# ---- mem_port_arbiter ----
### The clock network, mem_port_arbiter

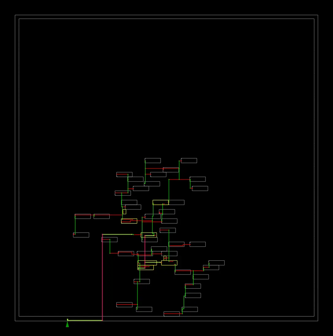

### config.mk
export PLATFORM = sky130hd
export DESIGN_NAME = mem_port_arbiter
export DESIGN_NICKNAME = d
export VERILOG_FILES = /design/src/rtl/mem_port_arbiter.sv
export SDC_FILE = /design/constraint.sdc
export NUM_CORES = 1
export LEC_CHECK = 0
export CAP_MARGIN = 30
export CORE_AREA = 2 2 175 177
export CTS_BUF_LIST = sky130_fd_sc_hd__clkbuf_8 sky130_fd_sc_hd__clkbuf_16
export DETAILED_ROUTE_END_ITERATION = 10
export DIE_AREA = 0 0 177 179
export PLACE_DENSITY_LB_ADDON = 0.15
export SLEW_MARGIN = 25
export SYNTH_ARGS = -nofsm -noshare
export SYNTH_HDL_FRONTEND = slang
export SYNTH_SLANG_ARGS = --single-unit
### constraint.sdc
create_clock -name clock_i -period 9.78 [get_ports clock_i]
set_input_delay 1.956 -clock clock_i [delete_from_list [all_inputs] [get_ports clock_i]]
set_output_delay 1.956 -clock clock_i [all_outputs]
set_load 0.02 [all_outputs]
### src/rtl/mem_port_arbiter.sv
// Arbitrates one memory port between dcache and icache, tracks load-tag ownership, routes returns.
// Optional statistics counters are enabled by defining MEM_ARB_STATS_EN.
module mem_port_arbiter #(
  parameter int NUM_TAGS     = 15,
  parameter int STARVE_LIMIT = 4,
  parameter int ADDR_W       = 32,
  parameter int DATA_W       = 64,
  parameter int TAG_W        = $clog2(NUM_TAGS + 1),
  parameter int OCNT_W       = $clog2(NUM_TAGS + 1)
`ifdef MEM_ARB_STATS_EN
  ,
  parameter int CNT_W        = 16
`endif
) (
  input  logic              clock_i,
  input  logic              reset_i,
  input  logic [1:0]        dcache_command_i,
  input  logic [ADDR_W-1:0] dcache_addr_i,
  input  logic [DATA_W-1:0] dcache_data_i,
  input  logic [1:0]        icache_command_i,
  input  logic [ADDR_W-1:0] icache_addr_i,
  input  logic [TAG_W-1:0]  mem2proc_transaction_tag_i,
  input  logic [DATA_W-1:0] mem2proc_data_i,
  input  logic [TAG_W-1:0]  mem2proc_data_tag_i,
  output logic [1:0]        proc2mem_command_o,
  output logic [ADDR_W-1:0] proc2mem_addr_o,
  output logic [DATA_W-1:0] proc2mem_data_o,
  output logic [TAG_W-1:0]  dcache_transaction_tag_o,
  output logic [TAG_W-1:0]  icache_transaction_tag_o,
  output logic [DATA_W-1:0] dcache_data_o,
  output logic [TAG_W-1:0]  dcache_data_tag_o,
  output logic [DATA_W-1:0] icache_data_o,
  output logic [TAG_W-1:0]  icache_data_tag_o,
  output logic [OCNT_W-1:0] outstanding_cnt_o,
  output logic              tag_error_o
`ifdef MEM_ARB_STATS_EN
  ,
  output logic [CNT_W-1:0]  stat_dgrant_o,
  output logic [CNT_W-1:0]  stat_igrant_o,
  output logic [CNT_W-1:0]  stat_icache_stall_o
`endif
);

  localparam logic [1:0] MEM_NONE = 2'd0;
  localparam logic [1:0] MEM_LOAD = 2'd1;
  localparam int SW = $clog2(STARVE_LIMIT + 1);
  localparam logic [SW-1:0] STARVE_MAX = SW'(STARVE_LIMIT);
  localparam logic [TAG_W-1:0] TAG_NONE = {TAG_W{1'b0}};

  logic [NUM_TAGS:0]  valid_q, valid_d;
  logic [NUM_TAGS:0]  owner_q, owner_d;
  logic [SW-1:0]      starve_q, starve_d;
  logic               tag_error_q, tag_error_d;
  logic [OCNT_W-1:0]  cnt_q, cnt_d;

  logic dcache_req_s, icache_req_s, grant_d_s, grant_i_s;
  logic accepted_s, alloc_s, ret_hit_s, ret_miss_s;

  // Grant selection and forwarding of the winner's request to memory
  always_comb begin
    dcache_req_s = (dcache_command_i != MEM_NONE);
    icache_req_s = (icache_command_i != MEM_NONE);
    grant_d_s    = 1'b0;
    grant_i_s    = 1'b0;
    if (icache_req_s && (starve_q == STARVE_MAX)) begin
      grant_i_s = 1'b1;
    end else if (dcache_req_s) begin
      grant_d_s = 1'b1;
    end else if (icache_req_s) begin
      grant_i_s = 1'b1;
    end else begin
      grant_d_s = 1'b0;
    end
    proc2mem_command_o       = MEM_NONE;
    proc2mem_addr_o          = {ADDR_W{1'b0}};
    proc2mem_data_o          = {DATA_W{1'b0}};
    dcache_transaction_tag_o = TAG_NONE;
    icache_transaction_tag_o = TAG_NONE;
    if (grant_d_s) begin
      proc2mem_command_o       = dcache_command_i;
      proc2mem_addr_o          = dcache_addr_i;
      proc2mem_data_o          = dcache_data_i;
      dcache_transaction_tag_o = mem2proc_transaction_tag_i;
    end else if (grant_i_s) begin
      proc2mem_command_o       = icache_command_i;
      proc2mem_addr_o          = icache_addr_i;
      icache_transaction_tag_o = mem2proc_transaction_tag_i;
    end else begin
      proc2mem_command_o = MEM_NONE;
    end
    accepted_s = (grant_d_s || grant_i_s) && (mem2proc_transaction_tag_i != TAG_NONE);
    alloc_s    = accepted_s && (proc2mem_command_o == MEM_LOAD);
  end

  // Return-data routing to the recorded owner of the tag
  always_comb begin
    ret_hit_s         = (mem2proc_data_tag_i != TAG_NONE) && valid_q[mem2proc_data_tag_i];
    ret_miss_s        = (mem2proc_data_tag_i != TAG_NONE) && !valid_q[mem2proc_data_tag_i];
    dcache_data_o     = {DATA_W{1'b0}};
    dcache_data_tag_o = TAG_NONE;
    icache_data_o     = {DATA_W{1'b0}};
    icache_data_tag_o = TAG_NONE;
    if (ret_hit_s && owner_q[mem2proc_data_tag_i]) begin
      icache_data_o     = mem2proc_data_i;
      icache_data_tag_o = mem2proc_data_tag_i;
    end else if (ret_hit_s) begin
      dcache_data_o     = mem2proc_data_i;
      dcache_data_tag_o = mem2proc_data_tag_i;
    end else begin
      dcache_data_tag_o = TAG_NONE;
    end
  end

  // Next state: a same-cycle allocation overrides a return of the same tag
  always_comb begin
    valid_d = valid_q;
    owner_d = owner_q;
    if (ret_hit_s) begin
      valid_d[mem2proc_data_tag_i] = 1'b0;
    end else begin
      valid_d[0] = 1'b0;
    end
    if (alloc_s) begin
      valid_d[mem2proc_transaction_tag_i] = 1'b1;
      owner_d[mem2proc_transaction_tag_i] = grant_i_s;
    end else begin
      owner_d[0] = 1'b0;
    end
    tag_error_d = tag_error_q | ret_miss_s;
    cnt_d = {OCNT_W{1'b0}};
    for (int i = 1; i <= NUM_TAGS; i++) begin
      cnt_d = cnt_d + {{(OCNT_W-1){1'b0}}, valid_d[i]};
    end
    if (icache_req_s && (icache_transaction_tag_o == TAG_NONE)) begin
      starve_d = (starve_q == STARVE_MAX) ? starve_q : starve_q + SW'(1'b1);
    end else begin
      starve_d = {SW{1'b0}};
    end
  end

  // Owner table, starvation counter and status registers
  always_ff @(posedge clock_i or negedge reset_i) begin
    if (!reset_i) begin
      valid_q     <= {(NUM_TAGS+1){1'b0}};
      owner_q     <= {(NUM_TAGS+1){1'b0}};
      starve_q    <= {SW{1'b0}};
      tag_error_q <= 1'b0;
      cnt_q       <= {OCNT_W{1'b0}};
    end else begin
      valid_q     <= valid_d;
      owner_q     <= owner_d;
      starve_q    <= starve_d;
      tag_error_q <= tag_error_d;
      cnt_q       <= cnt_d;
    end
  end

  assign outstanding_cnt_o = cnt_q;
  assign tag_error_o       = tag_error_q;

`ifdef MEM_ARB_STATS_EN
  localparam logic [CNT_W-1:0] CNT_MAX = {CNT_W{1'b1}};
  logic [CNT_W-1:0] dgr_q, igr_q, stall_q;

  // Saturating grant and stall statistics
  always_ff @(posedge clock_i or negedge reset_i) begin
    if (!reset_i) begin
      dgr_q   <= {CNT_W{1'b0}};
      igr_q   <= {CNT_W{1'b0}};
      stall_q <= {CNT_W{1'b0}};
    end else begin
      if (accepted_s && grant_d_s && (dgr_q != CNT_MAX)) dgr_q <= dgr_q + CNT_W'(1'b1);
      if (accepted_s && grant_i_s && (igr_q != CNT_MAX)) igr_q <= igr_q + CNT_W'(1'b1);
      if (icache_req_s && (icache_transaction_tag_o == TAG_NONE) && (stall_q != CNT_MAX))
        stall_q <= stall_q + CNT_W'(1'b1);
    end
  end

  assign stat_dgrant_o       = dgr_q;
  assign stat_igrant_o       = igr_q;
  assign stat_icache_stall_o = stall_q;
`endif

endmodule

# ---- key_loader_enc64 ----
--- src/rtl/key_loader_enc64.sv ---
// key_loader_enc64: serial 64-bit key loader with XOR checksum, zeroize and fail lockout
module key_loader_enc64 #(
   parameter int MAX_FAIL = 3
) (
   input  logic        clk_i,
   input  logic        rst_i,
   input  logic        start_i,
   input  logic        zeroize_i,
   input  logic        key_bit_i,
   input  logic        key_vld_i,
   output logic        key_rdy_o,
   output logic [63:0] keyinput_o,
   output logic        key_ready_o,
   output logic        key_err_o,
   output logic        locked_out_o,
   output logic        busy_o
);
   localparam int FW = $clog2(MAX_FAIL + 1);
   typedef enum logic [2:0] {IDLE, LOAD, CHECK, ACTIVE, ERROR, LOCKOUT} state_t;
   state_t state, nxt;
   logic [63:0] shadow;
   logic [7:0] csum;
   logic [6:0] cnt;
   logic [FW-1:0] fails, fails_inc;
   logic take, match;
   assign take = state == LOAD && key_vld_i && !zeroize_i;
   assign match = csum == (shadow[7:0] ^ shadow[15:8] ^ shadow[23:16] ^ shadow[31:24] ^
                           shadow[39:32] ^ shadow[47:40] ^ shadow[55:48] ^ shadow[63:56]);
   assign fails_inc = (fails == FW'(MAX_FAIL)) ? fails : fails + 1'b1;
   assign key_rdy_o = state == LOAD;
   assign busy_o = state == LOAD || state == CHECK;
   assign key_ready_o = state == ACTIVE;
   assign locked_out_o = state == LOCKOUT;
   // next state: lockout holds, then zeroize, then start, then data transfer
   always_comb begin
      nxt = state;
      if (state != LOCKOUT) begin
         if (zeroize_i) nxt = IDLE;
         else case (state)
            IDLE, ACTIVE, ERROR: if (start_i) nxt = LOAD;
            LOAD: if (key_vld_i && cnt == 7'd71) nxt = CHECK;
            CHECK: nxt = match ? ACTIVE : (fails_inc == FW'(MAX_FAIL) ? LOCKOUT : ERROR);
            default: nxt = state;
         endcase
      end
   end
   // state register plus key, checksum, counter and fail-count datapath
   always_ff @(posedge clk_i) begin
      if (rst_i) begin
         state <= IDLE;
         shadow <= '0;
         csum <= '0;
         cnt <= '0;
         fails <= '0;
         keyinput_o <= '0;
         key_err_o <= 1'b0;
      end else begin
         state <= nxt;
         keyinput_o <= (nxt == ACTIVE) ? (state == CHECK ? shadow : keyinput_o) : '0;
         if (state != LOCKOUT && zeroize_i) begin
            shadow <= '0;
            csum <= '0;
            cnt <= '0;
            key_err_o <= 1'b0;
         end else if (nxt == LOAD && state != LOAD) begin
            shadow <= '0;
            csum <= '0;
            cnt <= '0;
         end else if (take) begin
            if (cnt < 7'd64) shadow[cnt[5:0]] <= key_bit_i;
            else csum[cnt[2:0]] <= key_bit_i;
            cnt <= cnt + 7'd1;
         end else if (state == CHECK) begin
            key_err_o <= !match;
            fails <= match ? '0 : fails_inc;
         end
      end
   end
endmodule

--- config.mk ---
export PLATFORM = sky130hd
export DESIGN_NAME = key_loader_enc64
export DESIGN_NICKNAME = d
export VERILOG_FILES = /design/src/rtl/key_loader_enc64.sv
export SDC_FILE = /design/constraint.sdc
export NUM_CORES = 1
export LEC_CHECK = 0
export CAP_MARGIN = 0
export CORE_MARGIN = 2
export CORE_UTILIZATION = 62
export CTS_CLUSTER_SIZE = 24
export DETAILED_ROUTE_END_ITERATION = 8
export GPL_ROUTABILITY_DRIVEN = 0
export GPL_TIMING_DRIVEN = 1
export PLACE_DENSITY = 0.95
export SLEW_MARGIN = 40
export SYNTH_ARGS = -nofsm -noshare
export SYNTH_HDL_FRONTEND = slang
export SYNTH_SLANG_ARGS = --single-unit
--- constraint.sdc ---
create_clock -name clk_i -period 3.4 [get_ports clk_i]
set_input_delay 0.68 -clock clk_i [delete_from_list [all_inputs] [get_ports clk_i]]
set_output_delay 0.68 -clock clk_i [all_outputs]
set_load 0.02 [all_outputs]
# ---- spi_slave_core ----
[src/rtl/spi_pkg.sv]
// rtl/spi_pkg.sv - shared SPI constants and state encoding
//
// Purpose: constants and the slave FSM state type, shared by the SPI slave
// and master cores.
// Ports: none (package).
package spi_pkg;

  // Bits in one SPI word, MSB first on the wire.
  localparam int SPI_BITS_PER_BYTE = 8;

  // Flops in each asynchronous-input synchronizer chain.
  localparam int SPI_SYNC_STAGES = 2;

  // Bit counter sizing derived from the word length.
  localparam int SPI_CNT_W = $clog2(SPI_BITS_PER_BYTE);
  localparam logic [SPI_CNT_W-1:0] SPI_CNT_LAST = SPI_CNT_W'(SPI_BITS_PER_BYTE - 1);

  typedef enum logic {
    ST_IDLE     = 1'b0,
    ST_SELECTED = 1'b1
  } spi_state_t;

endpackage

[src/rtl/spi_sync_2ff.sv]
// rtl/spi_sync_2ff.sv - multi-flop synchronizer for one asynchronous input
//
// Purpose: brings one asynchronous pin into the clk domain through
// SPI_SYNC_STAGES flops. The reset value is an input so that a clock pin can
// be parked at its configured idle level.
// Ports:
//   clk     - system clock
//   rst_l   - synchronous active-low reset
//   rst_val - value loaded into every stage during reset
//   d       - asynchronous input
//   q       - synchronized output
module spi_sync_2ff (
  input  logic clk,
  input  logic rst_l,
  input  logic rst_val,
  input  logic d,
  output logic q
);
  import spi_pkg::*;

  logic [SPI_SYNC_STAGES-1:0] ff;

  always_ff @(posedge clk) begin
    if (!rst_l) begin
      ff <= {SPI_SYNC_STAGES{rst_val}};
    end else begin
      ff <= {ff[SPI_SYNC_STAGES-2:0], d};
    end
  end

  assign q = ff[SPI_SYNC_STAGES-1];

endmodule

[src/rtl/spi_slave_core.sv]
// rtl/spi_slave_core.sv - SPI slave, all four modes, oversampled by i_Clk
//
// Purpose: SPI slave that oversamples SCLK/CS_n/MOSI with the system clock
// (i_Clk at least 8x SPI_CLK). It has a one-byte TX holding register and
// reports each received byte with a one-cycle strobe.
// Optional feature: define SPI_SLAVE_UNDERRUN_EN to add the TX_Underrun output.
// Ports:
//   i_Clk, i_Rst_L        - system clock, synchronous active-low reset
//   CPOL, CPHA            - SPI mode; static while selected
//   SPI_CLK, SPI_CS_n,
//   SPI_MOSI              - asynchronous pins from the master
//   SPI_MISO, SPI_MISO_En - serial data to the master and its enable
//   TX_Byte, TX_DataValid,
//   TX_Ready              - holding-register write port (Ready = empty)
//   RX_Byte, RX_DataValid - last received byte and its one-cycle strobe
//   Busy                  - synchronized chip select is active
//   TX_Underrun           - sticky: a load found the holding register empty
module spi_slave_core (
  input  logic       i_Clk,
  input  logic       i_Rst_L,
  input  logic       CPOL,
  input  logic       CPHA,
  input  logic       SPI_CLK,
  input  logic       SPI_CS_n,
  input  logic       SPI_MOSI,
  output logic       SPI_MISO,
  output logic       SPI_MISO_En,
  input  logic [7:0] TX_Byte,
  input  logic       TX_DataValid,
  output logic       TX_Ready,
  output logic [7:0] RX_Byte,
  output logic       RX_DataValid,
  output logic       Busy
`ifdef SPI_SLAVE_UNDERRUN_EN
  ,
  output logic       TX_Underrun
`endif
);
  import spi_pkg::*;

  // Synchronized pins and their one-cycle-delayed copies for edge detection.
  logic sclk_s, cs_s, mosi_s;
  logic sclk_d, cs_d;

  spi_sync_2ff u_sync_sclk (.clk(i_Clk), .rst_l(i_Rst_L), .rst_val(CPOL), .d(SPI_CLK), .q(sclk_s));
  spi_sync_2ff u_sync_cs   (.clk(i_Clk), .rst_l(i_Rst_L), .rst_val(1'b1), .d(SPI_CS_n), .q(cs_s));
  spi_sync_2ff u_sync_mosi (.clk(i_Clk), .rst_l(i_Rst_L), .rst_val(1'b0), .d(SPI_MOSI), .q(mosi_s));

  always_ff @(posedge i_Clk) begin
    if (!i_Rst_L) begin
      sclk_d <= CPOL;
      cs_d   <= 1'b1;
    end else begin
      sclk_d <= sclk_s;
      cs_d   <= cs_s;
    end
  end

  logic sclk_chg, lead_edge, trail_edge, cs_fall, cs_rise;
  assign sclk_chg   = sclk_s ^ sclk_d;
  assign lead_edge  = sclk_chg & (sclk_d == CPOL);
  assign trail_edge = sclk_chg & (sclk_s == CPOL);
  assign cs_fall    = cs_d & ~cs_s;
  assign cs_rise    = ~cs_d & cs_s;

  // After reset the synchronizers hold reset values, not the pin. A chip
  // select still held low across reset would then look like a fresh falling
  // edge. The slave arms only after it has seen a real, settled high on CS_n.
  logic [SPI_SYNC_STAGES-1:0] sync_ok;
  logic                       cs_armed;

  always_ff @(posedge i_Clk) begin
    if (!i_Rst_L) begin
      sync_ok  <= '0;
      cs_armed <= 1'b0;
    end else begin
      sync_ok <= {sync_ok[SPI_SYNC_STAGES-2:0], 1'b1};
      if (sync_ok[SPI_SYNC_STAGES-1] && cs_s) begin
        cs_armed <= 1'b1;
      end
    end
  end

  spi_state_t state, next_state;

  always_ff @(posedge i_Clk) begin
    if (!i_Rst_L) begin
      state <= ST_IDLE;
    end else begin
      state <= next_state;
    end
  end

  always_comb begin
    next_state = state;
    case (state)
      ST_IDLE:     if (cs_fall && cs_armed) next_state = ST_SELECTED;
      ST_SELECTED: if (cs_rise) next_state = ST_IDLE;
      default:     next_state = ST_IDLE;
    endcase
  end

  // SCLK edges count only while selected and not in the cycle CS_n releases.
  logic                 active, sample_ev, shift_ev, enter, byte_end, load;
  logic [SPI_CNT_W-1:0] bit_cnt;

  assign active    = (state == ST_SELECTED) & ~cs_rise;
  assign sample_ev = active & (CPHA ? trail_edge : lead_edge);
  // In CPHA=0 the trailing edge right after a word boundary (count back at 0)
  // must not shift: the freshly loaded bit 7 is still due on the next lead.
  assign shift_ev  = active & (CPHA ? lead_edge : (trail_edge & (bit_cnt != '0)));
  assign enter     = (state == ST_IDLE) & (next_state == ST_SELECTED);
  assign byte_end  = sample_ev & (bit_cnt == SPI_CNT_LAST);
  assign load      = enter | byte_end;

  // TX holding register: one byte, filled by the host, drained by loads.
  logic       hold_full;
  logic [7:0] hold_data;
  logic       wr_acc;

  assign wr_acc   = TX_DataValid & ~hold_full;
  assign TX_Ready = ~hold_full;

  always_ff @(posedge i_Clk) begin
    if (!i_Rst_L) begin
      hold_full <= 1'b0;
      hold_data <= 8'h00;
    end else begin
      if (load) begin
        hold_full <= 1'b0;
      end
      // Only possible when empty, so it never collides with a draining load.
      if (wr_acc) begin
        hold_full <= 1'b1;
        hold_data <= TX_Byte;
      end
    end
  end

  // TX shift register. CPHA=0 drives bit 7 directly. CPHA=1 presents each
  // bit through miso_q on the leading edge, ahead of the trailing sample.
  logic [7:0] tx_shift;
  logic       miso_q;

  always_ff @(posedge i_Clk) begin
    if (!i_Rst_L) begin
      tx_shift <= 8'h00;
      miso_q   <= 1'b0;
    end else begin
      if (load) begin
        tx_shift <= hold_full ? hold_data : 8'h00;
      end else if (shift_ev) begin
        tx_shift <= {tx_shift[6:0], 1'b0};
      end
      if (enter) begin
        miso_q <= 1'b0;
      end else if (CPHA && shift_ev) begin
        miso_q <= tx_shift[7];
      end
    end
  end

  assign SPI_MISO    = CPHA ? miso_q : tx_shift[7];
  assign SPI_MISO_En = (state == ST_SELECTED);
  assign Busy        = ~cs_s;

  // RX path. A partial word is dropped by clearing the count whenever the
  // slave is not actively selected.
  logic [SPI_BITS_PER_BYTE-2:0] rx_shift;

  always_ff @(posedge i_Clk) begin
    if (!i_Rst_L) begin
      bit_cnt      <= '0;
      rx_shift     <= '0;
      RX_Byte      <= 8'h00;
      RX_DataValid <= 1'b0;
    end else begin
      RX_DataValid <= 1'b0;
      if (!active) begin
        bit_cnt <= '0;
      end else if (sample_ev) begin
        bit_cnt  <= bit_cnt + 1'b1;
        rx_shift <= {rx_shift[SPI_BITS_PER_BYTE-3:0], mosi_s};
        if (bit_cnt == SPI_CNT_LAST) begin
          RX_Byte      <= {rx_shift, mosi_s};
          RX_DataValid <= 1'b1;
        end
      end
    end
  end

`ifdef SPI_SLAVE_UNDERRUN_EN
  // Set wins over clear: a byte that went out as 8'h00 is reported even if a
  // write lands in the same cycle.
  always_ff @(posedge i_Clk) begin
    if (!i_Rst_L) begin
      TX_Underrun <= 1'b0;
    end else if (load && !hold_full) begin
      TX_Underrun <= 1'b1;
    end else if (wr_acc) begin
      TX_Underrun <= 1'b0;
    end
  end
`endif

endmodule

[config.mk]
export PLATFORM = sky130hd
export DESIGN_NAME = spi_slave_core
export DESIGN_NICKNAME = d
export VERILOG_FILES = /design/src/rtl/spi_pkg.sv /design/src/rtl/spi_sync_2ff.sv /design/src/rtl/spi_slave_core.sv
export SDC_FILE = /design/constraint.sdc
export NUM_CORES = 1
export LEC_CHECK = 0
export CAP_MARGIN = 10
export CELL_PAD_IN_SITES_DETAIL_PLACEMENT = 1
export CELL_PAD_IN_SITES_GLOBAL_PLACEMENT = 1
export CORE_AREA = 4 4 86 88
export DETAILED_ROUTE_END_ITERATION = 6
export DIE_AREA = 0 0 90 92
export HOLD_SLACK_MARGIN = 0.06
export PLACE_DENSITY = 0.69
export SYNTH_ARGS = -nofsm -noshare
export SYNTH_HDL_FRONTEND = slang
export SYNTH_SLANG_ARGS = --single-unit
[constraint.sdc]
create_clock -name i_Clk -period 2.99 [get_ports i_Clk]
set_input_delay 0.299 -clock i_Clk [delete_from_list [all_inputs] [get_ports i_Clk]]
set_output_delay 0.299 -clock i_Clk [all_outputs]
set_load 0.005 [all_outputs]

==> layout pictures side by side <==
Selected gate families.
image #1
Bar = 20 µm.
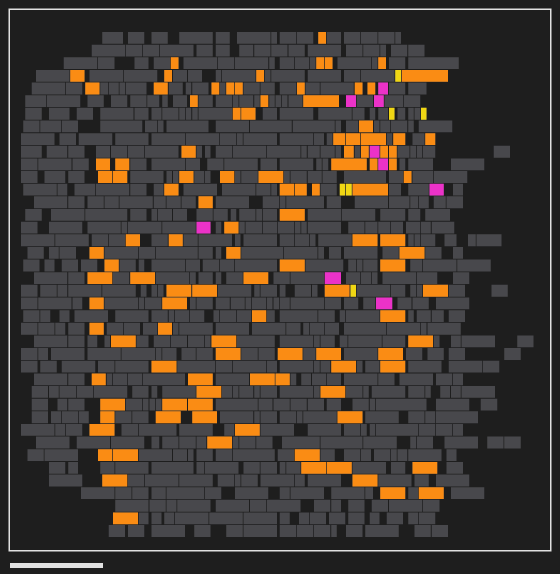
image #2
Bar = 50 µm.
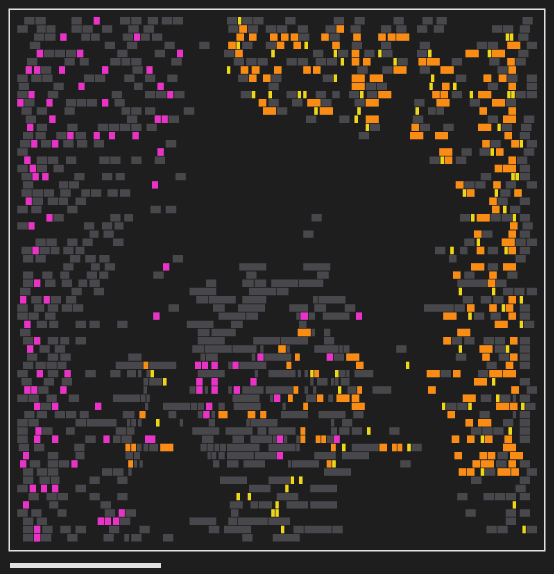
image #3
Bar = 20 µm.
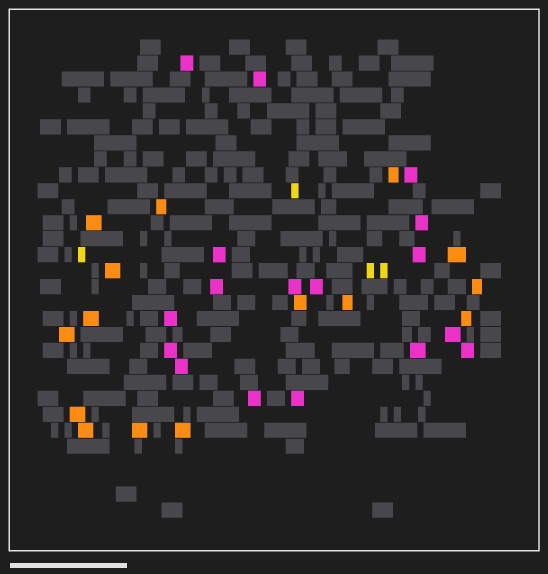
| picture | from |
|---|---|
| image #3 | spi_slave_core |
| image #1 | key_loader_enc64 |
| image #2 | mem_port_arbiter |
Of these, fewest cells: image #3
Of these, largest die: image #2

Key to image #3:
legend:
  yellow:
    family: inverters
    cells: 4
    most_used: inv_1
  magenta:
    family: AND and OR gates
    cells: 17
    most_used: and2_1
  orange:
    family: inverting AOI/OAI gates
    cells: 15
    most_used: a21boi_0

### PDN straps and rails, key_loader_enc64

Pins as bars on the die edge. Tap cells in gray.
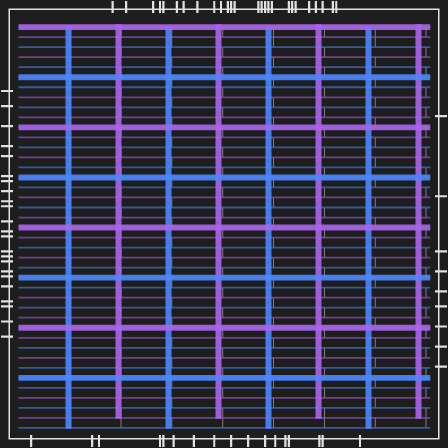
legend:
  purple:
    net: VDD
  blue:
    net: VSS
rows: 40
signal pins: 75
die y size: 116 µm
worst vdd ir: 0.350 mV
Horiz. Die Dim: 116 µm

==> out/metrics.json, key_loader_enc64 <==
{
  "run_status": {
    "outcome": "finished, final reports clean"
  },
  "power_and_ir_drop": {
    "sequentialPowerShare_pct": 46.3,
    "clock_power_share_pct": 50.1,
    "power.largest_group": "clock",
    "pwr_density_nw_per_um2": 408,
    "power.share.switching_pct": 23.6
  },
  "clocking": {
    "cts-htree-levels": 4,
    "numCtsBuffers": 17
  },
  "synthesis": {
    "post_synth_aoi_oai_area_pct": 15.7,
    "ys_chip_area_um2": 7800,
    "synth.lib_cells_used.distinct": 44
  },
  "routing": {
    "wl_per_cell_um": 24.3
  },
  "grt": {
    "busiest_layer": "met2",
    "grt_start_max_net_pins": 80
  },
  "layout": {
    "largest_cell_class": "combinational gates"
  },
  "die": {
    "pin_count": 75
  },
  "worst_setup_path": {
    "worstPathMaxFanout": 79
  }
}
key_loader_enc64: cells by family (layout without fill, tap and decap cells):
group,after synthesis,count (layout)
flops,149,149
xor+xnor,62,62
buf+inv,88,138
mux,122,122
fa+ha+maj,1,1
compound gates,113,113
simple gates,225,225
key_loader_enc64: metrics by stage:
stage	worst slack (ps)	power, W	hold slack (ps)	util (%)	cells
floorplan	1020	0.00188	467	-	760
global placement	600	0.00191	486	70.9	945
detailed placement	436	0.00191	509	71.0	945
CTS	293	0.00376	524	75.9	977
global route	111	0.00385	558	76.1	978
finish	131	0.00377	528	76.1	978
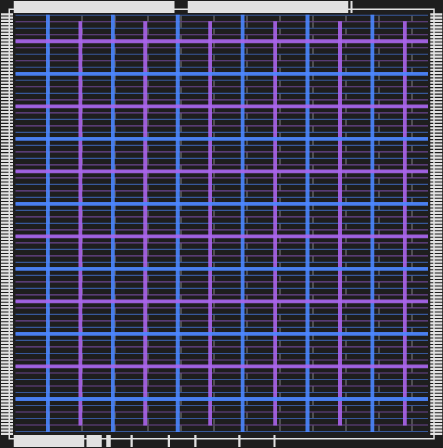
*PDN straps and rails, mem_port_arbiter*
Pins as bars on the die edge. Tap cells in gray.
legend:
  purple:
    net: VDD
  blue:
    net: VSS
rows: 64
met4 straps: 12

## Picture notes: 'The clock network' of mem_port_arbiter
number of CTS-inserted buffers: 5
Insertion Delay late pin: 280 ps
clock sinks: 40

==> out/metrics.json, mem_port_arbiter <==
{
  "run_status": {
    "outcome": "finished, final reports clean"
  },
  "worst_setup_path": {
    "regToRegEndpoint": "outstanding_cnt_o[1]",
    "setup.worst_path.start_class": "primary input",
    "cp_data_required_time_ps": 7820,
    "endpoint": "icache_data_o[39]",
    "kind_of_end_point_of_the_critical_path": "primary output"
  },
  "placed_design": {
    "placedCellCount": 1395
  },
  "grt": {
    "met1_global_route_usage_pct": 15.8
  },
  "layout": {
    "share_of_cells_above_drive_strength_1_pct": 9.42,
    "num-nonclk-buffers": 463,
    "flow.area_growth_from_synthesis_pct": 98.5
  },
  "synthesis": {
    "yosysMostFrequentCell": "sky130_fd_sc_hd__a211oi_1",
    "mux_area_share_pct": 7.15,
    "syn_area_per_cell_um2": 8.33
  },
  "power_and_ir_drop": {
    "leakage_nw": 3.82
  },
  "run": {
    "drv_cap": 0
  },
  "routing": {
    "route.met2.wl_um": 14900,
    "totalWireLength_um": 27700
  },
  "hold_path": {
    "worst_hold_startpoint": "tag_error_o"
  },
  "sta": {
    "setup_violations": 0,
    "clock_skew_ps": 3.32,
    "finalClockPeriodUsage_pct": 79.9
  },
  "die": {
    "floorplan.die.height_um": 179
  }
}
==> mem_port_arbiter: per-stage QoR <==
step	area, µm²	hold slack, ps	utilization (%)
CTS	10000	480	33.3
finish	10000	474	33.4
global placement	9750	473	32.5
floorplan	5050	457	-
detailed placement	9830	462	32.8
global route	10000	493	33.4
==> mem_port_arbiter: power by group through the flow <==
stage	Combinational (W)	Sequential [W]	Clock, W
finish	0.00119	0.000252	0.000184
global route	0.00131	0.000257	0.000197
CTS	0.00121	0.000252	0.000190
detailed placement	0.00120	0.000255	0
global placement	0.00118	0.000256	0
floorplan	0.000728	0.000253	0
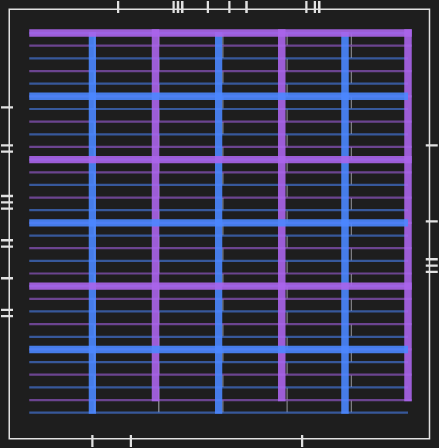
*PDN straps and rails, spi_slave_core*
Pins as bars on the die edge. Tap cells in gray.
legend:
  blue:
    net: VSS
  purple:
    net: VDD
met1 rails: 31
signal pins: 29
met4 straps: 6
tap cells: 80
Horiz. Die Dim: 90 µm
Floorplan Core Area: 6640 µm²
die y size: 92 µm
worst vdd ir: 0.164 mV

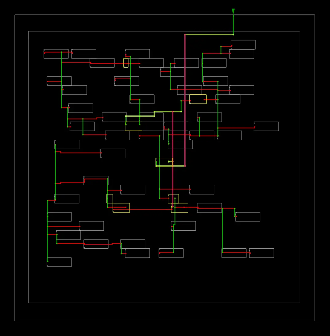
*The clock network, spi_slave_core*
number of clock buffers in the layout: 6
power drawn by the clock network: 0.000383 W
count of flip-flops and latches: 49
clock sinks: 49
number of CTS-inserted buffers: 5

==> out/metrics.json, spi_slave_core <==
{
  "run_status": {
    "outcome": "finished, final reports clean"
  },
  "worst_setup_path": {
    "worst_r2r_startpoint": "u_sync_cs.ff[1]",
    "crit_cells": 7,
    "rrSetupSlack_ps": 1100
  },
  "synthesis": {
    "synthesis.instances": 211,
    "yosys.stat.seqShare_pct": 47.3,
    "syn_area_per_cell_um2": 9.83,
    "floorplan.nets": 230,
    "synth_largest_type_area_fraction_pct": 47.3,
    "simple_gate_share_pct": 23.7
  },
  "sta": {
    "report.final.hold_viol_count": 0,
    "finalMaxSlewViolations": 0,
    "rsz0062_at_grt": "no",
    "finalWorstPathRequiredPeriod_ps": 2170
  },
  "layout": {
    "layout.area.comb_um2": 1000,
    "seqAreaFraction_pct": 39.2,
    "antenna_cells": 0,
    "largest_cell_class": "combinational gates"
  },
  "routing": {
    "totalWireLength_um": 4170,
    "drcViolationCount": 0
  },
  "clocking": {
    "ctsHoldBuffers": 0,
    "post-cts-setup-buffer-count": 0
  },
  "hold_path": {
    "worst_hold_path.num_cells": 2
  },
  "power_and_ir_drop": {
    "sequentialPower_w": 0.000682
  }
}
spi_slave_core: layer usage:
metal  wire length, µm  track usage, %  vias up
met4                68            4.21        0
li1                  -               -      765
met1              2130            14.5      700
met5                 0               0        -
met3               120            2.30        5
met2              1850            16.9       22
spi_slave_core: metrics by stage:
stage	hold WS (ps)	std cells	utilization, %	total power (W)
after floorplan	327	211	-	0.000742
after global placement	414	309	36.4	0.000781
after detailed placement	421	309	36.4	0.000783
after CTS	443	317	37.7	0.00117
after global routing	471	317	37.7	0.00121
final	437	317	37.7	0.00115

# ---- collision_scorer_flat ----
===== src/rtl/collision_scorer_if.sv =====
// Bundles the per-frame game inputs and the scorer's result outputs.
// The game core drives through the master modport; collision_scorer uses the slave modport.
interface collision_scorer_if #(
  parameter int N_BARS  = 3,
  parameter int SCORE_W = 10
);
  logic                  frame_tick;
  logic                  game_start;
  logic [9:0]            bruin_x;
  logic [9:0]            bruin_y;
  logic [4:0]            bruin_w;
  logic [4:0]            bruin_h;
  logic [N_BARS*10-1:0]  x_bar;
  logic [N_BARS*10-1:0]  y_gap;
  logic [N_BARS-1:0]     wraps;
  logic                  lose;
  logic [SCORE_W-1:0]    score;
  logic                  score_pulse;
  logic [SCORE_W-1:0]    high_score;
  logic [1:0]            state;

  modport master (
    output frame_tick, game_start, bruin_x, bruin_y, bruin_w, bruin_h,
           x_bar, y_gap, wraps,
    input  lose, score, score_pulse, high_score, state
  );

  modport slave (
    input  frame_tick, game_start, bruin_x, bruin_y, bruin_w, bruin_h,
           x_bar, y_gap, wraps,
    output lose, score, score_pulse, high_score, state
  );
endinterface


===== src/rtl/collision_scorer.sv =====
// Per-frame collision detection, pass scoring and game-state FSM for a flappy-style game.
// Define HIGH_SCORE_EN to keep a best-score register that survives restarts.
module collision_scorer #(
  parameter int N_BARS   = 3,
  parameter int BAR_W    = 40,
  parameter int GAP_H    = 120,
  parameter int SCORE_W  = 10,
  parameter int SCREEN_H = 480
) (
  input  logic              clk_25MHz,
  input  logic              reset,
  collision_scorer_if.slave bus
);

  typedef enum logic [1:0] {
    IDLE = 2'b00,
    PLAY = 2'b01,
    OVER = 2'b10
  } state_t;

  localparam logic [10:0]        BAR_W_W   = 11'(BAR_W);
  localparam logic [10:0]        HALF_GAP  = 11'(GAP_H / 2);
  localparam logic [10:0]        FLOOR_Y   = 11'(SCREEN_H - 1);
  localparam logic [SCORE_W-1:0] SCORE_MAX = '1;

  state_t              state_q, state_d;
  logic                lose_q, lose_d;
  logic [SCORE_W-1:0]  score_q, score_d;
  logic                pulse_q, pulse_d;
  logic [N_BARS-1:0]   armed_q, armed_d;

  logic [10:0]         birdX, birdY, halfW, halfH;
  logic [10:0]         birdL, birdR;
  logic [N_BARS-1:0]   barHit, barPass;
  logic                edgeHit, evalTick, anyHit, enterPlay;
  logic [3:0]          passCount;
  logic [SCORE_W+3:0]  scoreSum;
  logic [SCORE_W-1:0]  scoreSat;

  // All geometry is widened to 11 bits and subtractions floor at zero.
  function automatic logic [10:0] subClamp(input logic [10:0] a, input logic [10:0] b);
    return (a >= b) ? (a - b) : 11'd0;
  endfunction

  assign birdX = 11'(bus.bruin_x);
  assign birdY = 11'(bus.bruin_y);
  assign halfW = 11'(bus.bruin_w >> 1);
  assign halfH = 11'(bus.bruin_h >> 1);
  assign birdL = subClamp(birdX, halfW);
  assign birdR = birdX + halfW;

  assign edgeHit = ((birdY + halfH) >= FLOOR_Y) || (birdY < halfH);

  always_comb begin : barGeometry
    logic [10:0] xb;
    logic [10:0] yg;
    xb      = '0;
    yg      = '0;
    barHit  = '0;
    barPass = '0;
    for (int i = 0; i < N_BARS; i++) begin
      xb = 11'(bus.x_bar[10*i +: 10]);
      yg = 11'(bus.y_gap[10*i +: 10]);
      barHit[i]  = (birdR >= subClamp(xb, BAR_W_W)) && (birdL <= xb) &&
                   ((birdY < subClamp(yg, HALF_GAP)) || (birdY > (yg + HALF_GAP)));
      barPass[i] = (birdL > xb) && armed_q[i];
    end
  end

  always_comb begin
    passCount = '0;
    for (int i = 0; i < N_BARS; i++) begin
      passCount = passCount + 4'(barPass[i]);
    end
  end

  assign scoreSum = {4'b0, score_q} + {{SCORE_W{1'b0}}, passCount};
  assign scoreSat = (scoreSum > {4'b0, SCORE_MAX}) ? SCORE_MAX : scoreSum[SCORE_W-1:0];

  assign evalTick  = bus.frame_tick && (state_q == PLAY);
  assign anyHit    = evalTick && ((|barHit) || edgeHit);
  assign enterPlay = bus.game_start && ((state_q == IDLE) || (state_q == OVER));

  always_ff @(posedge clk_25MHz) begin
    if (reset) state_q <= IDLE;
    else       state_q <= state_d;
  end

  always_comb begin
    state_d = state_q;
    case (state_q)
      IDLE:    if (bus.game_start) state_d = PLAY;
      PLAY:    if (anyHit)         state_d = OVER;
      OVER:    if (bus.game_start) state_d = PLAY;
      default: state_d = IDLE;
    endcase
  end

  // A hit freezes score and armed bits; respawn re-arms a bar regardless of state or pass.
  always_comb begin
    lose_d  = lose_q;
    score_d = score_q;
    pulse_d = 1'b0;
    armed_d = armed_q;
    if (enterPlay) begin
      score_d = '0;
      lose_d  = 1'b0;
      armed_d = '1;
    end else if (anyHit) begin
      lose_d = 1'b1;
    end else if (evalTick) begin
      armed_d = armed_q & ~barPass;
      score_d = scoreSat;
      pulse_d = (scoreSat != score_q);
    end
    armed_d = armed_d | bus.wraps;
  end

  always_ff @(posedge clk_25MHz) begin
    if (reset) begin
      lose_q  <= 1'b0;
      score_q <= '0;
      pulse_q <= 1'b0;
      armed_q <= '1;
    end else begin
      lose_q  <= lose_d;
      score_q <= score_d;
      pulse_q <= pulse_d;
      armed_q <= armed_d;
    end
  end

`ifdef HIGH_SCORE_EN
  logic [SCORE_W-1:0] highScore_q, highScore_d;

  always_comb begin
    highScore_d = highScore_q;
    if (anyHit && (score_q > highScore_q)) highScore_d = score_q;
  end

  always_ff @(posedge clk_25MHz) begin
    if (reset) highScore_q <= '0;
    else       highScore_q <= highScore_d;
  end

  assign bus.high_score = highScore_q;
`else
  assign bus.high_score = '0;
`endif

  assign bus.state       = state_q;
  assign bus.lose        = lose_q;
  assign bus.score       = score_q;
  assign bus.score_pulse = pulse_q;

endmodule


===== src/flat_wrapper.sv =====
// flat-port wrapper written by rule: the top's interface ports become plain ports
module collision_scorer_flat 
#(
  parameter int N_BARS   = 3,
  parameter int BAR_W    = 40,
  parameter int GAP_H    = 120,
  parameter int SCORE_W  = 10,
  parameter int SCREEN_H = 480
)
  (clk_25MHz, reset, bus_frame_tick, bus_game_start, bus_bruin_x, bus_bruin_y, bus_bruin_w, bus_bruin_h, bus_x_bar, bus_y_gap, bus_wraps, bus_lose, bus_score, bus_score_pulse, bus_high_score, bus_state);
  collision_scorer_if #(.N_BARS(N_BARS), .SCORE_W(SCORE_W)) bus_i ();
  input  logic clk_25MHz;
  input  logic reset;
  input wire logic [$bits(bus_i.frame_tick)-1:0] bus_frame_tick;
  input wire logic [$bits(bus_i.game_start)-1:0] bus_game_start;
  input wire logic [$bits(bus_i.bruin_x)-1:0] bus_bruin_x;
  input wire logic [$bits(bus_i.bruin_y)-1:0] bus_bruin_y;
  input wire logic [$bits(bus_i.bruin_w)-1:0] bus_bruin_w;
  input wire logic [$bits(bus_i.bruin_h)-1:0] bus_bruin_h;
  input wire logic [$bits(bus_i.x_bar)-1:0] bus_x_bar;
  input wire logic [$bits(bus_i.y_gap)-1:0] bus_y_gap;
  input wire logic [$bits(bus_i.wraps)-1:0] bus_wraps;
  output wire logic [$bits(bus_i.lose)-1:0] bus_lose;
  output wire logic [$bits(bus_i.score)-1:0] bus_score;
  output wire logic [$bits(bus_i.score_pulse)-1:0] bus_score_pulse;
  output wire logic [$bits(bus_i.high_score)-1:0] bus_high_score;
  output wire logic [$bits(bus_i.state)-1:0] bus_state;
  assign bus_i.frame_tick = bus_frame_tick;
  assign bus_i.game_start = bus_game_start;
  assign bus_i.bruin_x = bus_bruin_x;
  assign bus_i.bruin_y = bus_bruin_y;
  assign bus_i.bruin_w = bus_bruin_w;
  assign bus_i.bruin_h = bus_bruin_h;
  assign bus_i.x_bar = bus_x_bar;
  assign bus_i.y_gap = bus_y_gap;
  assign bus_i.wraps = bus_wraps;
  assign bus_lose = bus_i.lose;
  assign bus_score = bus_i.score;
  assign bus_score_pulse = bus_i.score_pulse;
  assign bus_high_score = bus_i.high_score;
  assign bus_state = bus_i.state;
  collision_scorer #(.N_BARS(N_BARS), .BAR_W(BAR_W), .GAP_H(GAP_H), .SCORE_W(SCORE_W), .SCREEN_H(SCREEN_H)) u_core (.clk_25MHz(clk_25MHz), .reset(reset), .bus(bus_i));
endmodule

===== config.mk =====
export PLATFORM = sky130hd
export DESIGN_NAME = collision_scorer_flat
export DESIGN_NICKNAME = d
export VERILOG_FILES = /design/src/rtl/collision_scorer_if.sv /design/src/rtl/collision_scorer.sv /design/src/flat_wrapper.sv
export SDC_FILE = /design/constraint.sdc
export NUM_CORES = 1
export LEC_CHECK = 0
export CORE_ASPECT_RATIO = 1.75
export CORE_MARGIN = 3
export CORE_UTILIZATION = 50
export DETAILED_ROUTE_END_ITERATION = 10
export PLACE_DENSITY = 0.88
export SYNTH_ARGS = -nofsm -noshare
export SYNTH_HDL_FRONTEND = slang
export SYNTH_SLANG_ARGS = --single-unit

===== constraint.sdc =====
create_clock -name clk_25MHz -period 9.9 [get_ports clk_25MHz]
set_clock_uncertainty 0.05 [all_clocks]
set_input_delay 1.98 -clock clk_25MHz [delete_from_list [all_inputs] [get_ports clk_25MHz]]
set_output_delay 1.98 -clock clk_25MHz [all_outputs]
set_load 0.02 [all_outputs]

# ---- rv_mul_sequencer ----
<file path="config.mk">
export PLATFORM = sky130hd
export DESIGN_NAME = rv_mul_sequencer
export DESIGN_NICKNAME = d
export VERILOG_FILES = /design/src/rtl/rv_mul_sequencer.sv
export SDC_FILE = /design/constraint.sdc
export NUM_CORES = 1
export LEC_CHECK = 0
export CAP_MARGIN = 20
export CORE_UTILIZATION = 40
export CTS_BUF_LIST = sky130_fd_sc_hd__clkbuf_16
export CTS_CLUSTER_SIZE = 20
export DETAILED_ROUTE_END_ITERATION = 16
export SLEW_MARGIN = 0
export SYNTH_ARGS = -nofsm -noshare
export SYNTH_HDL_FRONTEND = slang
export SYNTH_HIERARCHICAL = 1
export SYNTH_SLANG_ARGS = --single-unit
</file>
<file path="constraint.sdc">
create_clock -name clk -period 18.2 [get_ports clk]
set_clock_uncertainty 0.1 [all_clocks]
set_input_delay 3.64 -clock clk [delete_from_list [all_inputs] [get_ports clk]]
set_output_delay 3.64 -clock clk [all_outputs]
set_load 0.02 [all_outputs]
</file>
<file path="src/rtl/rv_mul_sequencer.sv">
// rv_mul_sequencer: multi-cycle RISC-V MUL/MULH/MULHSU/MULHU unit.
// Works on operand magnitudes. One 16x16 unsigned multiplier is reused for the
// four partial products. A final cycle applies the sign and selects the word.

// Shared combinational unsigned 16x16 multiplier.
module Sixteen_bit_multiplier (
  input  logic [15:0] a,
  input  logic [15:0] b,
  output logic [31:0] p
);
  assign p = {16'b0, a} * {16'b0, b};
endmodule

module rv_mul_sequencer #(
  parameter int TAG_W = 5
) (
  input  logic             clk,
  input  logic             rst_n,
  input  logic             flush,
  input  logic             in_valid,
  output logic             in_ready,
  input  logic [1:0]       in_funct,
  input  logic [31:0]      in_op_a,
  input  logic [31:0]      in_op_b,
  input  logic [TAG_W-1:0] in_tag,
  output logic             out_valid,
  input  logic             out_ready,
  output logic [31:0]      out_result,
  output logic [TAG_W-1:0] out_tag,
  output logic             busy
);

  typedef enum logic [1:0] {IDLE, CALC, SIGN, DONE} state_t;

  // Everything captured at accept; magnitudes are unsigned from here on.
  typedef struct packed {
    logic [1:0]       funct;
    logic [TAG_W-1:0] tag;
    logic [31:0]      mag_a;
    logic [31:0]      mag_b;
    logic             neg;
  } req_t;

  state_t      state, state_nxt;
  logic [1:0]  cnt;
  logic [63:0] acc;
  req_t        req_q, req_d;

  logic        accept;
  logic        a_signed, b_signed, sa, sb;
  logic [15:0] mul_a, mul_b;
  logic [31:0] pp;
  logic [63:0] pp_sh;
  logic [63:0] p_signed;

  assign in_ready = (state == IDLE) && !flush;
  assign busy     = (state != IDLE);
  assign accept   = in_valid && in_ready;

  // Decode signedness and build magnitudes of the incoming request.
  always_comb begin
    a_signed    = (in_funct == 2'b01) || (in_funct == 2'b10);
    b_signed    = (in_funct == 2'b01);
    sa          = in_op_a[31] & a_signed;
    sb          = in_op_b[31] & b_signed;
    req_d.funct = in_funct;
    req_d.tag   = in_tag;
    req_d.mag_a = sa ? (~in_op_a + 32'd1) : in_op_a;
    req_d.mag_b = sb ? (~in_op_b + 32'd1) : in_op_b;
    req_d.neg   = sa ^ sb;
  end

  // Half selection: cnt[1] picks the high half of a, cnt[0] the high half of b.
  always_comb begin
    mul_a = req_q.mag_a[15:0];
    mul_b = req_q.mag_b[15:0];
    if (cnt[1]) mul_a = req_q.mag_a[31:16];
    if (cnt[0]) mul_b = req_q.mag_b[31:16];
  end

  Sixteen_bit_multiplier u_mul (
    .a (mul_a),
    .b (mul_b),
    .p (pp)
  );

  // Place the partial product at its weight: 0, 16, 16, 32.
  always_comb begin
    pp_sh = {32'b0, pp};
    case (cnt)
      2'd0:    pp_sh = {32'b0, pp};
      2'd1,
      2'd2:    pp_sh = {16'b0, pp, 16'b0};
      default: pp_sh = {pp, 32'b0};
    endcase
  end

  assign p_signed = req_q.neg ? (~acc + 64'd1) : acc;

  // State register.
  always_ff @(posedge clk or negedge rst_n) begin
    if (!rst_n) state <= IDLE;
    else        state <= state_nxt;
  end

  // Next-state logic; flush wins over every other transition.
  always_comb begin
    state_nxt = state;
    case (state)
      IDLE: if (accept)    state_nxt = CALC;
      CALC: if (cnt == 2'd3) state_nxt = SIGN;
      SIGN: state_nxt = DONE;
      DONE: if (out_ready) state_nxt = IDLE;
      default: state_nxt = IDLE;
    endcase
    if (flush) state_nxt = IDLE;
  end

  // Datapath: latch request, accumulate partial products, sign and publish.
  always_ff @(posedge clk or negedge rst_n) begin
    if (!rst_n) begin
      cnt        <= 2'd0;
      acc        <= 64'd0;
      req_q      <= '0;
      out_valid  <= 1'b0;
      out_result <= 32'd0;
      out_tag    <= '0;
    end else if (flush) begin
      cnt       <= 2'd0;
      out_valid <= 1'b0;
    end else begin
      case (state)
        IDLE: if (accept) begin
          req_q <= req_d;
          acc   <= 64'd0;
          cnt   <= 2'd0;
        end
        CALC: begin
          acc <= acc + pp_sh;
          cnt <= cnt + 2'd1;
        end
        SIGN: begin
          out_result <= (req_q.funct == 2'b00) ? p_signed[31:0] : p_signed[63:32];
          out_tag    <= req_q.tag;
          out_valid  <= 1'b1;
        end
        DONE: if (out_ready) out_valid <= 1'b0;
        default: ;
      endcase
    end
  end

endmodule

</file>
# ---- fifosc_wr_arb ----
## src/rtl/fifosc_pkg.sv

```systemverilog
// Shared types and helpers for the fifosc write-side arbiter and related schedulers.
package fifosc_pkg;

    typedef enum logic [1:0] {
        ST_INIT  = 2'd0,
        ST_RUN   = 2'd1,
        ST_FLUSH = 2'd2
    } state_t;

    function automatic int clog2(input int n);
        int r;
        r = 0;
        while ((1 << r) < n) r++;
        return r;
    endfunction

endpackage

```

## src/rtl/rr_pick.sv

```systemverilog
// Circular priority pick: first set req bit scanning from start upward, wrapping.
module rr_pick #(
    parameter int NUM_REQ  = 4,
    parameter int ID_WIDTH = 2
) (
    input  logic [NUM_REQ-1:0]  req,
    input  logic [ID_WIDTH-1:0] start,
    output logic                found,
    output logic [ID_WIDTH-1:0] idx
);

    // NOTE: defaults assigned first so every path drives found/idx and no latch is inferred.
    always_comb begin
        found = 1'b0;
        idx   = start;
        for (int k = 0; k < NUM_REQ; k++) begin
            if (!found && req[(int'(start) + k) % NUM_REQ]) begin
                found = 1'b1;
                idx   = ID_WIDTH'((int'(start) + k) % NUM_REQ);
            end
        end
    end

endmodule

```

## src/rtl/fifosc_wr_arb.sv

```systemverilog
// Round-robin write arbiter sharing one fifosc among NUM_REQ producers, with burst
// limit, ID tagging and flush sequencing (fifosc itself has no reset).
module fifosc_wr_arb
    import fifosc_pkg::*;
#(
    parameter int  NUM_REQ    = 4,
    parameter int  DATA_WIDTH = 4,
    parameter int  BURST      = 2,
    localparam int ID_WIDTH   = (clog2(NUM_REQ) < 1) ? 1 : clog2(NUM_REQ)
) (
    input  logic                           clk,
    input  logic                           rst,
    input  logic [NUM_REQ-1:0]             req,
    input  logic [NUM_REQ*DATA_WIDTH-1:0]  req_data,
    output logic [NUM_REQ-1:0]             ack,
    input  logic                           flush_req,
    output logic                           busy,
    output logic                           fifo_insert,
    output logic [ID_WIDTH+DATA_WIDTH-1:0] fifo_di,
    output logic                           fifo_flush,
    input  logic                           fifo_full,
    input  logic                           fifo_remove
);

    localparam int CNT_W = (clog2(BURST + 1) < 1) ? 1 : clog2(BURST + 1);

    state_t              state;
    logic [ID_WIDTH-1:0] last;
    logic [CNT_W-1:0]    cnt;
    logic [CNT_W-1:0]    cnt_next;
    logic [ID_WIDTH-1:0] start;
    logic [ID_WIDTH-1:0] scan_idx;
    logic [ID_WIDTH-1:0] winner;
    logic                scan_found;
    logic                keep;
    logic                space;
    logic                grant;

    assign start = (last == ID_WIDTH'(NUM_REQ - 1)) ? '0 : last + 1'b1;

    rr_pick #(
        .NUM_REQ (NUM_REQ),
        .ID_WIDTH(ID_WIDTH)
    ) u_pick (
        .req  (req),
        .start(start),
        .found(scan_found),
        .idx  (scan_idx)
    );

    // cnt==0 only after reset: the owner holds no claim yet, so arbitration starts at producer 0.
    assign keep   = req[last] && (cnt != '0) && (cnt < CNT_W'(BURST));
    assign winner = keep ? last : scan_idx;
    assign space  = ~fifo_full | fifo_remove;
    assign grant  = (state == ST_RUN) && !flush_req && (keep || scan_found) && space;

    always_comb begin
        ack = '0;
        if (grant) ack[winner] = 1'b1;
    end

    assign fifo_insert = grant;
    assign fifo_di     = grant ? {winner, req_data[int'(winner)*DATA_WIDTH +: DATA_WIDTH]} : '0;

    always_comb begin
        if (winner != last)               cnt_next = CNT_W'(1);
        else if (cnt == CNT_W'(BURST))    cnt_next = cnt;
        else                              cnt_next = cnt + 1'b1;
    end

    // NOTE: sequential state uses non-blocking assignments so all registers update together at the edge.
    always_ff @(posedge clk or posedge rst) begin
        if (rst) begin
            state      <= ST_INIT;
            fifo_flush <= 1'b1;
            busy       <= 1'b1;
            last       <= ID_WIDTH'(NUM_REQ - 1);
            cnt        <= '0;
        end else begin
            case (state)
                ST_INIT: begin
                    state      <= ST_RUN;
                    fifo_flush <= 1'b0;
                    busy       <= 1'b0;
                end
                ST_RUN: begin
                    if (flush_req) begin
                        state      <= ST_FLUSH;
                        fifo_flush <= 1'b1;
                        busy       <= 1'b1;
                    end else if (grant) begin
                        last <= winner;
                        cnt  <= cnt_next;
                    end
                end
                ST_FLUSH: begin
                    if (!flush_req) begin
                        state      <= ST_RUN;
                        fifo_flush <= 1'b0;
                        busy       <= 1'b0;
                    end
                end
                default: begin
                    state      <= ST_INIT;
                    fifo_flush <= 1'b1;
                    busy       <= 1'b1;
                end
            endcase
        end
    end

endmodule

```

## config.mk

```make
export PLATFORM = sky130hd
export DESIGN_NAME = fifosc_wr_arb
export DESIGN_NICKNAME = d
export VERILOG_FILES = /design/src/rtl/fifosc_pkg.sv /design/src/rtl/rr_pick.sv /design/src/rtl/fifosc_wr_arb.sv
export SDC_FILE = /design/constraint.sdc
export NUM_CORES = 1
export LEC_CHECK = 0
export CORE_ASPECT_RATIO = 0.7
export CORE_MARGIN = 3
export CORE_UTILIZATION = 48
export DETAILED_ROUTE_END_ITERATION = 16
export PLACE_DENSITY = 0.85
export REMOVE_ABC_BUFFERS = 1
export SETUP_SLACK_MARGIN = 0.02
export SYNTH_ARGS = -nofsm -noshare
export SYNTH_HDL_FRONTEND = slang
export SYNTH_SLANG_ARGS = --single-unit
```

## constraint.sdc

```tcl
create_clock -name clk -period 15.57 [get_ports clk]
set_input_delay 4.671 -clock clk [delete_from_list [all_inputs] [get_ports clk]]
set_output_delay 4.671 -clock clk [all_outputs]
set_load 0.05 [all_outputs]
```

# ---- alu32_core_flat ----
## config.mk

```make
export PLATFORM = sky130hd
export DESIGN_NAME = alu32_core_flat
export DESIGN_NICKNAME = d
export VERILOG_FILES = /design/src/rtl/alu32_core_if.sv /design/src/rtl/alu32_core.sv /design/src/flat_wrapper.sv
export SDC_FILE = /design/constraint.sdc
export NUM_CORES = 2
export LEC_CHECK = 0
export ABC_CLOCK_PERIOD_IN_PS = 1780
export CAP_MARGIN = 5
export CORE_MARGIN = 2
export CORE_UTILIZATION = 45
export DETAILED_ROUTE_END_ITERATION = 10
export HOLD_SLACK_MARGIN = 0.15
export PLACE_DENSITY = 0.67
export REMOVE_ABC_BUFFERS = 1
export SETUP_SLACK_MARGIN = 0.02
export SLEW_MARGIN = 25
export SYNTH_ARGS = -nofsm -noshare
export SYNTH_HDL_FRONTEND = slang
export SYNTH_SLANG_ARGS = --single-unit
```

## constraint.sdc

```tcl
create_clock -name clk -period 1.78 [get_ports clk]
set_clock_uncertainty 0.15 [all_clocks]
set_input_delay 0.178 -clock clk [delete_from_list [all_inputs] [get_ports clk]]
set_output_delay 0.178 -clock clk [all_outputs]
set_load 0.05 [all_outputs]
```

## src/rtl/alu32_core_if.sv

```systemverilog
// Operand/result bundle between the ALU stimulus side and the datapath.
// The master drives operands and opcode; the slave returns the registered
// result and error flag.
interface alu32_core_if #(
   parameter int WIDTH = 32
);
   logic [WIDTH-1:0] A;
   logic [WIDTH-1:0] B;
   logic [2:0]       Opcode;
   logic [WIDTH-1:0] Result;
   logic             Error;

   modport master (
      output A,
      output B,
      output Opcode,
      input  Result,
      input  Error
   );

   modport slave (
      input  A,
      input  B,
      input  Opcode,
      output Result,
      output Error
   );
endinterface

```

## src/rtl/alu32_core.sv

```systemverilog
// Single-cycle signed ALU with registered result and error flag.
// All operations, including division, complete combinationally and are
// captured on the rising edge, so a new operation is accepted every cycle.
module alu32_core #(
   parameter int WIDTH = 32
) (
   input logic         clk,
   input logic         rst,
   alu32_core_if.slave alu
);

   localparam logic [WIDTH-1:0] MIN_VAL  = {1'b1, {(WIDTH-1){1'b0}}};
   localparam logic [WIDTH-1:0] ALL_ONES = {WIDTH{1'b1}};
   localparam logic [WIDTH-1:0] ONE      = {{(WIDTH-1){1'b0}}, 1'b1};

   logic [WIDTH-1:0]          sum;
   logic [WIDTH-1:0]          diff;
   logic signed [2*WIDTH-1:0] prod;
   logic [WIDTH-1:0]          quot;
   logic signed [WIDTH-1:0]   div_b;
   logic                      div_zero;
   logic                      div_ovf;
   logic                      add_ovf;
   logic                      sub_ovf;
   logic                      mul_ovf;
   logic [WIDTH-1:0]          res_nxt;
   logic                      err_nxt;

   assign sum  = alu.A + alu.B;
   assign diff = alu.A - alu.B;
   assign prod = $signed({{WIDTH{alu.A[WIDTH-1]}}, alu.A})
               * $signed({{WIDTH{alu.B[WIDTH-1]}}, alu.B});

   assign add_ovf = (alu.A[WIDTH-1] == alu.B[WIDTH-1]) && (sum[WIDTH-1]  != alu.A[WIDTH-1]);
   assign sub_ovf = (alu.A[WIDTH-1] != alu.B[WIDTH-1]) && (diff[WIDTH-1] != alu.A[WIDTH-1]);
   // Product fits in WIDTH bits only if the top WIDTH+1 bits are a pure sign extension.
   assign mul_ovf = !((&prod[2*WIDTH-1:WIDTH-1]) || (~|prod[2*WIDTH-1:WIDTH-1]));

   assign div_zero = (alu.B == '0);
   assign div_ovf  = (alu.A == MIN_VAL) && (alu.B == ALL_ONES);
   // The divider never sees the two undefined cases; their outputs are forced below.
   assign div_b    = (div_zero || div_ovf) ? $signed(ONE) : $signed(alu.B);
   assign quot     = $signed(alu.A) / div_b;

   // Next result/error select; unknown or reserved opcodes fall into default.
   always_comb begin
      res_nxt = '0;
      err_nxt = 1'b0;
      case (alu.Opcode)
         3'b000: begin
            res_nxt = sum;
            err_nxt = add_ovf;
         end
         3'b001: begin
            res_nxt = diff;
            err_nxt = sub_ovf;
         end
         3'b010: begin
            res_nxt = prod[WIDTH-1:0];
            err_nxt = mul_ovf;
         end
         3'b011: begin
            if (div_zero) begin
               res_nxt = '0;
               err_nxt = 1'b1;
            end else if (div_ovf) begin
               res_nxt = MIN_VAL;
               err_nxt = 1'b1;
            end else begin
               res_nxt = quot;
               err_nxt = 1'b0;
            end
         end
         3'b100: res_nxt = alu.A & alu.B;
         3'b101: res_nxt = alu.A | alu.B;
         3'b110: res_nxt = alu.A ^ alu.B;
         default: begin
            res_nxt = '0;
            err_nxt = 1'b1;
         end
      endcase
   end

   // Output register; reset clears outputs without waiting for a clock.
   always_ff @(posedge clk or posedge rst) begin
      if (rst) begin
         alu.Result <= '0;
         alu.Error  <= 1'b0;
      end else begin
         alu.Result <= res_nxt;
         alu.Error  <= err_nxt;
      end
   end

endmodule

```

## src/flat_wrapper.sv

```systemverilog
// flat-port wrapper written by rule: the top's interface ports become plain ports
module alu32_core_flat 
#(
   parameter int WIDTH = 32
)
  (clk, rst, alu_A, alu_B, alu_Opcode, alu_Result, alu_Error);
  alu32_core_if #(.WIDTH(WIDTH)) alu_i ();
  input logic clk;
  input logic rst;
  input wire logic [$bits(alu_i.A)-1:0] alu_A;
  input wire logic [$bits(alu_i.B)-1:0] alu_B;
  input wire logic [$bits(alu_i.Opcode)-1:0] alu_Opcode;
  output wire logic [$bits(alu_i.Result)-1:0] alu_Result;
  output wire logic [$bits(alu_i.Error)-1:0] alu_Error;
  assign alu_i.A = alu_A;
  assign alu_i.B = alu_B;
  assign alu_i.Opcode = alu_Opcode;
  assign alu_Result = alu_i.Result;
  assign alu_Error = alu_i.Error;
  alu32_core #(.WIDTH(WIDTH)) u_core (.clk(clk), .rst(rst), .alu(alu_i));
endmodule
```


==> screenshots <==
PDN straps and rails.
Pins as bars on the die edge. Tap cells in gray.
(a)
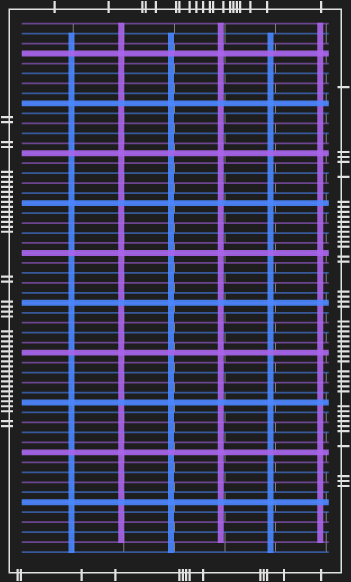
(b)
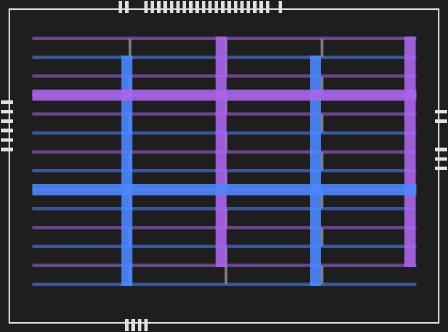
(c)
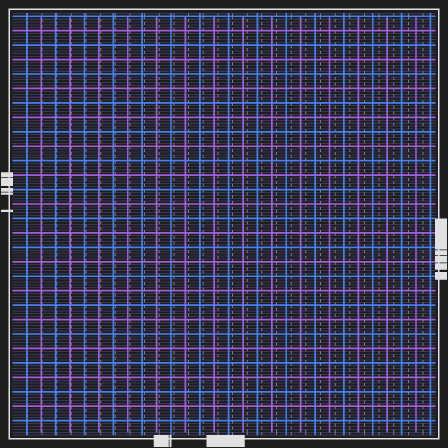
(d)
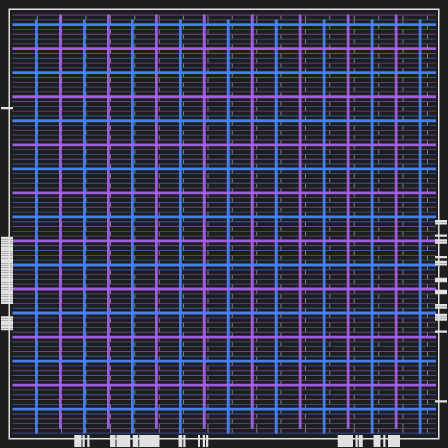
(b) -> fifosc_wr_arb
(d) -> rv_mul_sequencer
(a) -> collision_scorer_flat
(c) -> alu32_core_flat
Of these, smallest die: (b)
Of these, largest die: (c)

Key to (d):
legend:
  blue:
    net: VSS
  purple:
    net: VDD
rows: 87
met1 rails: 88

### Selected gate families, alu32_core_flat

Bar = 100 µm.
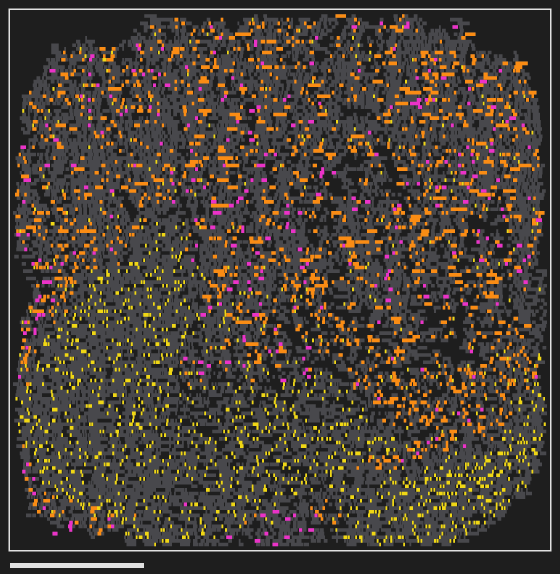
legend:
  magenta:
    family: AND and OR gates
    cells: 301
    most_used: or3_1
    where: all over the die
  yellow:
    family: inverters
    cells: 1364
    most_used: inv_1
  orange:
    family: inverting AOI/OAI gates
    cells: 1406
    most_used: a21oi_1
    where: all over the die

==> out/metrics.json, alu32_core_flat <==
{
  "run_status": {
    "outcome": "complete, but fails checks",
    "violations": "setup timing"
  },
  "synthesis": {
    "yosysMostFrequentCell": "sky130_fd_sc_hd__inv_1",
    "ys_seq_elements": 33
  },
  "layout": {
    "nonClkBufAreaFrac_pct": 25.0,
    "inverters": 1364,
    "stdcell_area_um2": 103000,
    "final_common_cell": "sky130_fd_sc_hd__buf_4",
    "seq_area_um2": 826,
    "seqAreaFraction_pct": 0.799
  },
  "sta": {
    "setup_ws_ps": -70440,
    "finalWorstPathRequiredPeriod_ps": 72220,
    "setup_violations": 33
  },
  "die": {
    "floorplan.die.height_um": 403,
    "die_w_um": 403,
    "floorplanUtilization_pct": 45.3,
    "pin_count": 102
  },
  "grt": {
    "grtUsageMet2_pct": 62.8,
    "grt_overflow": 0
  },
  "clocking": {
    "ctsHoldBuffers": 1
  },
  "placed_design": {
    "gp_congestion": 1.04,
    "portBuffers": 101
  }
}
==> alu32_core_flat: how the worst min path moves through the flow <==
stage                                 end  slack, ps  depth (start not counted)
finish              u_core.alu.Result[31]        280                          4
global route        u_core.alu.Result[31]        290                          4
CTS                 u_core.alu.Result[30]        260                          4
detailed placement   u_core.alu.Result[5]        420                          3
global placement     u_core.alu.Result[6]        420                          3
floorplan                u_core.alu.Error        160                          1
==> alu32_core_flat: flip-flops by register name, indices dropped and copies added, names as in the netlist <==
| register | cells |
|---|---|
| u_core.alu.Error | 1 |
| u_core.alu.Result | 32 |
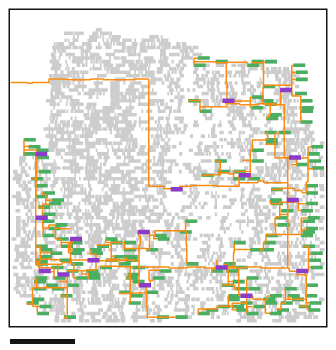
*Clock wires, drivers and flops, rv_mul_sequencer*
Bar = 50 µm.
legend:
  green:
    item: flip-flops
    count: 178
  orange:
    item: clock wires
    length: 2760 µm
  purple:
    item: clock drivers
    count: 17
flops lie: all over the die
routed clock nets: 18
Insertion Delay late pin: 500 ps

==> out/metrics.json, rv_mul_sequencer <==
{
  "run_status": {
    "outcome": "finished, final reports clean"
  },
  "layout": {
    "seq_area_um2": 4460,
    "share_of_cells_above_drive_strength_1_pct": 4.47,
    "largest_reg_flops": 72,
    "nonClkBufAreaFrac_pct": 5.23,
    "nFlopsAndLatches": 178
  },
  "sta": {
    "totalNegativeSetupSlack_ps": 0,
    "rsz0062_at_grt": "no",
    "timing.max_slew.rel_slack_pct": 24.5,
    "finalClockPeriodUsage_pct": 60.2,
    "timing.fmax_ghz": 0.0913
  },
  "grt": {
    "grt_start_max_net_pins": 134,
    "first_global_vias": 20296
  },
  "synthesis": {
    "yosysCellCount": 2802,
    "yosysWarnings": 6,
    "yosysMostFrequentCell": "sky130_fd_sc_hd__nand2_1",
    "synth.lib_cells_used.distinct": 86,
    "top_cells_by_area": "sky130_fd_sc_hd__dfrtp_1, sky130_fd_sc_hd__fa_1, sky130_fd_sc_hd__ha_1",
    "post_synth_edffs": 0
  },
  "routing": {
    "initialDrtViolationCount": 1326
  },
  "die": {
    "floorplan.die.height_um": 242
  },
  "placed_design": {
    "gp_congestion": 0.933
  },
  "worst_setup_path": {
    "critPathSlowestCell": "sky130_fd_sc_hd__dfrtp_1"
  }
}
rv_mul_sequencer: worst max-delay path by stage:
stage                     startpoint       to
after floorplan               cnt[0]  acc[57]
after global placement        cnt[1]  acc[52]
after detailed placement      cnt[1]  acc[52]
after CTS                     cnt[1]  acc[52]
after global routing          cnt[1]  acc[52]
final                         cnt[1]  acc[52]
rv_mul_sequencer: metrics by stage:
step	instance area (µm²)	utilization, %	cells
global placement	24700	43.6	3538
floorplan	23100	-	2802
global route	25300	44.7	3572
CTS	25300	44.5	3569
detailed placement	24700	43.6	3538
finish	25300	44.7	3572
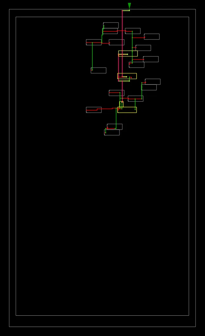
*The clock network, collision_scorer_flat*
number of CTS-inserted buffers: 3
Insertion Delay late pin: 250 ps

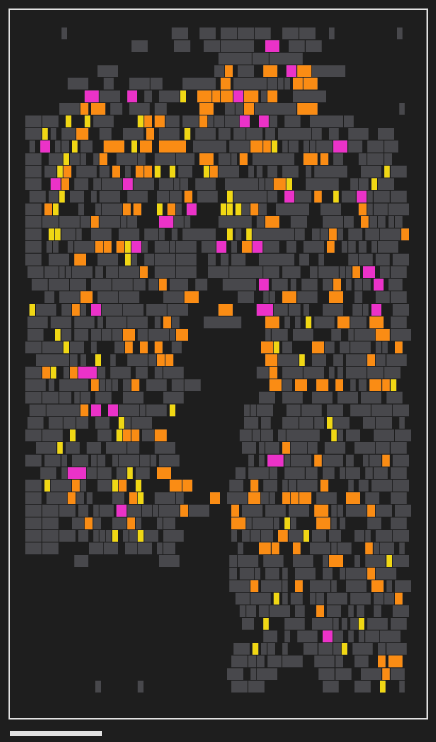
*Selected gate families, collision_scorer_flat*
Bar = 20 µm.
legend:
  yellow:
    family: inverters
    cells: 63
    most_used: inv_1
  magenta:
    family: AND and OR gates
    cells: 31
  orange:
    family: inverting AOI/OAI gates
    cells: 140
    most_used: a21oi_1
    where: all over the die
most frequently placed logic cell in the final layout: sky130_fd_sc_hd__ha_1
post-layout instance count excluding filler cells: 1082
combinational share of cell area: 73.8%

==> out/metrics.json, collision_scorer_flat <==
{
  "run_status": {
    "outcome": "finished, final reports clean"
  },
  "layout": {
    "layout.area.comb_um2": 5470,
    "flow.area_growth_from_synthesis_pct": 19.6
  },
  "worst_setup_path": {
    "critical-path-max-stage-delay_ps": 650,
    "path_class": "in2reg",
    "regToRegEndpoint": "u_core.bus.score_pulse"
  },
  "sta": {
    "report.final.hold_viol_count": 0,
    "finalClockPeriodUsage_pct": 90.7,
    "totalNegativeSetupSlack_ps": 0,
    "actual_slew_at_the_worst_max_slew_pin_ps": 786
  },
  "synthesis": {
    "yosysCellCount": 828,
    "ys_async_sr_fraction_pct": 0,
    "ys_seq_elements": 17,
    "yosysWarnings": 0
  },
  "routing": {
    "totalWireLength_um": 17800
  },
  "die": {
    "design.die.area_um2": 13800
  },
  "placed_design": {
    "portBuffers": 108
  },
  "run": {
    "drv_cap": 0
  },
  "clocking": {
    "ctsHoldBuffers": 0
  },
  "hold_path": {
    "worst_hold_path.num_cells": 2
  },
  "grt": {
    "busiest_layer": "met2",
    "grt_overflow": 0
  }
}
## collision_scorer_flat: layout make-up
class,instances,share of cell area [%]
flip-flops and latches,17,4.59
clock buffers,3,1.01
repair buffers,108,14.6
inverters,63,3.19
multi-input cells,725,73.8
well taps,165,2.78
clock inverters,1,0.0675
## collision_scorer_flat: worst max-delay path: cells and delay by family
| family | cells | cell delay, ps |
|---|---|---|
| and+or+nand+nor | 11 | 2900 |
| adders and majority gates | 6 | 1650 |
| buffers and inverters | 3 | 720 |
| AOI/OAI and AO/OA | 9 | 1790 |
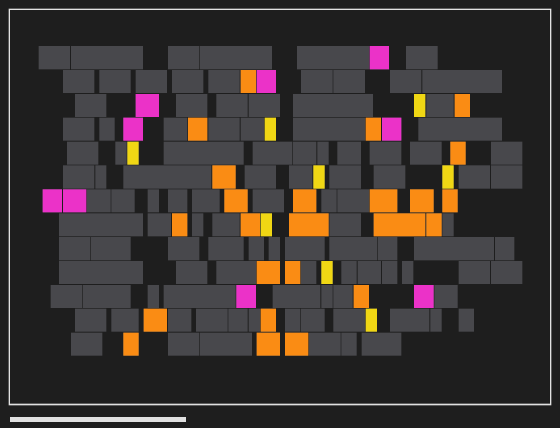
*Selected gate families, fifosc_wr_arb*
Bar = 20 µm.
legend:
  orange:
    family: inverting AOI/OAI gates
    cells: 24
    most_used: a21oi_1
  magenta:
    family: AND and OR gates
    cells: 9
    most_used: and2_1
  yellow:
    family: inverters
    cells: 8
    most_used: inv_1

==> out/metrics.json, fifosc_wr_arb <==
{
  "worst_setup_path": {
    "critical_path_arrival_ps": 8140,
    "cell_repeated_most_along_the_worst_path": "sky130_fd_sc_hd__clkdlybuf4s50_1",
    "cp_data_required_time_ps": 10900,
    "kind_of_end_point_of_the_critical_path": "primary output"
  },
  "die": {
    "floorplanUtilization_pct": 53.1
  },
  "routing": {
    "routed-wl-met3_um": 186,
    "drcViolationCount": 0
  },
  "synthesis": {
    "yosysCellCount": 114,
    "ys_async_sr_fraction_pct": 100
  },
  "run": {
    "drv_cap": 0
  },
  "clocking": {
    "cts-htree-levels": 1,
    "worst_skew_pair.late_latency_ps": 250
  },
  "placed_design": {
    "dpl.hpwl_um": 2410,
    "placed_cell_area_um2": 1390
  },
  "sta": {
    "setup_ws_ps": 2760,
    "timing.fmax_ghz": 0.0780,
    "finalMaxSlewViolations": 0,
    "rsz0062_at_grt": "no"
  },
  "hold_path": {
    "worstHoldPathType": "reg2reg"
  },
  "run_status": {
    "outcome": "finished, final reports clean"
  }
}
[fifosc_wr_arb: cells in the mapped netlist, drive strengths merged (4+ instances only)]
library cell / count / area [µm²]
nor3: 8 / 56.3
dfrtp: 4 / 100
buf: 6 / 45.0
mux2i: 4 / 40.0
ha: 5 / 62.6
nand2: 5 / 18.8
nor2: 6 / 22.5
a21oi: 7 / 35.0
inv: 8 / 30.0
o21ai: 4 / 20.0
mux4: 5 / 113
and2: 6 / 38.8
[fifosc_wr_arb: registers in the layout, indices dropped and copies added, names as in the netlist]
| register | count |
|---|---|
| state | 2 |
| last | 2 |
| fifo_flush | 1 |
| cnt | 2 |

# ---- stage_if ----
### Selected gate families, stage_if

Bar = 20 µm.
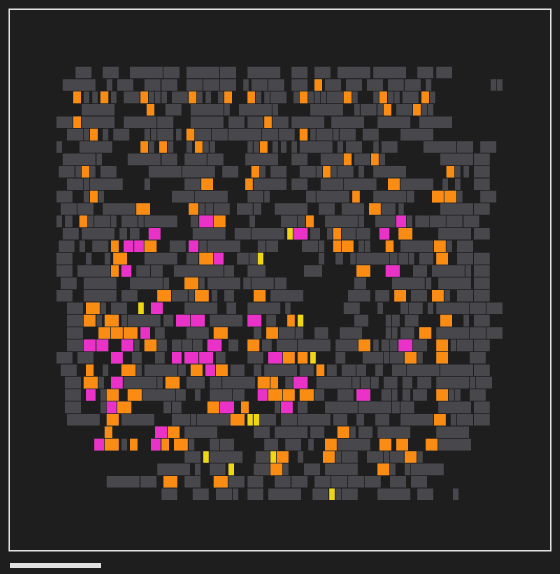

[src/rtl/stage_if.sv]
// stage_if: instruction-fetch stage of the five-stage pipeline.
// Owns the program counter and fetches one word per PC over a req/ack
// instruction-memory handshake. It registers the fetched instruction and
// its PC+4 into the IF/ID boundary that feeds decode.
// Optional feature: define STAGE_IF_SKID_EN to compile in a one-entry skid
// register. The skid keeps a word that arrives during a decode stall, so
// that word is never fetched a second time.
module stage_if #(
    parameter logic [31:0] RESET_PC = 32'h0000_0000
) (
    input  logic        clock,
    input  logic        reset,
    output logic        IMem_Req,
    output logic [31:0] IMem_Addr,
    input  logic        IMem_Ack,
    input  logic [31:0] IMem_Data,
    input  logic        Stall,
    input  logic        Redirect,
    input  logic [31:0] RedirectPC,
    output logic [31:0] EndStageIF_Inst,
    output logic [31:0] EndStageIF_NewPC,
    output logic        EndStageIF_Valid
);

`ifdef STAGE_IF_SKID_EN
    typedef enum logic {
        FETCH = 1'b0,
        HOLD  = 1'b1
    } state_t;
`else
    typedef enum logic {
        FETCH = 1'b0
    } state_t;
`endif

    state_t      r_state;
    logic [31:0] r_pc;
    logic [31:0] r_inst;
    logic [31:0] r_newPc;
    logic        r_valid;

`ifdef STAGE_IF_SKID_EN
    logic [31:0] r_skidInst;
    logic [31:0] r_skidNewPc;
`endif

    logic [31:0] w_pcPlus4;
    logic [31:0] w_redirectTarget;
    logic        w_unusedRedirectLow;

    // Instructions are word aligned, so the low two bits of a redirect
    // target are forced to zero and otherwise ignored.
    assign w_pcPlus4           = r_pc + 32'd4;
    assign w_redirectTarget    = {RedirectPC[31:2], 2'b00};
    assign w_unusedRedirectLow = ^RedirectPC[1:0];

    assign IMem_Req         = (r_state == FETCH);
    assign IMem_Addr        = r_pc;
    assign EndStageIF_Inst  = r_inst;
    assign EndStageIF_NewPC = r_newPc;
    assign EndStageIF_Valid = r_valid;

    // Fetch control: reset wins over redirect, and redirect wins over any
    // ack or stall handling in the same cycle.
    always_ff @(posedge clock) begin
        if (reset) begin
            r_pc    <= {RESET_PC[31:2], 2'b00};
            r_state <= FETCH;
            r_inst  <= '0;
            r_newPc <= '0;
            r_valid <= 1'b0;
`ifdef STAGE_IF_SKID_EN
            r_skidInst  <= '0;
            r_skidNewPc <= '0;
`endif
        end else if (Redirect) begin
            // A same-cycle ack and any skid contents belong to the
            // abandoned path, so they are dropped.
            r_pc    <= w_redirectTarget;
            r_state <= FETCH;
            r_valid <= 1'b0;
        end else begin
            case (r_state)
                FETCH: begin
                    if (!Stall) begin
                        if (IMem_Ack) begin
                            r_inst  <= IMem_Data;
                            r_newPc <= w_pcPlus4;
                            r_valid <= 1'b1;
                            r_pc    <= w_pcPlus4;
                        end else begin
                            r_valid <= 1'b0;
                        end
                    end
`ifdef STAGE_IF_SKID_EN
                    else if (IMem_Ack) begin
                        r_skidInst  <= IMem_Data;
                        r_skidNewPc <= w_pcPlus4;
                        r_pc        <= w_pcPlus4;
                        r_state     <= HOLD;
                    end
`endif
                end
`ifdef STAGE_IF_SKID_EN
                HOLD: begin
                    if (!Stall) begin
                        r_inst  <= r_skidInst;
                        r_newPc <= r_skidNewPc;
                        r_valid <= 1'b1;
                        r_state <= FETCH;
                    end
                end
`endif
                default: begin
                    r_state <= FETCH;
                end
            endcase
        end
    end

endmodule

[config.mk]
export PLATFORM = sky130hd
export DESIGN_NAME = stage_if
export DESIGN_NICKNAME = d
export VERILOG_FILES = /design/src/rtl/stage_if.sv
export SDC_FILE = /design/constraint.sdc
export NUM_CORES = 1
export LEC_CHECK = 0
export ABC_CLOCK_PERIOD_IN_PS = 6900
export CAP_MARGIN = 20
export CORE_MARGIN = 10
export CORE_UTILIZATION = 46
export CTS_CLUSTER_DIAMETER = 30
export DETAILED_ROUTE_END_ITERATION = 7
export GPL_TIMING_DRIVEN = 1
export PLACE_DENSITY = 0.83
export RECOVER_POWER = 100
export SKIP_CTS_REPAIR_TIMING = 1
export SYNTH_ARGS = -nofsm -noshare
export SYNTH_HDL_FRONTEND = slang
export SYNTH_SLANG_ARGS = --single-unit
[constraint.sdc]
create_clock -name clock -period 6.9 [get_ports clock]
set_clock_uncertainty 0.1 [all_clocks]
set_input_delay 2.07 -clock clock [delete_from_list [all_inputs] [get_ports clock]]
set_output_delay 2.07 -clock clock [all_outputs]
set_load 0.1 [all_outputs]
# ---- signal_delay_line ----
$ cat src/rtl/signal_delay_line.sv
// Run-time programmable delay line: 0..MAX_DEPTH enabled cycles of latency for a
// valid-qualified data stream, with stall, flush-on-delay-change and a primed flag.
module signal_delay_line #(
    parameter int                 WIDTH     = 10,
    parameter int                 MAX_DEPTH = 8,
    parameter int                 DEPTH_W   = 4,
    parameter logic [WIDTH-1:0]   RESET_VAL = '0
) (
    input  logic               clk,
    input  logic               rst,
    input  logic               en,
    input  logic [DEPTH_W-1:0] delay_sel,
    input  logic               in_valid,
    input  logic [WIDTH-1:0]   in_signal,
    output logic [WIDTH-1:0]   out_signal,
    output logic               out_valid,
    output logic               primed,
    output logic [DEPTH_W-1:0] delay_cur
);

    localparam logic [DEPTH_W-1:0] MAX_SEL = DEPTH_W'(MAX_DEPTH);

    // Streaming, valid-only: there is no backpressure. in_valid qualifies in_signal
    // at every enabled edge, and out_valid qualifies out_signal every cycle.
    logic [WIDTH-1:0]     data_q [MAX_DEPTH];
    logic [WIDTH-1:0]     data_d [MAX_DEPTH];
    logic [MAX_DEPTH-1:0] valid_q;
    logic [MAX_DEPTH-1:0] valid_d;
    logic [DEPTH_W-1:0]   fill_q;
    logic [DEPTH_W-1:0]   fill_d;
    logic [DEPTH_W-1:0]   delay_q;
    logic [DEPTH_W-1:0]   delay_d;
    logic [DEPTH_W-1:0]   sel_clamped;
    logic                 flush;

    always_comb begin
        sel_clamped = (delay_sel > MAX_SEL) ? MAX_SEL : delay_sel;
        flush       = (sel_clamped != delay_q);
    end

    // A flush drops the edge's sample and only clears valids; data bits are kept.
    always_comb begin
        data_d  = data_q;
        valid_d = valid_q;
        fill_d  = fill_q;
        delay_d = delay_q;
        if (flush) begin
            delay_d = sel_clamped;
            valid_d = '0;
            fill_d  = '0;
        end else if (en) begin
            data_d[0]  = in_signal;
            valid_d[0] = in_valid;
            for (int k = 1; k < MAX_DEPTH; k++) begin
                data_d[k]  = data_q[k-1];
                valid_d[k] = valid_q[k-1];
            end
            if (fill_q != MAX_SEL) begin
                fill_d = fill_q + DEPTH_W'(1);
            end
        end
    end

    always_ff @(posedge clk) begin
        if (!rst) begin
            for (int k = 0; k < MAX_DEPTH; k++) begin
                data_q[k] <= RESET_VAL;
            end
            valid_q <= '0;
            fill_q  <= '0;
            delay_q <= sel_clamped;
        end else begin
            data_q  <= data_d;
            valid_q <= valid_d;
            fill_q  <= fill_d;
            delay_q <= delay_d;
        end
    end

    // Delay 0 is a pure combinational bypass; otherwise tap stage delay_q-1.
    always_comb begin
        out_signal = in_signal;
        out_valid  = in_valid;
        for (int k = 0; k < MAX_DEPTH; k++) begin
            if (delay_q == DEPTH_W'(k + 1)) begin
                out_signal = data_q[k];
                out_valid  = valid_q[k];
            end
        end
        primed    = (delay_q == '0) ? rst : (fill_q >= delay_q);
        delay_cur = delay_q;
    end

endmodule
$ cat config.mk
export PLATFORM = sky130hd
export DESIGN_NAME = signal_delay_line
export DESIGN_NICKNAME = d
export VERILOG_FILES = /design/src/rtl/signal_delay_line.sv
export SDC_FILE = /design/constraint.sdc
export NUM_CORES = 1
export LEC_CHECK = 0
export ABC_AREA = 1
export CORE_ASPECT_RATIO = 0.7
export CORE_MARGIN = 2
export CORE_UTILIZATION = 55
export CTS_CLUSTER_DIAMETER = 80
export CTS_CLUSTER_SIZE = 16
export DETAILED_ROUTE_END_ITERATION = 8
export PLACE_DENSITY = 0.76
export SLEW_MARGIN = 20
export SYNTH_ARGS = -nofsm -noshare
export SYNTH_HDL_FRONTEND = slang
export SYNTH_SLANG_ARGS = --single-unit
$ cat constraint.sdc
create_clock -name clk -period 2.65 [get_ports clk]
set_input_delay 0.265 -clock clk [delete_from_list [all_inputs] [get_ports clk]]
set_output_delay 0.265 -clock clk [all_outputs]
set_load 0.02 [all_outputs]
# ---- fft_core ----
--- config.mk ---
export PLATFORM = sky130hd
export DESIGN_NAME = fft_core
export DESIGN_NICKNAME = d
export VERILOG_FILES = /design/src/rtl/fft_core.sv
export SDC_FILE = /design/constraint.sdc
export NUM_CORES = 1
export LEC_CHECK = 0
export ABC_AREA = 1
export CAP_MARGIN = 20
export CORE_ASPECT_RATIO = 1.1
export CORE_MARGIN = 1
export CORE_UTILIZATION = 13
export CTS_CLUSTER_SIZE = 12
export DETAILED_ROUTE_END_ITERATION = 8
export PLACE_DENSITY = 0.8
export SLEW_MARGIN = 10
export SYNTH_ARGS = -nofsm -noshare
export SYNTH_HDL_FRONTEND = slang
export SYNTH_SLANG_ARGS = --single-unit
--- constraint.sdc ---
create_clock -name clk -period 1.15 [get_ports clk]
set_input_delay 0.115 -clock clk [delete_from_list [all_inputs] [get_ports clk]]
set_output_delay 0.115 -clock clk [all_outputs]
set_load 0.005 [all_outputs]
--- src/rtl/fft_core.sv ---
// ---------------------------------------------------------------------------
// fft_core
//   Radix-2 decimation-in-time FFT over two ping-pong complex memories.
//   Samples are loaded into mem0 (two complex words per load cycle), a start
//   request then runs log2(N) stages of N/2 butterflies, one per enabled
//   cycle, and the natural-order spectrum ends up in mem1.
//
// Parameters
//   N : transform length (twiddle ROM holds the eight-point circle, N = 8)
//   I : integer bits of the Q(I).(F) sample format
//   F : fraction bits of the Q(I).(F) sample format
//
// Ports
//   clk      : rising-edge clock
//   reset    : synchronous, active-low; clears state, done, pointers, memories
//   enable   : clock enable, low freezes everything except reset
//   go       : start request, needs a low phase between two starts
//   mem0_load, mem1_load              : load strobes for mem0 / mem1
//   memX_external_load1/2_real/_imag  : two complex words written per strobe
//   done     : registered, high once the transform has completed
// ---------------------------------------------------------------------------
module fft_core #(
    parameter int N = 8,
    parameter int I = 8,
    parameter int F = 8
) (
    input  logic           clk,
    input  logic           reset,
    input  logic           enable,
    input  logic           go,
    input  logic           mem0_load,
    input  logic           mem1_load,
    input  logic [I+F-1:0] mem0_external_load1_real,
    input  logic [I+F-1:0] mem0_external_load1_imag,
    input  logic [I+F-1:0] mem0_external_load2_real,
    input  logic [I+F-1:0] mem0_external_load2_imag,
    input  logic [I+F-1:0] mem1_external_load1_real,
    input  logic [I+F-1:0] mem1_external_load1_imag,
    input  logic [I+F-1:0] mem1_external_load2_real,
    input  logic [I+F-1:0] mem1_external_load2_imag,
    output logic           done
);

    localparam int W    = I + F;
    localparam int LOGN = $clog2(N);
    localparam int BW   = (LOGN > 1) ? LOGN - 1 : 1;
    localparam int SW   = (LOGN > 1) ? $clog2(LOGN) : 1;

    localparam logic [BW-1:0] LAST_BFLY  = BW'(N / 2 - 1);
    localparam logic [SW-1:0] LAST_STAGE = SW'(LOGN - 1);

    // sqrt(1/2) in Q0.32, rounded to F fraction bits for the 45-degree twiddles
    localparam logic [63:0] SQRT_HALF_Q32 = 64'h0000_0000_B504_F334;
    localparam logic [63:0] C45_WIDE = (SQRT_HALF_Q32 + (64'd1 << (31 - F))) >> (32 - F);

    localparam logic [W-1:0] ONE     = W'(64'd1 << F);
    localparam logic [W-1:0] NEG_ONE = ~ONE + 1'b1;
    localparam logic [W-1:0] C45     = W'(C45_WIDE);
    localparam logic [W-1:0] NEG_C45 = ~C45 + 1'b1;

    typedef enum logic [1:0] {IDLE, RUN, DONE} state_t;

    state_t          state_q, state_d;
    logic [SW-1:0]   stage_q, stage_d;
    logic [BW-1:0]   bfly_q, bfly_d;
    logic            done_q, done_d;
    logic            armed_q, armed_d;
    logic [LOGN-1:0] ptr0_q, ptr1_q;

    logic [W-1:0] mem0_real [N];
    logic [W-1:0] mem0_imag [N];
    logic [W-1:0] mem1_real [N];
    logic [W-1:0] mem1_imag [N];

    logic [LOGN-1:0] bExt, hBit, hMask, topIdx, botIdx, rdTop, rdBot;
    logic [SW-1:0]   kShift;
    logic [BW-1:0]   kIdx;
    logic            srcIsMem0;
    logic [W-1:0]    aRe, aIm, bRe, bIm, wRe, wIm, tRe, tIm;
    logic [W-1:0]    newTopRe, newTopIm, newBotRe, newBotIm;
    logic [2*W-1:0]  pRR, pII, pRI, pIR;
    logic signed [2*W:0] sumRe, sumIm;

    function automatic logic [LOGN-1:0] bitRev(input logic [LOGN-1:0] x);
        logic [LOGN-1:0] r;
        for (int i = 0; i < LOGN; i++) begin
            r[i] = x[LOGN-1-i];
        end
        return r;
    endfunction

    // Control: start qualification, butterfly/stage counters and done.
    // armed_q remembers that go has been seen low since the last start, so
    // holding go high across a completed transform cannot restart it.
    always_comb begin
        state_d = state_q;
        stage_d = stage_q;
        bfly_d  = bfly_q;
        done_d  = done_q;
        armed_d = armed_q;
        if (!go) begin
            armed_d = 1'b1;
        end
        case (state_q)
            IDLE, DONE: begin
                if (go && armed_q && !mem0_load && !mem1_load) begin
                    state_d = RUN;
                    stage_d = '0;
                    bfly_d  = '0;
                    done_d  = 1'b0;
                    armed_d = 1'b0;
                end
            end
            RUN: begin
                if (bfly_q == LAST_BFLY) begin
                    bfly_d = '0;
                    if (stage_q == LAST_STAGE) begin
                        state_d = DONE;
                        stage_d = '0;
                        done_d  = 1'b1;
                    end else begin
                        stage_d = stage_q + 1'b1;
                    end
                end else begin
                    bfly_d = bfly_q + 1'b1;
                end
            end
            default: begin
                state_d = IDLE;
            end
        endcase
    end

    always_ff @(posedge clk) begin
        if (!reset) begin
            state_q <= IDLE;
            stage_q <= '0;
            bfly_q  <= '0;
            done_q  <= 1'b0;
            armed_q <= 1'b1;
        end else if (enable) begin
            state_q <= state_d;
            stage_q <= stage_d;
            bfly_q  <= bfly_d;
            done_q  <= done_d;
            armed_q <= armed_d;
        end
    end

    assign done = done_q;

    // Butterfly addressing. top clears bit s of the butterfly index and
    // shifts the upper part left by one, so bot is simply top with bit s set.
    always_comb begin
        bExt   = LOGN'(bfly_q);
        hBit   = LOGN'(1) << stage_q;
        hMask  = hBit - 1'b1;
        topIdx = ((bExt & ~hMask) << 1) | (bExt & hMask);
        botIdx = topIdx | hBit;
        kShift = LAST_STAGE - stage_q;
        kIdx   = BW'((bExt & hMask) << kShift);
        srcIsMem0 = ~stage_q[0];
        rdTop  = (stage_q == '0) ? bitRev(topIdx) : topIdx;
        rdBot  = (stage_q == '0) ? bitRev(botIdx) : botIdx;
    end

    // Even stages read mem0 and write mem1, odd stages the reverse
    always_comb begin
        if (srcIsMem0) begin
            aRe = mem0_real[rdTop];
            aIm = mem0_imag[rdTop];
            bRe = mem0_real[rdBot];
            bIm = mem0_imag[rdBot];
        end else begin
            aRe = mem1_real[rdTop];
            aIm = mem1_imag[rdTop];
            bRe = mem1_real[rdBot];
            bIm = mem1_imag[rdBot];
        end
    end

    // Twiddle ROM, W_k = cos(2*pi*k/N) - j*sin(2*pi*k/N)
    always_comb begin
        wRe = ONE;
        wIm = '0;
        case (kIdx)
            BW'(1): begin wRe = C45;     wIm = NEG_C45; end
            BW'(2): begin wRe = '0;      wIm = NEG_ONE; end
            BW'(3): begin wRe = NEG_C45; wIm = NEG_C45; end
            default: ;
        endcase
    end

    // Complex multiply and add/sub. Operands are sign-extended to 2W bits so
    // the low 2W bits of each unsigned product equal the signed product; the
    // sums are then truncated toward minus infinity by the arithmetic shift.
    always_comb begin
        pRR = {{W{wRe[W-1]}}, wRe} * {{W{bRe[W-1]}}, bRe};
        pII = {{W{wIm[W-1]}}, wIm} * {{W{bIm[W-1]}}, bIm};
        pRI = {{W{wRe[W-1]}}, wRe} * {{W{bIm[W-1]}}, bIm};
        pIR = {{W{wIm[W-1]}}, wIm} * {{W{bRe[W-1]}}, bRe};
        sumRe = {pRR[2*W-1], pRR} - {pII[2*W-1], pII};
        sumIm = {pRI[2*W-1], pRI} + {pIR[2*W-1], pIR};
        tRe = W'(sumRe >>> F);
        tIm = W'(sumIm >>> F);
        newTopRe = aRe + tRe;
        newTopIm = aIm + tIm;
        newBotRe = aRe - tRe;
        newBotIm = aIm - tIm;
    end

    // Memories and load pointers. A load pointer only advances on a cycle
    // where its load is actually accepted and falls back to zero otherwise.
    always_ff @(posedge clk) begin
        if (!reset) begin
            for (int i = 0; i < N; i++) begin
                mem0_real[i] <= '0;
                mem0_imag[i] <= '0;
                mem1_real[i] <= '0;
                mem1_imag[i] <= '0;
            end
            ptr0_q <= '0;
            ptr1_q <= '0;
        end else if (enable) begin
            if (state_q != RUN && mem0_load) begin
                mem0_real[ptr0_q]        <= mem0_external_load1_real;
                mem0_imag[ptr0_q]        <= mem0_external_load1_imag;
                mem0_real[ptr0_q + 1'b1] <= mem0_external_load2_real;
                mem0_imag[ptr0_q + 1'b1] <= mem0_external_load2_imag;
                ptr0_q <= ptr0_q + LOGN'(2);
            end else begin
                ptr0_q <= '0;
            end
            if (state_q != RUN && mem1_load) begin
                mem1_real[ptr1_q]        <= mem1_external_load1_real;
                mem1_imag[ptr1_q]        <= mem1_external_load1_imag;
                mem1_real[ptr1_q + 1'b1] <= mem1_external_load2_real;
                mem1_imag[ptr1_q + 1'b1] <= mem1_external_load2_imag;
                ptr1_q <= ptr1_q + LOGN'(2);
            end else begin
                ptr1_q <= '0;
            end
            if (state_q == RUN) begin
                if (srcIsMem0) begin
                    mem1_real[topIdx] <= newTopRe;
                    mem1_imag[topIdx] <= newTopIm;
                    mem1_real[botIdx] <= newBotRe;
                    mem1_imag[botIdx] <= newBotIm;
                end else begin
                    mem0_real[topIdx] <= newTopRe;
                    mem0_imag[topIdx] <= newTopIm;
                    mem0_real[botIdx] <= newBotRe;
                    mem0_imag[botIdx] <= newBotIm;
                end
            end
        end
    end

endmodule

### PDN straps and rails, stage_if

Pins as bars on the die edge. Tap cells in gray.
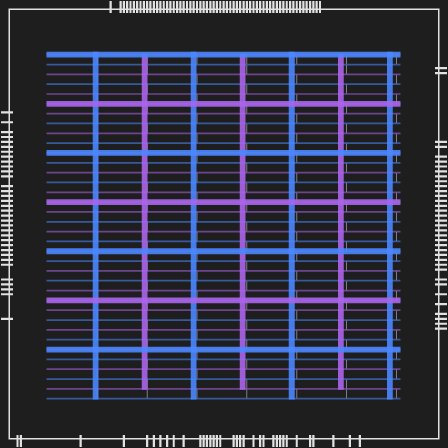
legend:
  purple:
    net: VDD
  blue:
    net: VSS
met4 straps: 7
tap cells: 129
rows: 35
worst vdd ir: 0.116 mV
Horiz. Die Dim: 118 µm
Floorplan Core Area: 9330 µm²
die y size: 118 µm

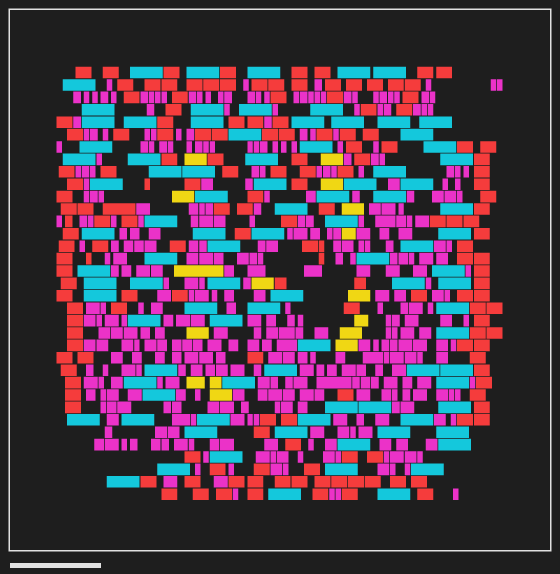
*Cell classes on the final placement, stage_if*
Bar = 20 µm.
legend:
  magenta:
    class: combinational and other logic
    cells: 404
  yellow:
    class: clock drivers and dummy loads
    cells: 16
  red:
    class: other buffers and delay cells
    cells: 166
  cyan:
    class: flops
    cells: 93

About 'Selected gate families' of stage_if:
legend:
  yellow:
    family: inverters
    cells: 11
    most_used: inv_1
  orange:
    family: inverting AOI/OAI gates
    cells: 119
    most_used: a21oi_1
  magenta:
    family: AND and OR gates
    cells: 38
    most_used: and4_1

==> out/metrics.json, stage_if <==
{
  "run_status": {
    "outcome": "complete, but fails checks",
    "violations": "capacitance limit, slew limit"
  },
  "layout": {
    "nonClkBufAreaFrac_pct": 26.2,
    "nFlopsAndLatches": 93,
    "largest_reg_flops": 32,
    "antenna_cells": 0,
    "comb_area_share_pct": 37.2
  },
  "sta": {
    "setup_ws_ps": 1510,
    "finalMaxSlewViolations": 92,
    "finalWorstPathRequiredPeriod_ps": 5390
  },
  "power_and_ir_drop": {
    "leakage_nw": 2.29,
    "sequentialPower_w": 0.000595,
    "combinationalPower_w": 0.000376
  },
  "worst_setup_path": {
    "kind_of_end_point_of_the_critical_path": "flop",
    "critPathSlowestCell": "sky130_fd_sc_hd__clkinv_1",
    "worstPathMaxFanout": 27
  },
  "routing": {
    "drcViolationCount": 0,
    "avgViaCountPerCell": 5.63
  },
  "die": {
    "design.die.area_um2": 14000,
    "floorplan.tapcells": 129
  },
  "run": {
    "drv_cap": 2
  },
  "clocking": {
    "worst_skew_pair.late_latency_ps": 350,
    "clock_tree.buffer_depth": 2
  },
  "synthesis": {
    "simple_gate_share_pct": 26.8,
    "post_synth_aoi_oai_area_pct": 19.5
  }
}
[stage_if: through the flow]
step / power [W] / area [µm²]
after global routing: 0.00142 / 6240
final: 0.00136 / 6240
after CTS: 0.00139 / 6250
after global placement: 0.000987 / 6020
after floorplan: 0.000882 / 4470
after detailed placement: 0.000994 / 6040
[stage_if: routing by layer]
| layer | GRT usage [%] | part of all wire (%) |
|---|---|---|
| met2 | 33.2 | 50 |
| met5 | 0 | 0 |
| met3 | 5.00 | 7.5 |
| met1 | 23.6 | 41 |
| met4 | 5.95 | 1.8 |
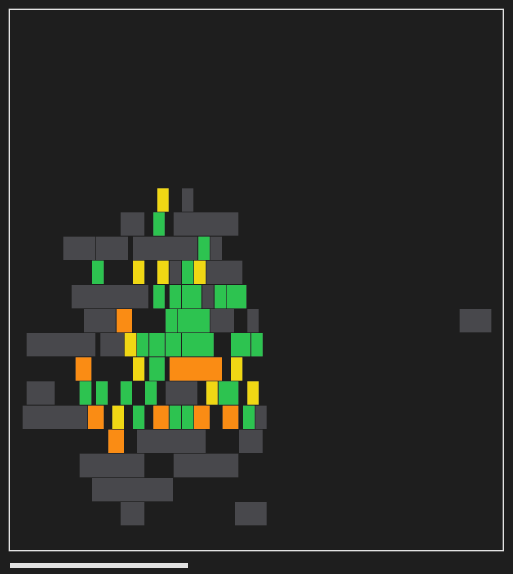
*Selected gate families, fft_core*
Bar = 20 µm.
legend:
  yellow:
    family: inverters
    cells: 10
    most_used: inv_1
  green:
    family: NAND gates
    cells: 27
    most_used: nand2_1
  orange:
    family: inverting AOI/OAI gates
    cells: 8
    most_used: a21oi_1
    where: lower left
post-layout instance count excluding filler cells: 107
combinational share of cell area: 41.9%
most frequently placed logic cell in the final layout: sky130_fd_sc_hd__nand2_1

==> out/metrics.json, fft_core <==
{
  "placed_design": {
    "place_worst_setup_slack_ps": -170
  },
  "clocking": {
    "numCtsBuffers": 3,
    "clk_pin_slew_worst_paths_ps": 50,
    "cts-htree-levels": 1
  },
  "die": {
    "die_w_um": 55.5,
    "floorplan.tapcells": 34
  },
  "layout": {
    "flow.area_growth_from_synthesis_pct": 44.3
  },
  "synthesis": {
    "mux_area_share_pct": 0,
    "simple_gate_share_pct": 38.8
  },
  "hold_path": {
    "worstHoldPathType": "reg2reg"
  },
  "worst_setup_path": {
    "kind_of_end_point_of_the_critical_path": "flop",
    "critical-path-max-stage-delay_ps": 360
  },
  "sta": {
    "timing.fmax_ghz": 0.936
  },
  "power_and_ir_drop": {
    "ir_drop_mv": 0.445
  },
  "run_status": {
    "outcome": "finished, final reports clean"
  }
}
## fft_core: registers in the layout, summed over array words and instances, names as in the netlist
signal	count
bfly_q	2
stage_q	2
state_q	2
armed_q	1
done	1
## fft_core: through the flow
stage	cell area (µm²)	total power, W	util [%]	hold WS (ps)	instances
6_report	591	0.000597	19.5	465	107
5_1_grt	591	0.000637	19.5	491	107
4_1_cts	552	0.000597	18.3	469	107
3_5_place_dp	527	0.000381	17.4	459	104
3_3_place_gp	527	0.000380	17.4	457	104
2_1_floorplan	409	0.000342	-	184	62
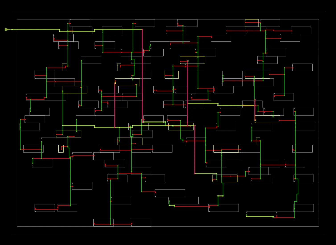
*The clock network, signal_delay_line*
Insertion Delay late pin: 340 ps
Clock Skew: 5.55 ps
clock sinks: 96

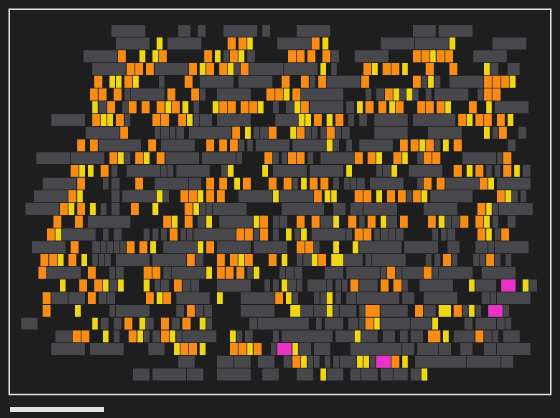
*Selected gate families, signal_delay_line*
Bar = 20 µm.
legend:
  orange:
    family: inverting AOI/OAI gates
    cells: 220
    most_used: a21oi_1
    where: all over the die
  magenta:
    family: XOR/XNOR gates
    cells: 4
    most_used: xor2_1
    where: lower right
  yellow:
    family: inverters
    cells: 136
    most_used: inv_1
    where: all over the die

==> out/metrics.json, signal_delay_line <==
{
  "run_status": {
    "outcome": "finished, final reports clean"
  },
  "layout": {
    "max_flop_register": "data_q",
    "final_nets": 750,
    "lay_top_cells": "sky130_fd_sc_hd__inv_1, sky130_fd_sc_hd__nand2_1, sky130_fd_sc_hd__a21oi_1",
    "comb_area_share_pct": 38.1,
    "nonClkBufAreaFrac_pct": 8.45
  },
  "placed_design": {
    "dpl.hpwl_um": 7450
  },
  "power_and_ir_drop": {
    "sequentialPowerShare_pct": 45.5
  },
  "synthesis": {
    "ys_chip_area_um2": 4780,
    "yosysWarnings": 0,
    "ys_seq_elements": 96,
    "yosys.stat.seqShare_pct": 41.1,
    "top_cells_by_area": "sky130_fd_sc_hd__dfxtp_1, sky130_fd_sc_hd__a21oi_1, sky130_fd_sc_hd__o21ai_0"
  },
  "worst_setup_path": {
    "critical_path_arrival_ps": 2220,
    "endpoint": "out_signal[5]"
  },
  "routing": {
    "drt_pass1_iterations": 5,
    "avgViaCountPerCell": 5.18
  },
  "clocking": {
    "ctsHoldBuffers": 0,
    "ctsResizeCount": 19
  },
  "sta": {
    "timing.max_slew.rel_slack_pct": 51.2,
    "finalWorstPathRequiredPeriod_ps": 2480,
    "totalNegativeSetupSlack_ps": 0
  },
  "die": {
    "die_w_um": 115
  },
  "hold_path": {
    "worst_hold_path.num_cells": 2,
    "worstHoldPathType": "reg2reg"
  },
  "grt": {
    "globalRouteTotalUtil_pct": 25.4
  }
}
[signal_delay_line: per-layer routing]
layer	track usage (%)	part of all wire [%]
met1	33.7	48
met2	41.2	46
met4	9.64	1.5
met3	4.87	5.0
met5	0	0
[signal_delay_line: cells by family after synthesis]
kind of cell | Yosys count | share of synthesized area (%)
adders and majority gates | 6 | 1.57
buffers and inverters | 178 | 16.0
xor gates and xnor gates | 4 | 0.734
AOI/OAI and AO/OA | 221 | 23.3
and+or+nand+nor | 197 | 17.3
DFF | 96 | 41.1

# ---- keypad_scan ----
===== src/rtl/keypad_pkg.sv =====
// Shared definitions for the 4x4 keypad scanner.
// Holds the debounce FSM state enum, the four active-low column drive
// patterns, the 5-bit frame candidate encoding (MSB set = no key), and the
// helper that turns one row sample into a candidate code.
package keypad_pkg;

    localparam int unsigned COL_W  = 4;
    localparam int unsigned ROW_W  = 4;
    localparam int unsigned CODE_W = 4;
    localparam int unsigned CAND_W = 5;
    localparam int unsigned DATA_W = 16;
    localparam int unsigned DIV_W  = 16;
    localparam int unsigned DEB_W  = 4;

    typedef enum logic [1:0] {
        ST_IDLE    = 2'd0,
        ST_CONFIRM = 2'd1,
        ST_HELD    = 2'd2,
        ST_RELEASE = 2'd3
    } kp_state_e;

    localparam logic [COL_W-1:0] COL_PAT0 = 4'b1110;
    localparam logic [COL_W-1:0] COL_PAT1 = 4'b1101;
    localparam logic [COL_W-1:0] COL_PAT2 = 4'b1011;
    localparam logic [COL_W-1:0] COL_PAT3 = 4'b0111;

    // NONE compares numerically greater than every real code (0..15),
    // so "lowest code in the frame" is a plain unsigned minimum.
    localparam logic [CAND_W-1:0] CAND_NONE = 5'b10000;

    // Active-low drive pattern for a column index.
    function automatic logic [COL_W-1:0] col_pattern(input logic [1:0] idx);
        logic [COL_W-1:0] pat;
        case (idx)
            2'd0:    pat = COL_PAT0;
            2'd1:    pat = COL_PAT1;
            2'd2:    pat = COL_PAT2;
            default: pat = COL_PAT3;
        endcase
        return pat;
    endfunction

    // Lowest pressed row in this column gives code 4*r + c, else NONE.
    function automatic logic [CAND_W-1:0] row_candidate(input logic [ROW_W-1:0] row,
                                                        input logic [1:0]       col_idx);
        logic [CAND_W-1:0] cand;
        cand = CAND_NONE;
        for (int r = 3; r >= 0; r--) begin
            if (!row[r]) begin
                cand = {1'b0, 2'(r), col_idx};
            end
        end
        return cand;
    endfunction

endpackage


===== src/rtl/keypad_col_scan.sv =====
// Column scanner: drives one active-low column at a time for SCAN_DIV
// cycles, samples the rows on the last dwell cycle, and reduces the four
// samples of a frame to the lowest pressed code.
// Ports:
//   clk_i, rst_i   - clock, synchronous active-high reset
//   row_i          - active-low row sense
//   col_o          - active-low column drive (registered)
//   frame_done_o   - one-cycle pulse after the column-3 sample
//   cand_o         - candidate of the last completed frame (valid with frame_done_o)
module keypad_col_scan
    import keypad_pkg::*;
#(
    parameter int unsigned SCAN_DIV = 16
) (
    input  logic              clk_i,
    input  logic              rst_i,
    input  logic [ROW_W-1:0]  row_i,
    output logic [COL_W-1:0]  col_o,
    output logic              frame_done_o,
    output logic [CAND_W-1:0] cand_o
);

    logic [DIV_W-1:0]  div_q, div_d;
    logic [1:0]        col_idx_q, col_idx_d;
    logic [COL_W-1:0]  col_q, col_d;
    logic [CAND_W-1:0] acc_q, acc_d;
    logic              frame_done_q, frame_done_d;
    logic [CAND_W-1:0] cand_q, cand_d;

    logic              last_dwell_c;
    logic [CAND_W-1:0] sample_cand_c;
    logic [CAND_W-1:0] merged_c;

    // Dwell counting, column stepping and per-frame minimum reduction.
    always_comb begin
        div_d         = div_q;
        col_idx_d     = col_idx_q;
        col_d         = col_q;
        acc_d         = acc_q;
        frame_done_d  = 1'b0;
        cand_d        = cand_q;

        last_dwell_c  = (div_q == DIV_W'(SCAN_DIV - 1));
        sample_cand_c = row_candidate(row_i, col_idx_q);
        merged_c      = (sample_cand_c < acc_q) ? sample_cand_c : acc_q;

        if (last_dwell_c) begin
            div_d     = '0;
            col_idx_d = col_idx_q + 2'd1;
            col_d     = col_pattern(col_idx_q + 2'd1);
            if (col_idx_q == 2'd3) begin
                frame_done_d = 1'b1;
                cand_d       = merged_c;
                acc_d        = CAND_NONE;
            end else begin
                acc_d        = merged_c;
            end
        end else begin
            div_d = div_q + DIV_W'(1);
        end
    end

    always_ff @(posedge clk_i) begin
        if (rst_i) begin
            div_q        <= '0;
            col_idx_q    <= 2'd0;
            col_q        <= COL_PAT0;
            acc_q        <= CAND_NONE;
            frame_done_q <= 1'b0;
            cand_q       <= CAND_NONE;
        end else begin
            div_q        <= div_d;
            col_idx_q    <= col_idx_d;
            col_q        <= col_d;
            acc_q        <= acc_d;
            frame_done_q <= frame_done_d;
            cand_q       <= cand_d;
        end
    end

    assign col_o        = col_q;
    assign frame_done_o = frame_done_q;
    assign cand_o       = cand_q;

endmodule


===== src/rtl/keypad_scan.sv =====
// 4x4 matrix keypad scanner with frame-level debounce.
// Each accepted press emits a one-cycle key_valid pulse, updates key_code,
// and shifts the code into the 4-digit display word.
// Ports:
//   clk, rst   - clock, synchronous active-high reset
//   col        - active-low column drive, one bit low at a time
//   row        - active-low row sense (already synchronised)
//   key_valid  - one-cycle pulse per accepted press
//   key_code   - code of the last accepted key
//   data       - last four accepted codes, newest in [3:0]
module keypad_scan
    import keypad_pkg::*;
#(
    parameter int unsigned SCAN_DIV = 16,
    parameter int unsigned DEBOUNCE = 4
) (
    input  logic              clk,
    input  logic              rst,
    output logic [COL_W-1:0]  col,
    input  logic [ROW_W-1:0]  row,
    output logic              key_valid,
    output logic [CODE_W-1:0] key_code,
    output logic [DATA_W-1:0] data
);

    logic              frame_done;
    logic [CAND_W-1:0] frame_cand;

    keypad_col_scan #(
        .SCAN_DIV (SCAN_DIV)
    ) u_col_scan (
        .clk_i        (clk),
        .rst_i        (rst),
        .row_i        (row),
        .col_o        (col),
        .frame_done_o (frame_done),
        .cand_o       (frame_cand)
    );

    kp_state_e         state_q, state_d;
    logic [DEB_W-1:0]  deb_q, deb_d;
    logic [CAND_W-1:0] lat_q, lat_d;

    logic              key_valid_q, key_valid_d;
    logic [CODE_W-1:0] key_code_q, key_code_d;
    logic [DATA_W-1:0] data_q, data_d;

    logic              cand_none_c;
    logic              cand_same_c;
    logic [DEB_W-1:0]  deb_inc_c;
    logic              deb_hit_c;
    logic              accept_c;

    // Shared frame decode used by both the next-state and output logic.
    assign cand_none_c = frame_cand[CAND_W-1];
    assign cand_same_c = (frame_cand == lat_q);
    assign deb_inc_c   = deb_q + DEB_W'(1);
    assign deb_hit_c   = (deb_inc_c == DEB_W'(DEBOUNCE));
    assign accept_c    = frame_done && !cand_none_c &&
                         (((state_q == ST_IDLE) && (DEBOUNCE == 1)) ||
                          ((state_q == ST_CONFIRM) && cand_same_c && deb_hit_c));

    // State, debounce count, latched candidate and output registers.
    always_ff @(posedge clk) begin
        if (rst) begin
            state_q     <= ST_IDLE;
            deb_q       <= '0;
            lat_q       <= CAND_NONE;
            key_valid_q <= 1'b0;
            key_code_q  <= '0;
            data_q      <= '0;
        end else begin
            state_q     <= state_d;
            deb_q       <= deb_d;
            lat_q       <= lat_d;
            key_valid_q <= key_valid_d;
            key_code_q  <= key_code_d;
            data_q      <= data_d;
        end
    end

    // Debounce FSM, stepped once per completed frame.
    always_comb begin
        state_d = state_q;
        deb_d   = deb_q;
        lat_d   = lat_q;

        if (frame_done) begin
            case (state_q)
                ST_IDLE: begin
                    if (!cand_none_c) begin
                        lat_d = frame_cand;
                        if (DEBOUNCE == 1) begin
                            state_d = ST_HELD;
                            deb_d   = '0;
                        end else begin
                            state_d = ST_CONFIRM;
                            deb_d   = DEB_W'(1);
                        end
                    end
                end
                ST_CONFIRM: begin
                    if (cand_none_c) begin
                        state_d = ST_IDLE;
                        deb_d   = '0;
                        lat_d   = CAND_NONE;
                    end else if (cand_same_c) begin
                        if (deb_hit_c) begin
                            state_d = ST_HELD;
                            deb_d   = '0;
                        end else begin
                            deb_d   = deb_inc_c;
                        end
                    end else begin
                        lat_d = frame_cand;
                        deb_d = DEB_W'(1);
                    end
                end
                ST_HELD: begin
                    // Any key while held, even a different one, is ignored.
                    if (cand_none_c) begin
                        if (DEBOUNCE == 1) begin
                            state_d = ST_IDLE;
                            deb_d   = '0;
                            lat_d   = CAND_NONE;
                        end else begin
                            state_d = ST_RELEASE;
                            deb_d   = DEB_W'(1);
                        end
                    end
                end
                ST_RELEASE: begin
                    if (cand_none_c) begin
                        if (deb_hit_c) begin
                            state_d = ST_IDLE;
                            deb_d   = '0;
                            lat_d   = CAND_NONE;
                        end else begin
                            deb_d   = deb_inc_c;
                        end
                    end else begin
                        state_d = ST_HELD;
                        deb_d   = '0;
                    end
                end
                default: begin
                    state_d = ST_IDLE;
                    deb_d   = '0;
                    lat_d   = CAND_NONE;
                end
            endcase
        end
    end

    // Press acceptance: pulse, code and display shift land on the same edge.
    always_comb begin
        key_valid_d = 1'b0;
        key_code_d  = key_code_q;
        data_d      = data_q;
        if (accept_c) begin
            key_valid_d = 1'b1;
            key_code_d  = frame_cand[CODE_W-1:0];
            data_d      = {data_q[DATA_W-CODE_W-1:0], frame_cand[CODE_W-1:0]};
        end
    end

    assign key_valid = key_valid_q;
    assign key_code  = key_code_q;
    assign data      = data_q;

endmodule


===== config.mk =====
export PLATFORM = sky130hd
export DESIGN_NAME = keypad_scan
export DESIGN_NICKNAME = d
export VERILOG_FILES = /design/src/rtl/keypad_pkg.sv /design/src/rtl/keypad_col_scan.sv /design/src/rtl/keypad_scan.sv
export SDC_FILE = /design/constraint.sdc
export NUM_CORES = 1
export LEC_CHECK = 0
export ABC_CLOCK_PERIOD_IN_PS = 2400
export CAP_MARGIN = 40
export CORE_ASPECT_RATIO = 1.5
export CORE_MARGIN = 2
export CORE_UTILIZATION = 51
export DETAILED_ROUTE_END_ITERATION = 16
export PLACE_DENSITY_LB_ADDON = 0.3
export RECOVER_POWER = 100
export SLEW_MARGIN = 15
export SYNTH_ARGS = -nofsm -noshare
export SYNTH_HDL_FRONTEND = slang
export SYNTH_HIERARCHICAL = 1
export SYNTH_SLANG_ARGS = --single-unit

===== constraint.sdc =====
create_clock -name clk -period 2.4 [get_ports clk]
set_input_delay 0.48 -clock clk [delete_from_list [all_inputs] [get_ports clk]]
set_output_delay 0.48 -clock clk [all_outputs]
set_load 0.01 [all_outputs]

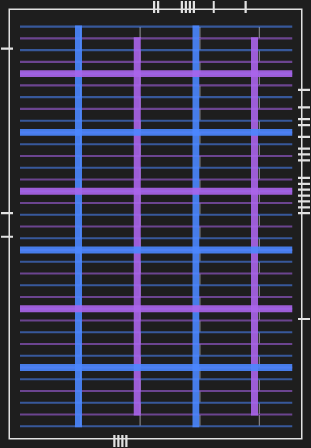
*PDN straps and rails, keypad_scan*
Pins as bars on the die edge. Tap cells in gray.
legend:
  purple:
    net: VDD
  blue:
    net: VSS
signal pins: 31
met4 straps: 4

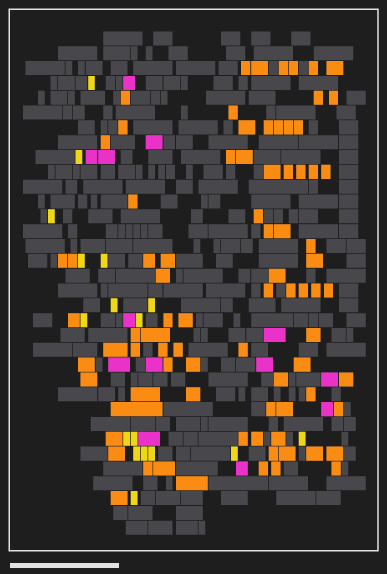
*Selected gate families, keypad_scan*
Bar = 20 µm.
legend:
  orange:
    family: inverting AOI/OAI gates
    cells: 82
    most_used: a21oi_1
  magenta:
    family: AND and OR gates
    cells: 13
  yellow:
    family: inverters
    cells: 17
    most_used: inv_1
post-layout instance count excluding filler cells: 466
most frequently placed logic cell in the final layout: sky130_fd_sc_hd__dfxtp_1

==> out/metrics.json <==
{
  "layout": {
    "seqAreaFraction_pct": 32.4,
    "clock_cell_area_share_pct": 5.90,
    "seq_area_um2": 1220,
    "layout.area.comb_um2": 1700,
    "flow.area_growth_from_synthesis_pct": 22.8,
    "inverters": 17
  },
  "synthesis": {
    "floorplan.nets": 364,
    "top_cells_by_area": "sky130_fd_sc_hd__dfxtp_1, sky130_fd_sc_hd__a21oi_1, sky130_fd_sc_hd__ha_1",
    "ys_seq_elements": 61
  },
  "sta": {
    "rsz0062_at_grt": "no",
    "clock_skew_ps": 12.7,
    "timing.fmax_ghz": 0.458,
    "timing.max_slew.rel_slack_pct": 46.1
  },
  "worst_setup_path": {
    "path_class": "in2reg",
    "regToRegEndpoint": "data[15]"
  },
  "power_and_ir_drop": {
    "sequentialPower_w": 0.00102,
    "power.largest_group": "sequential cells"
  },
  "run_status": {
    "outcome": "finished, final reports clean"
  },
  "clocking": {
    "clk_pin_slew_worst_paths_ps": 70,
    "ctsHoldBuffers": 0
  },
  "die": {
    "pin_count": 31
  }
}
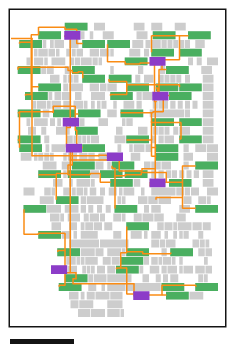
*Clock wires, drivers and flops, keypad_scan*
Bar = 20 µm.
legend:
  orange:
    item: clock wires
    length: 778 µm
  purple:
    item: clock drivers
    count: 9
  green:
    item: flip-flops
    count: 61
flops lie: all over the die
routed clock nets: 10

layer usage:
metal / vias up / global-route usage (%) / wire [µm]
met5: - / 0 / 0
met4: 0 / 11.0 / 159
met3: 12 / 4.45 / 183
met2: 48 / 35.4 / 3360
met1: 1232 / 23.5 / 2660
li1: 1307 / - / -
sequential cells by signal, summed over array words and instances, names as in the netlist, named ones only:
signal,count
lat_q,5
u_col_scan/acc_q,5
state_q,1
key_code,3
u_col_scan/div_q,16
data,13
u_col_scan/col_idx_q,2
u_col_scan/cand_o,5
u_col_scan/col_o,4
u_col_scan/frame_done_o,1
key_valid,1
deb_q,4


==> layout pictures side by side <==
Clock wires, drivers and flops.
shot_01.png
Bar = 20 µm.
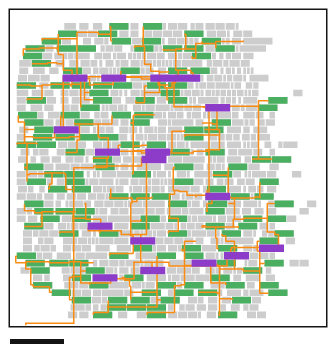
shot_02.png
Bar = 20 µm.
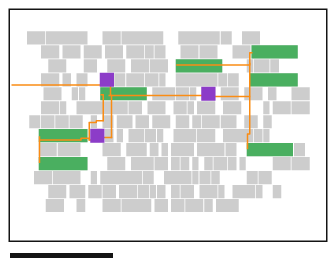
shot_03.png
Bar = 50 µm.
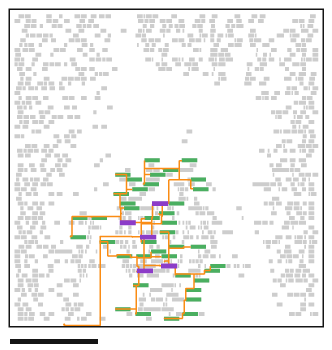
shot_04.png
Bar = 20 µm.
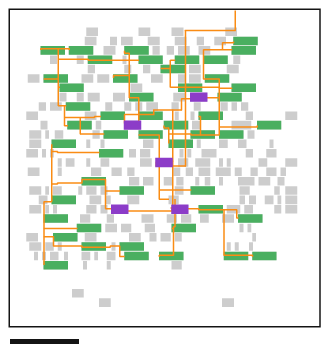
shot_05.png
Bar = 20 µm.
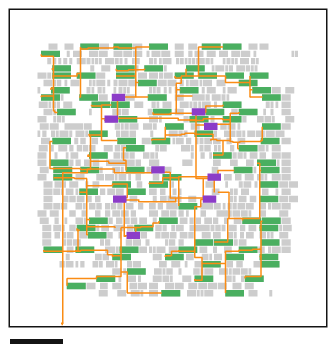
shot_06.png
Bar = 20 µm.
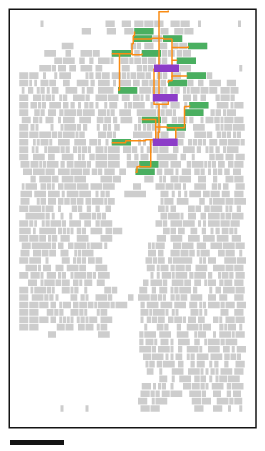
spi_slave_core -> shot_04.png
fifosc_wr_arb -> shot_02.png
mem_port_arbiter -> shot_03.png
stage_if -> shot_05.png
key_loader_enc64 -> shot_01.png
collision_scorer_flat -> shot_06.png
- smallest die: shot_02.png
- largest die: shot_03.png


==> layout pictures side by side <==
The clock network.
Plate I
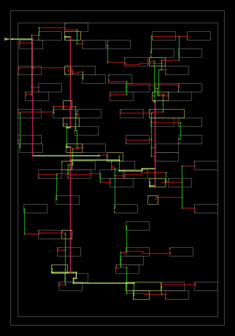
Plate II
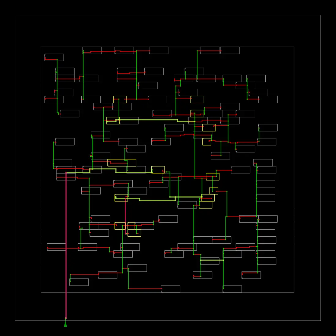
Plate III
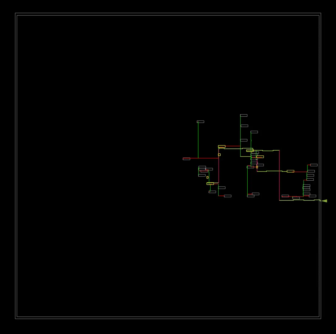
Plate IV
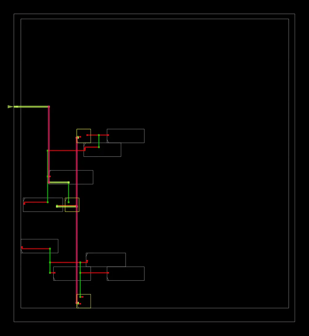
Plate V
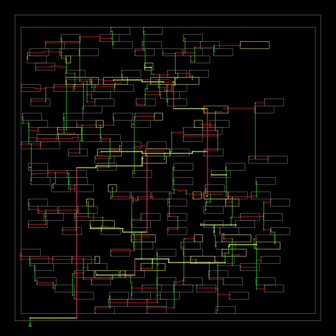
Plate VI
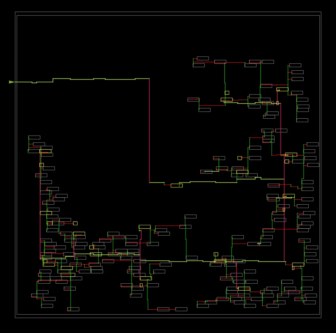
Plate I: keypad_scan
Plate VI: rv_mul_sequencer
Plate IV: fft_core
Plate V: key_loader_enc64
Plate II: stage_if
Plate III: alu32_core_flat
Of these, fewest sequential cells: Plate IV
Of these, most sequential cells: Plate VI

Power figures rest on the tool's default switching activity, not on a simulated workload.
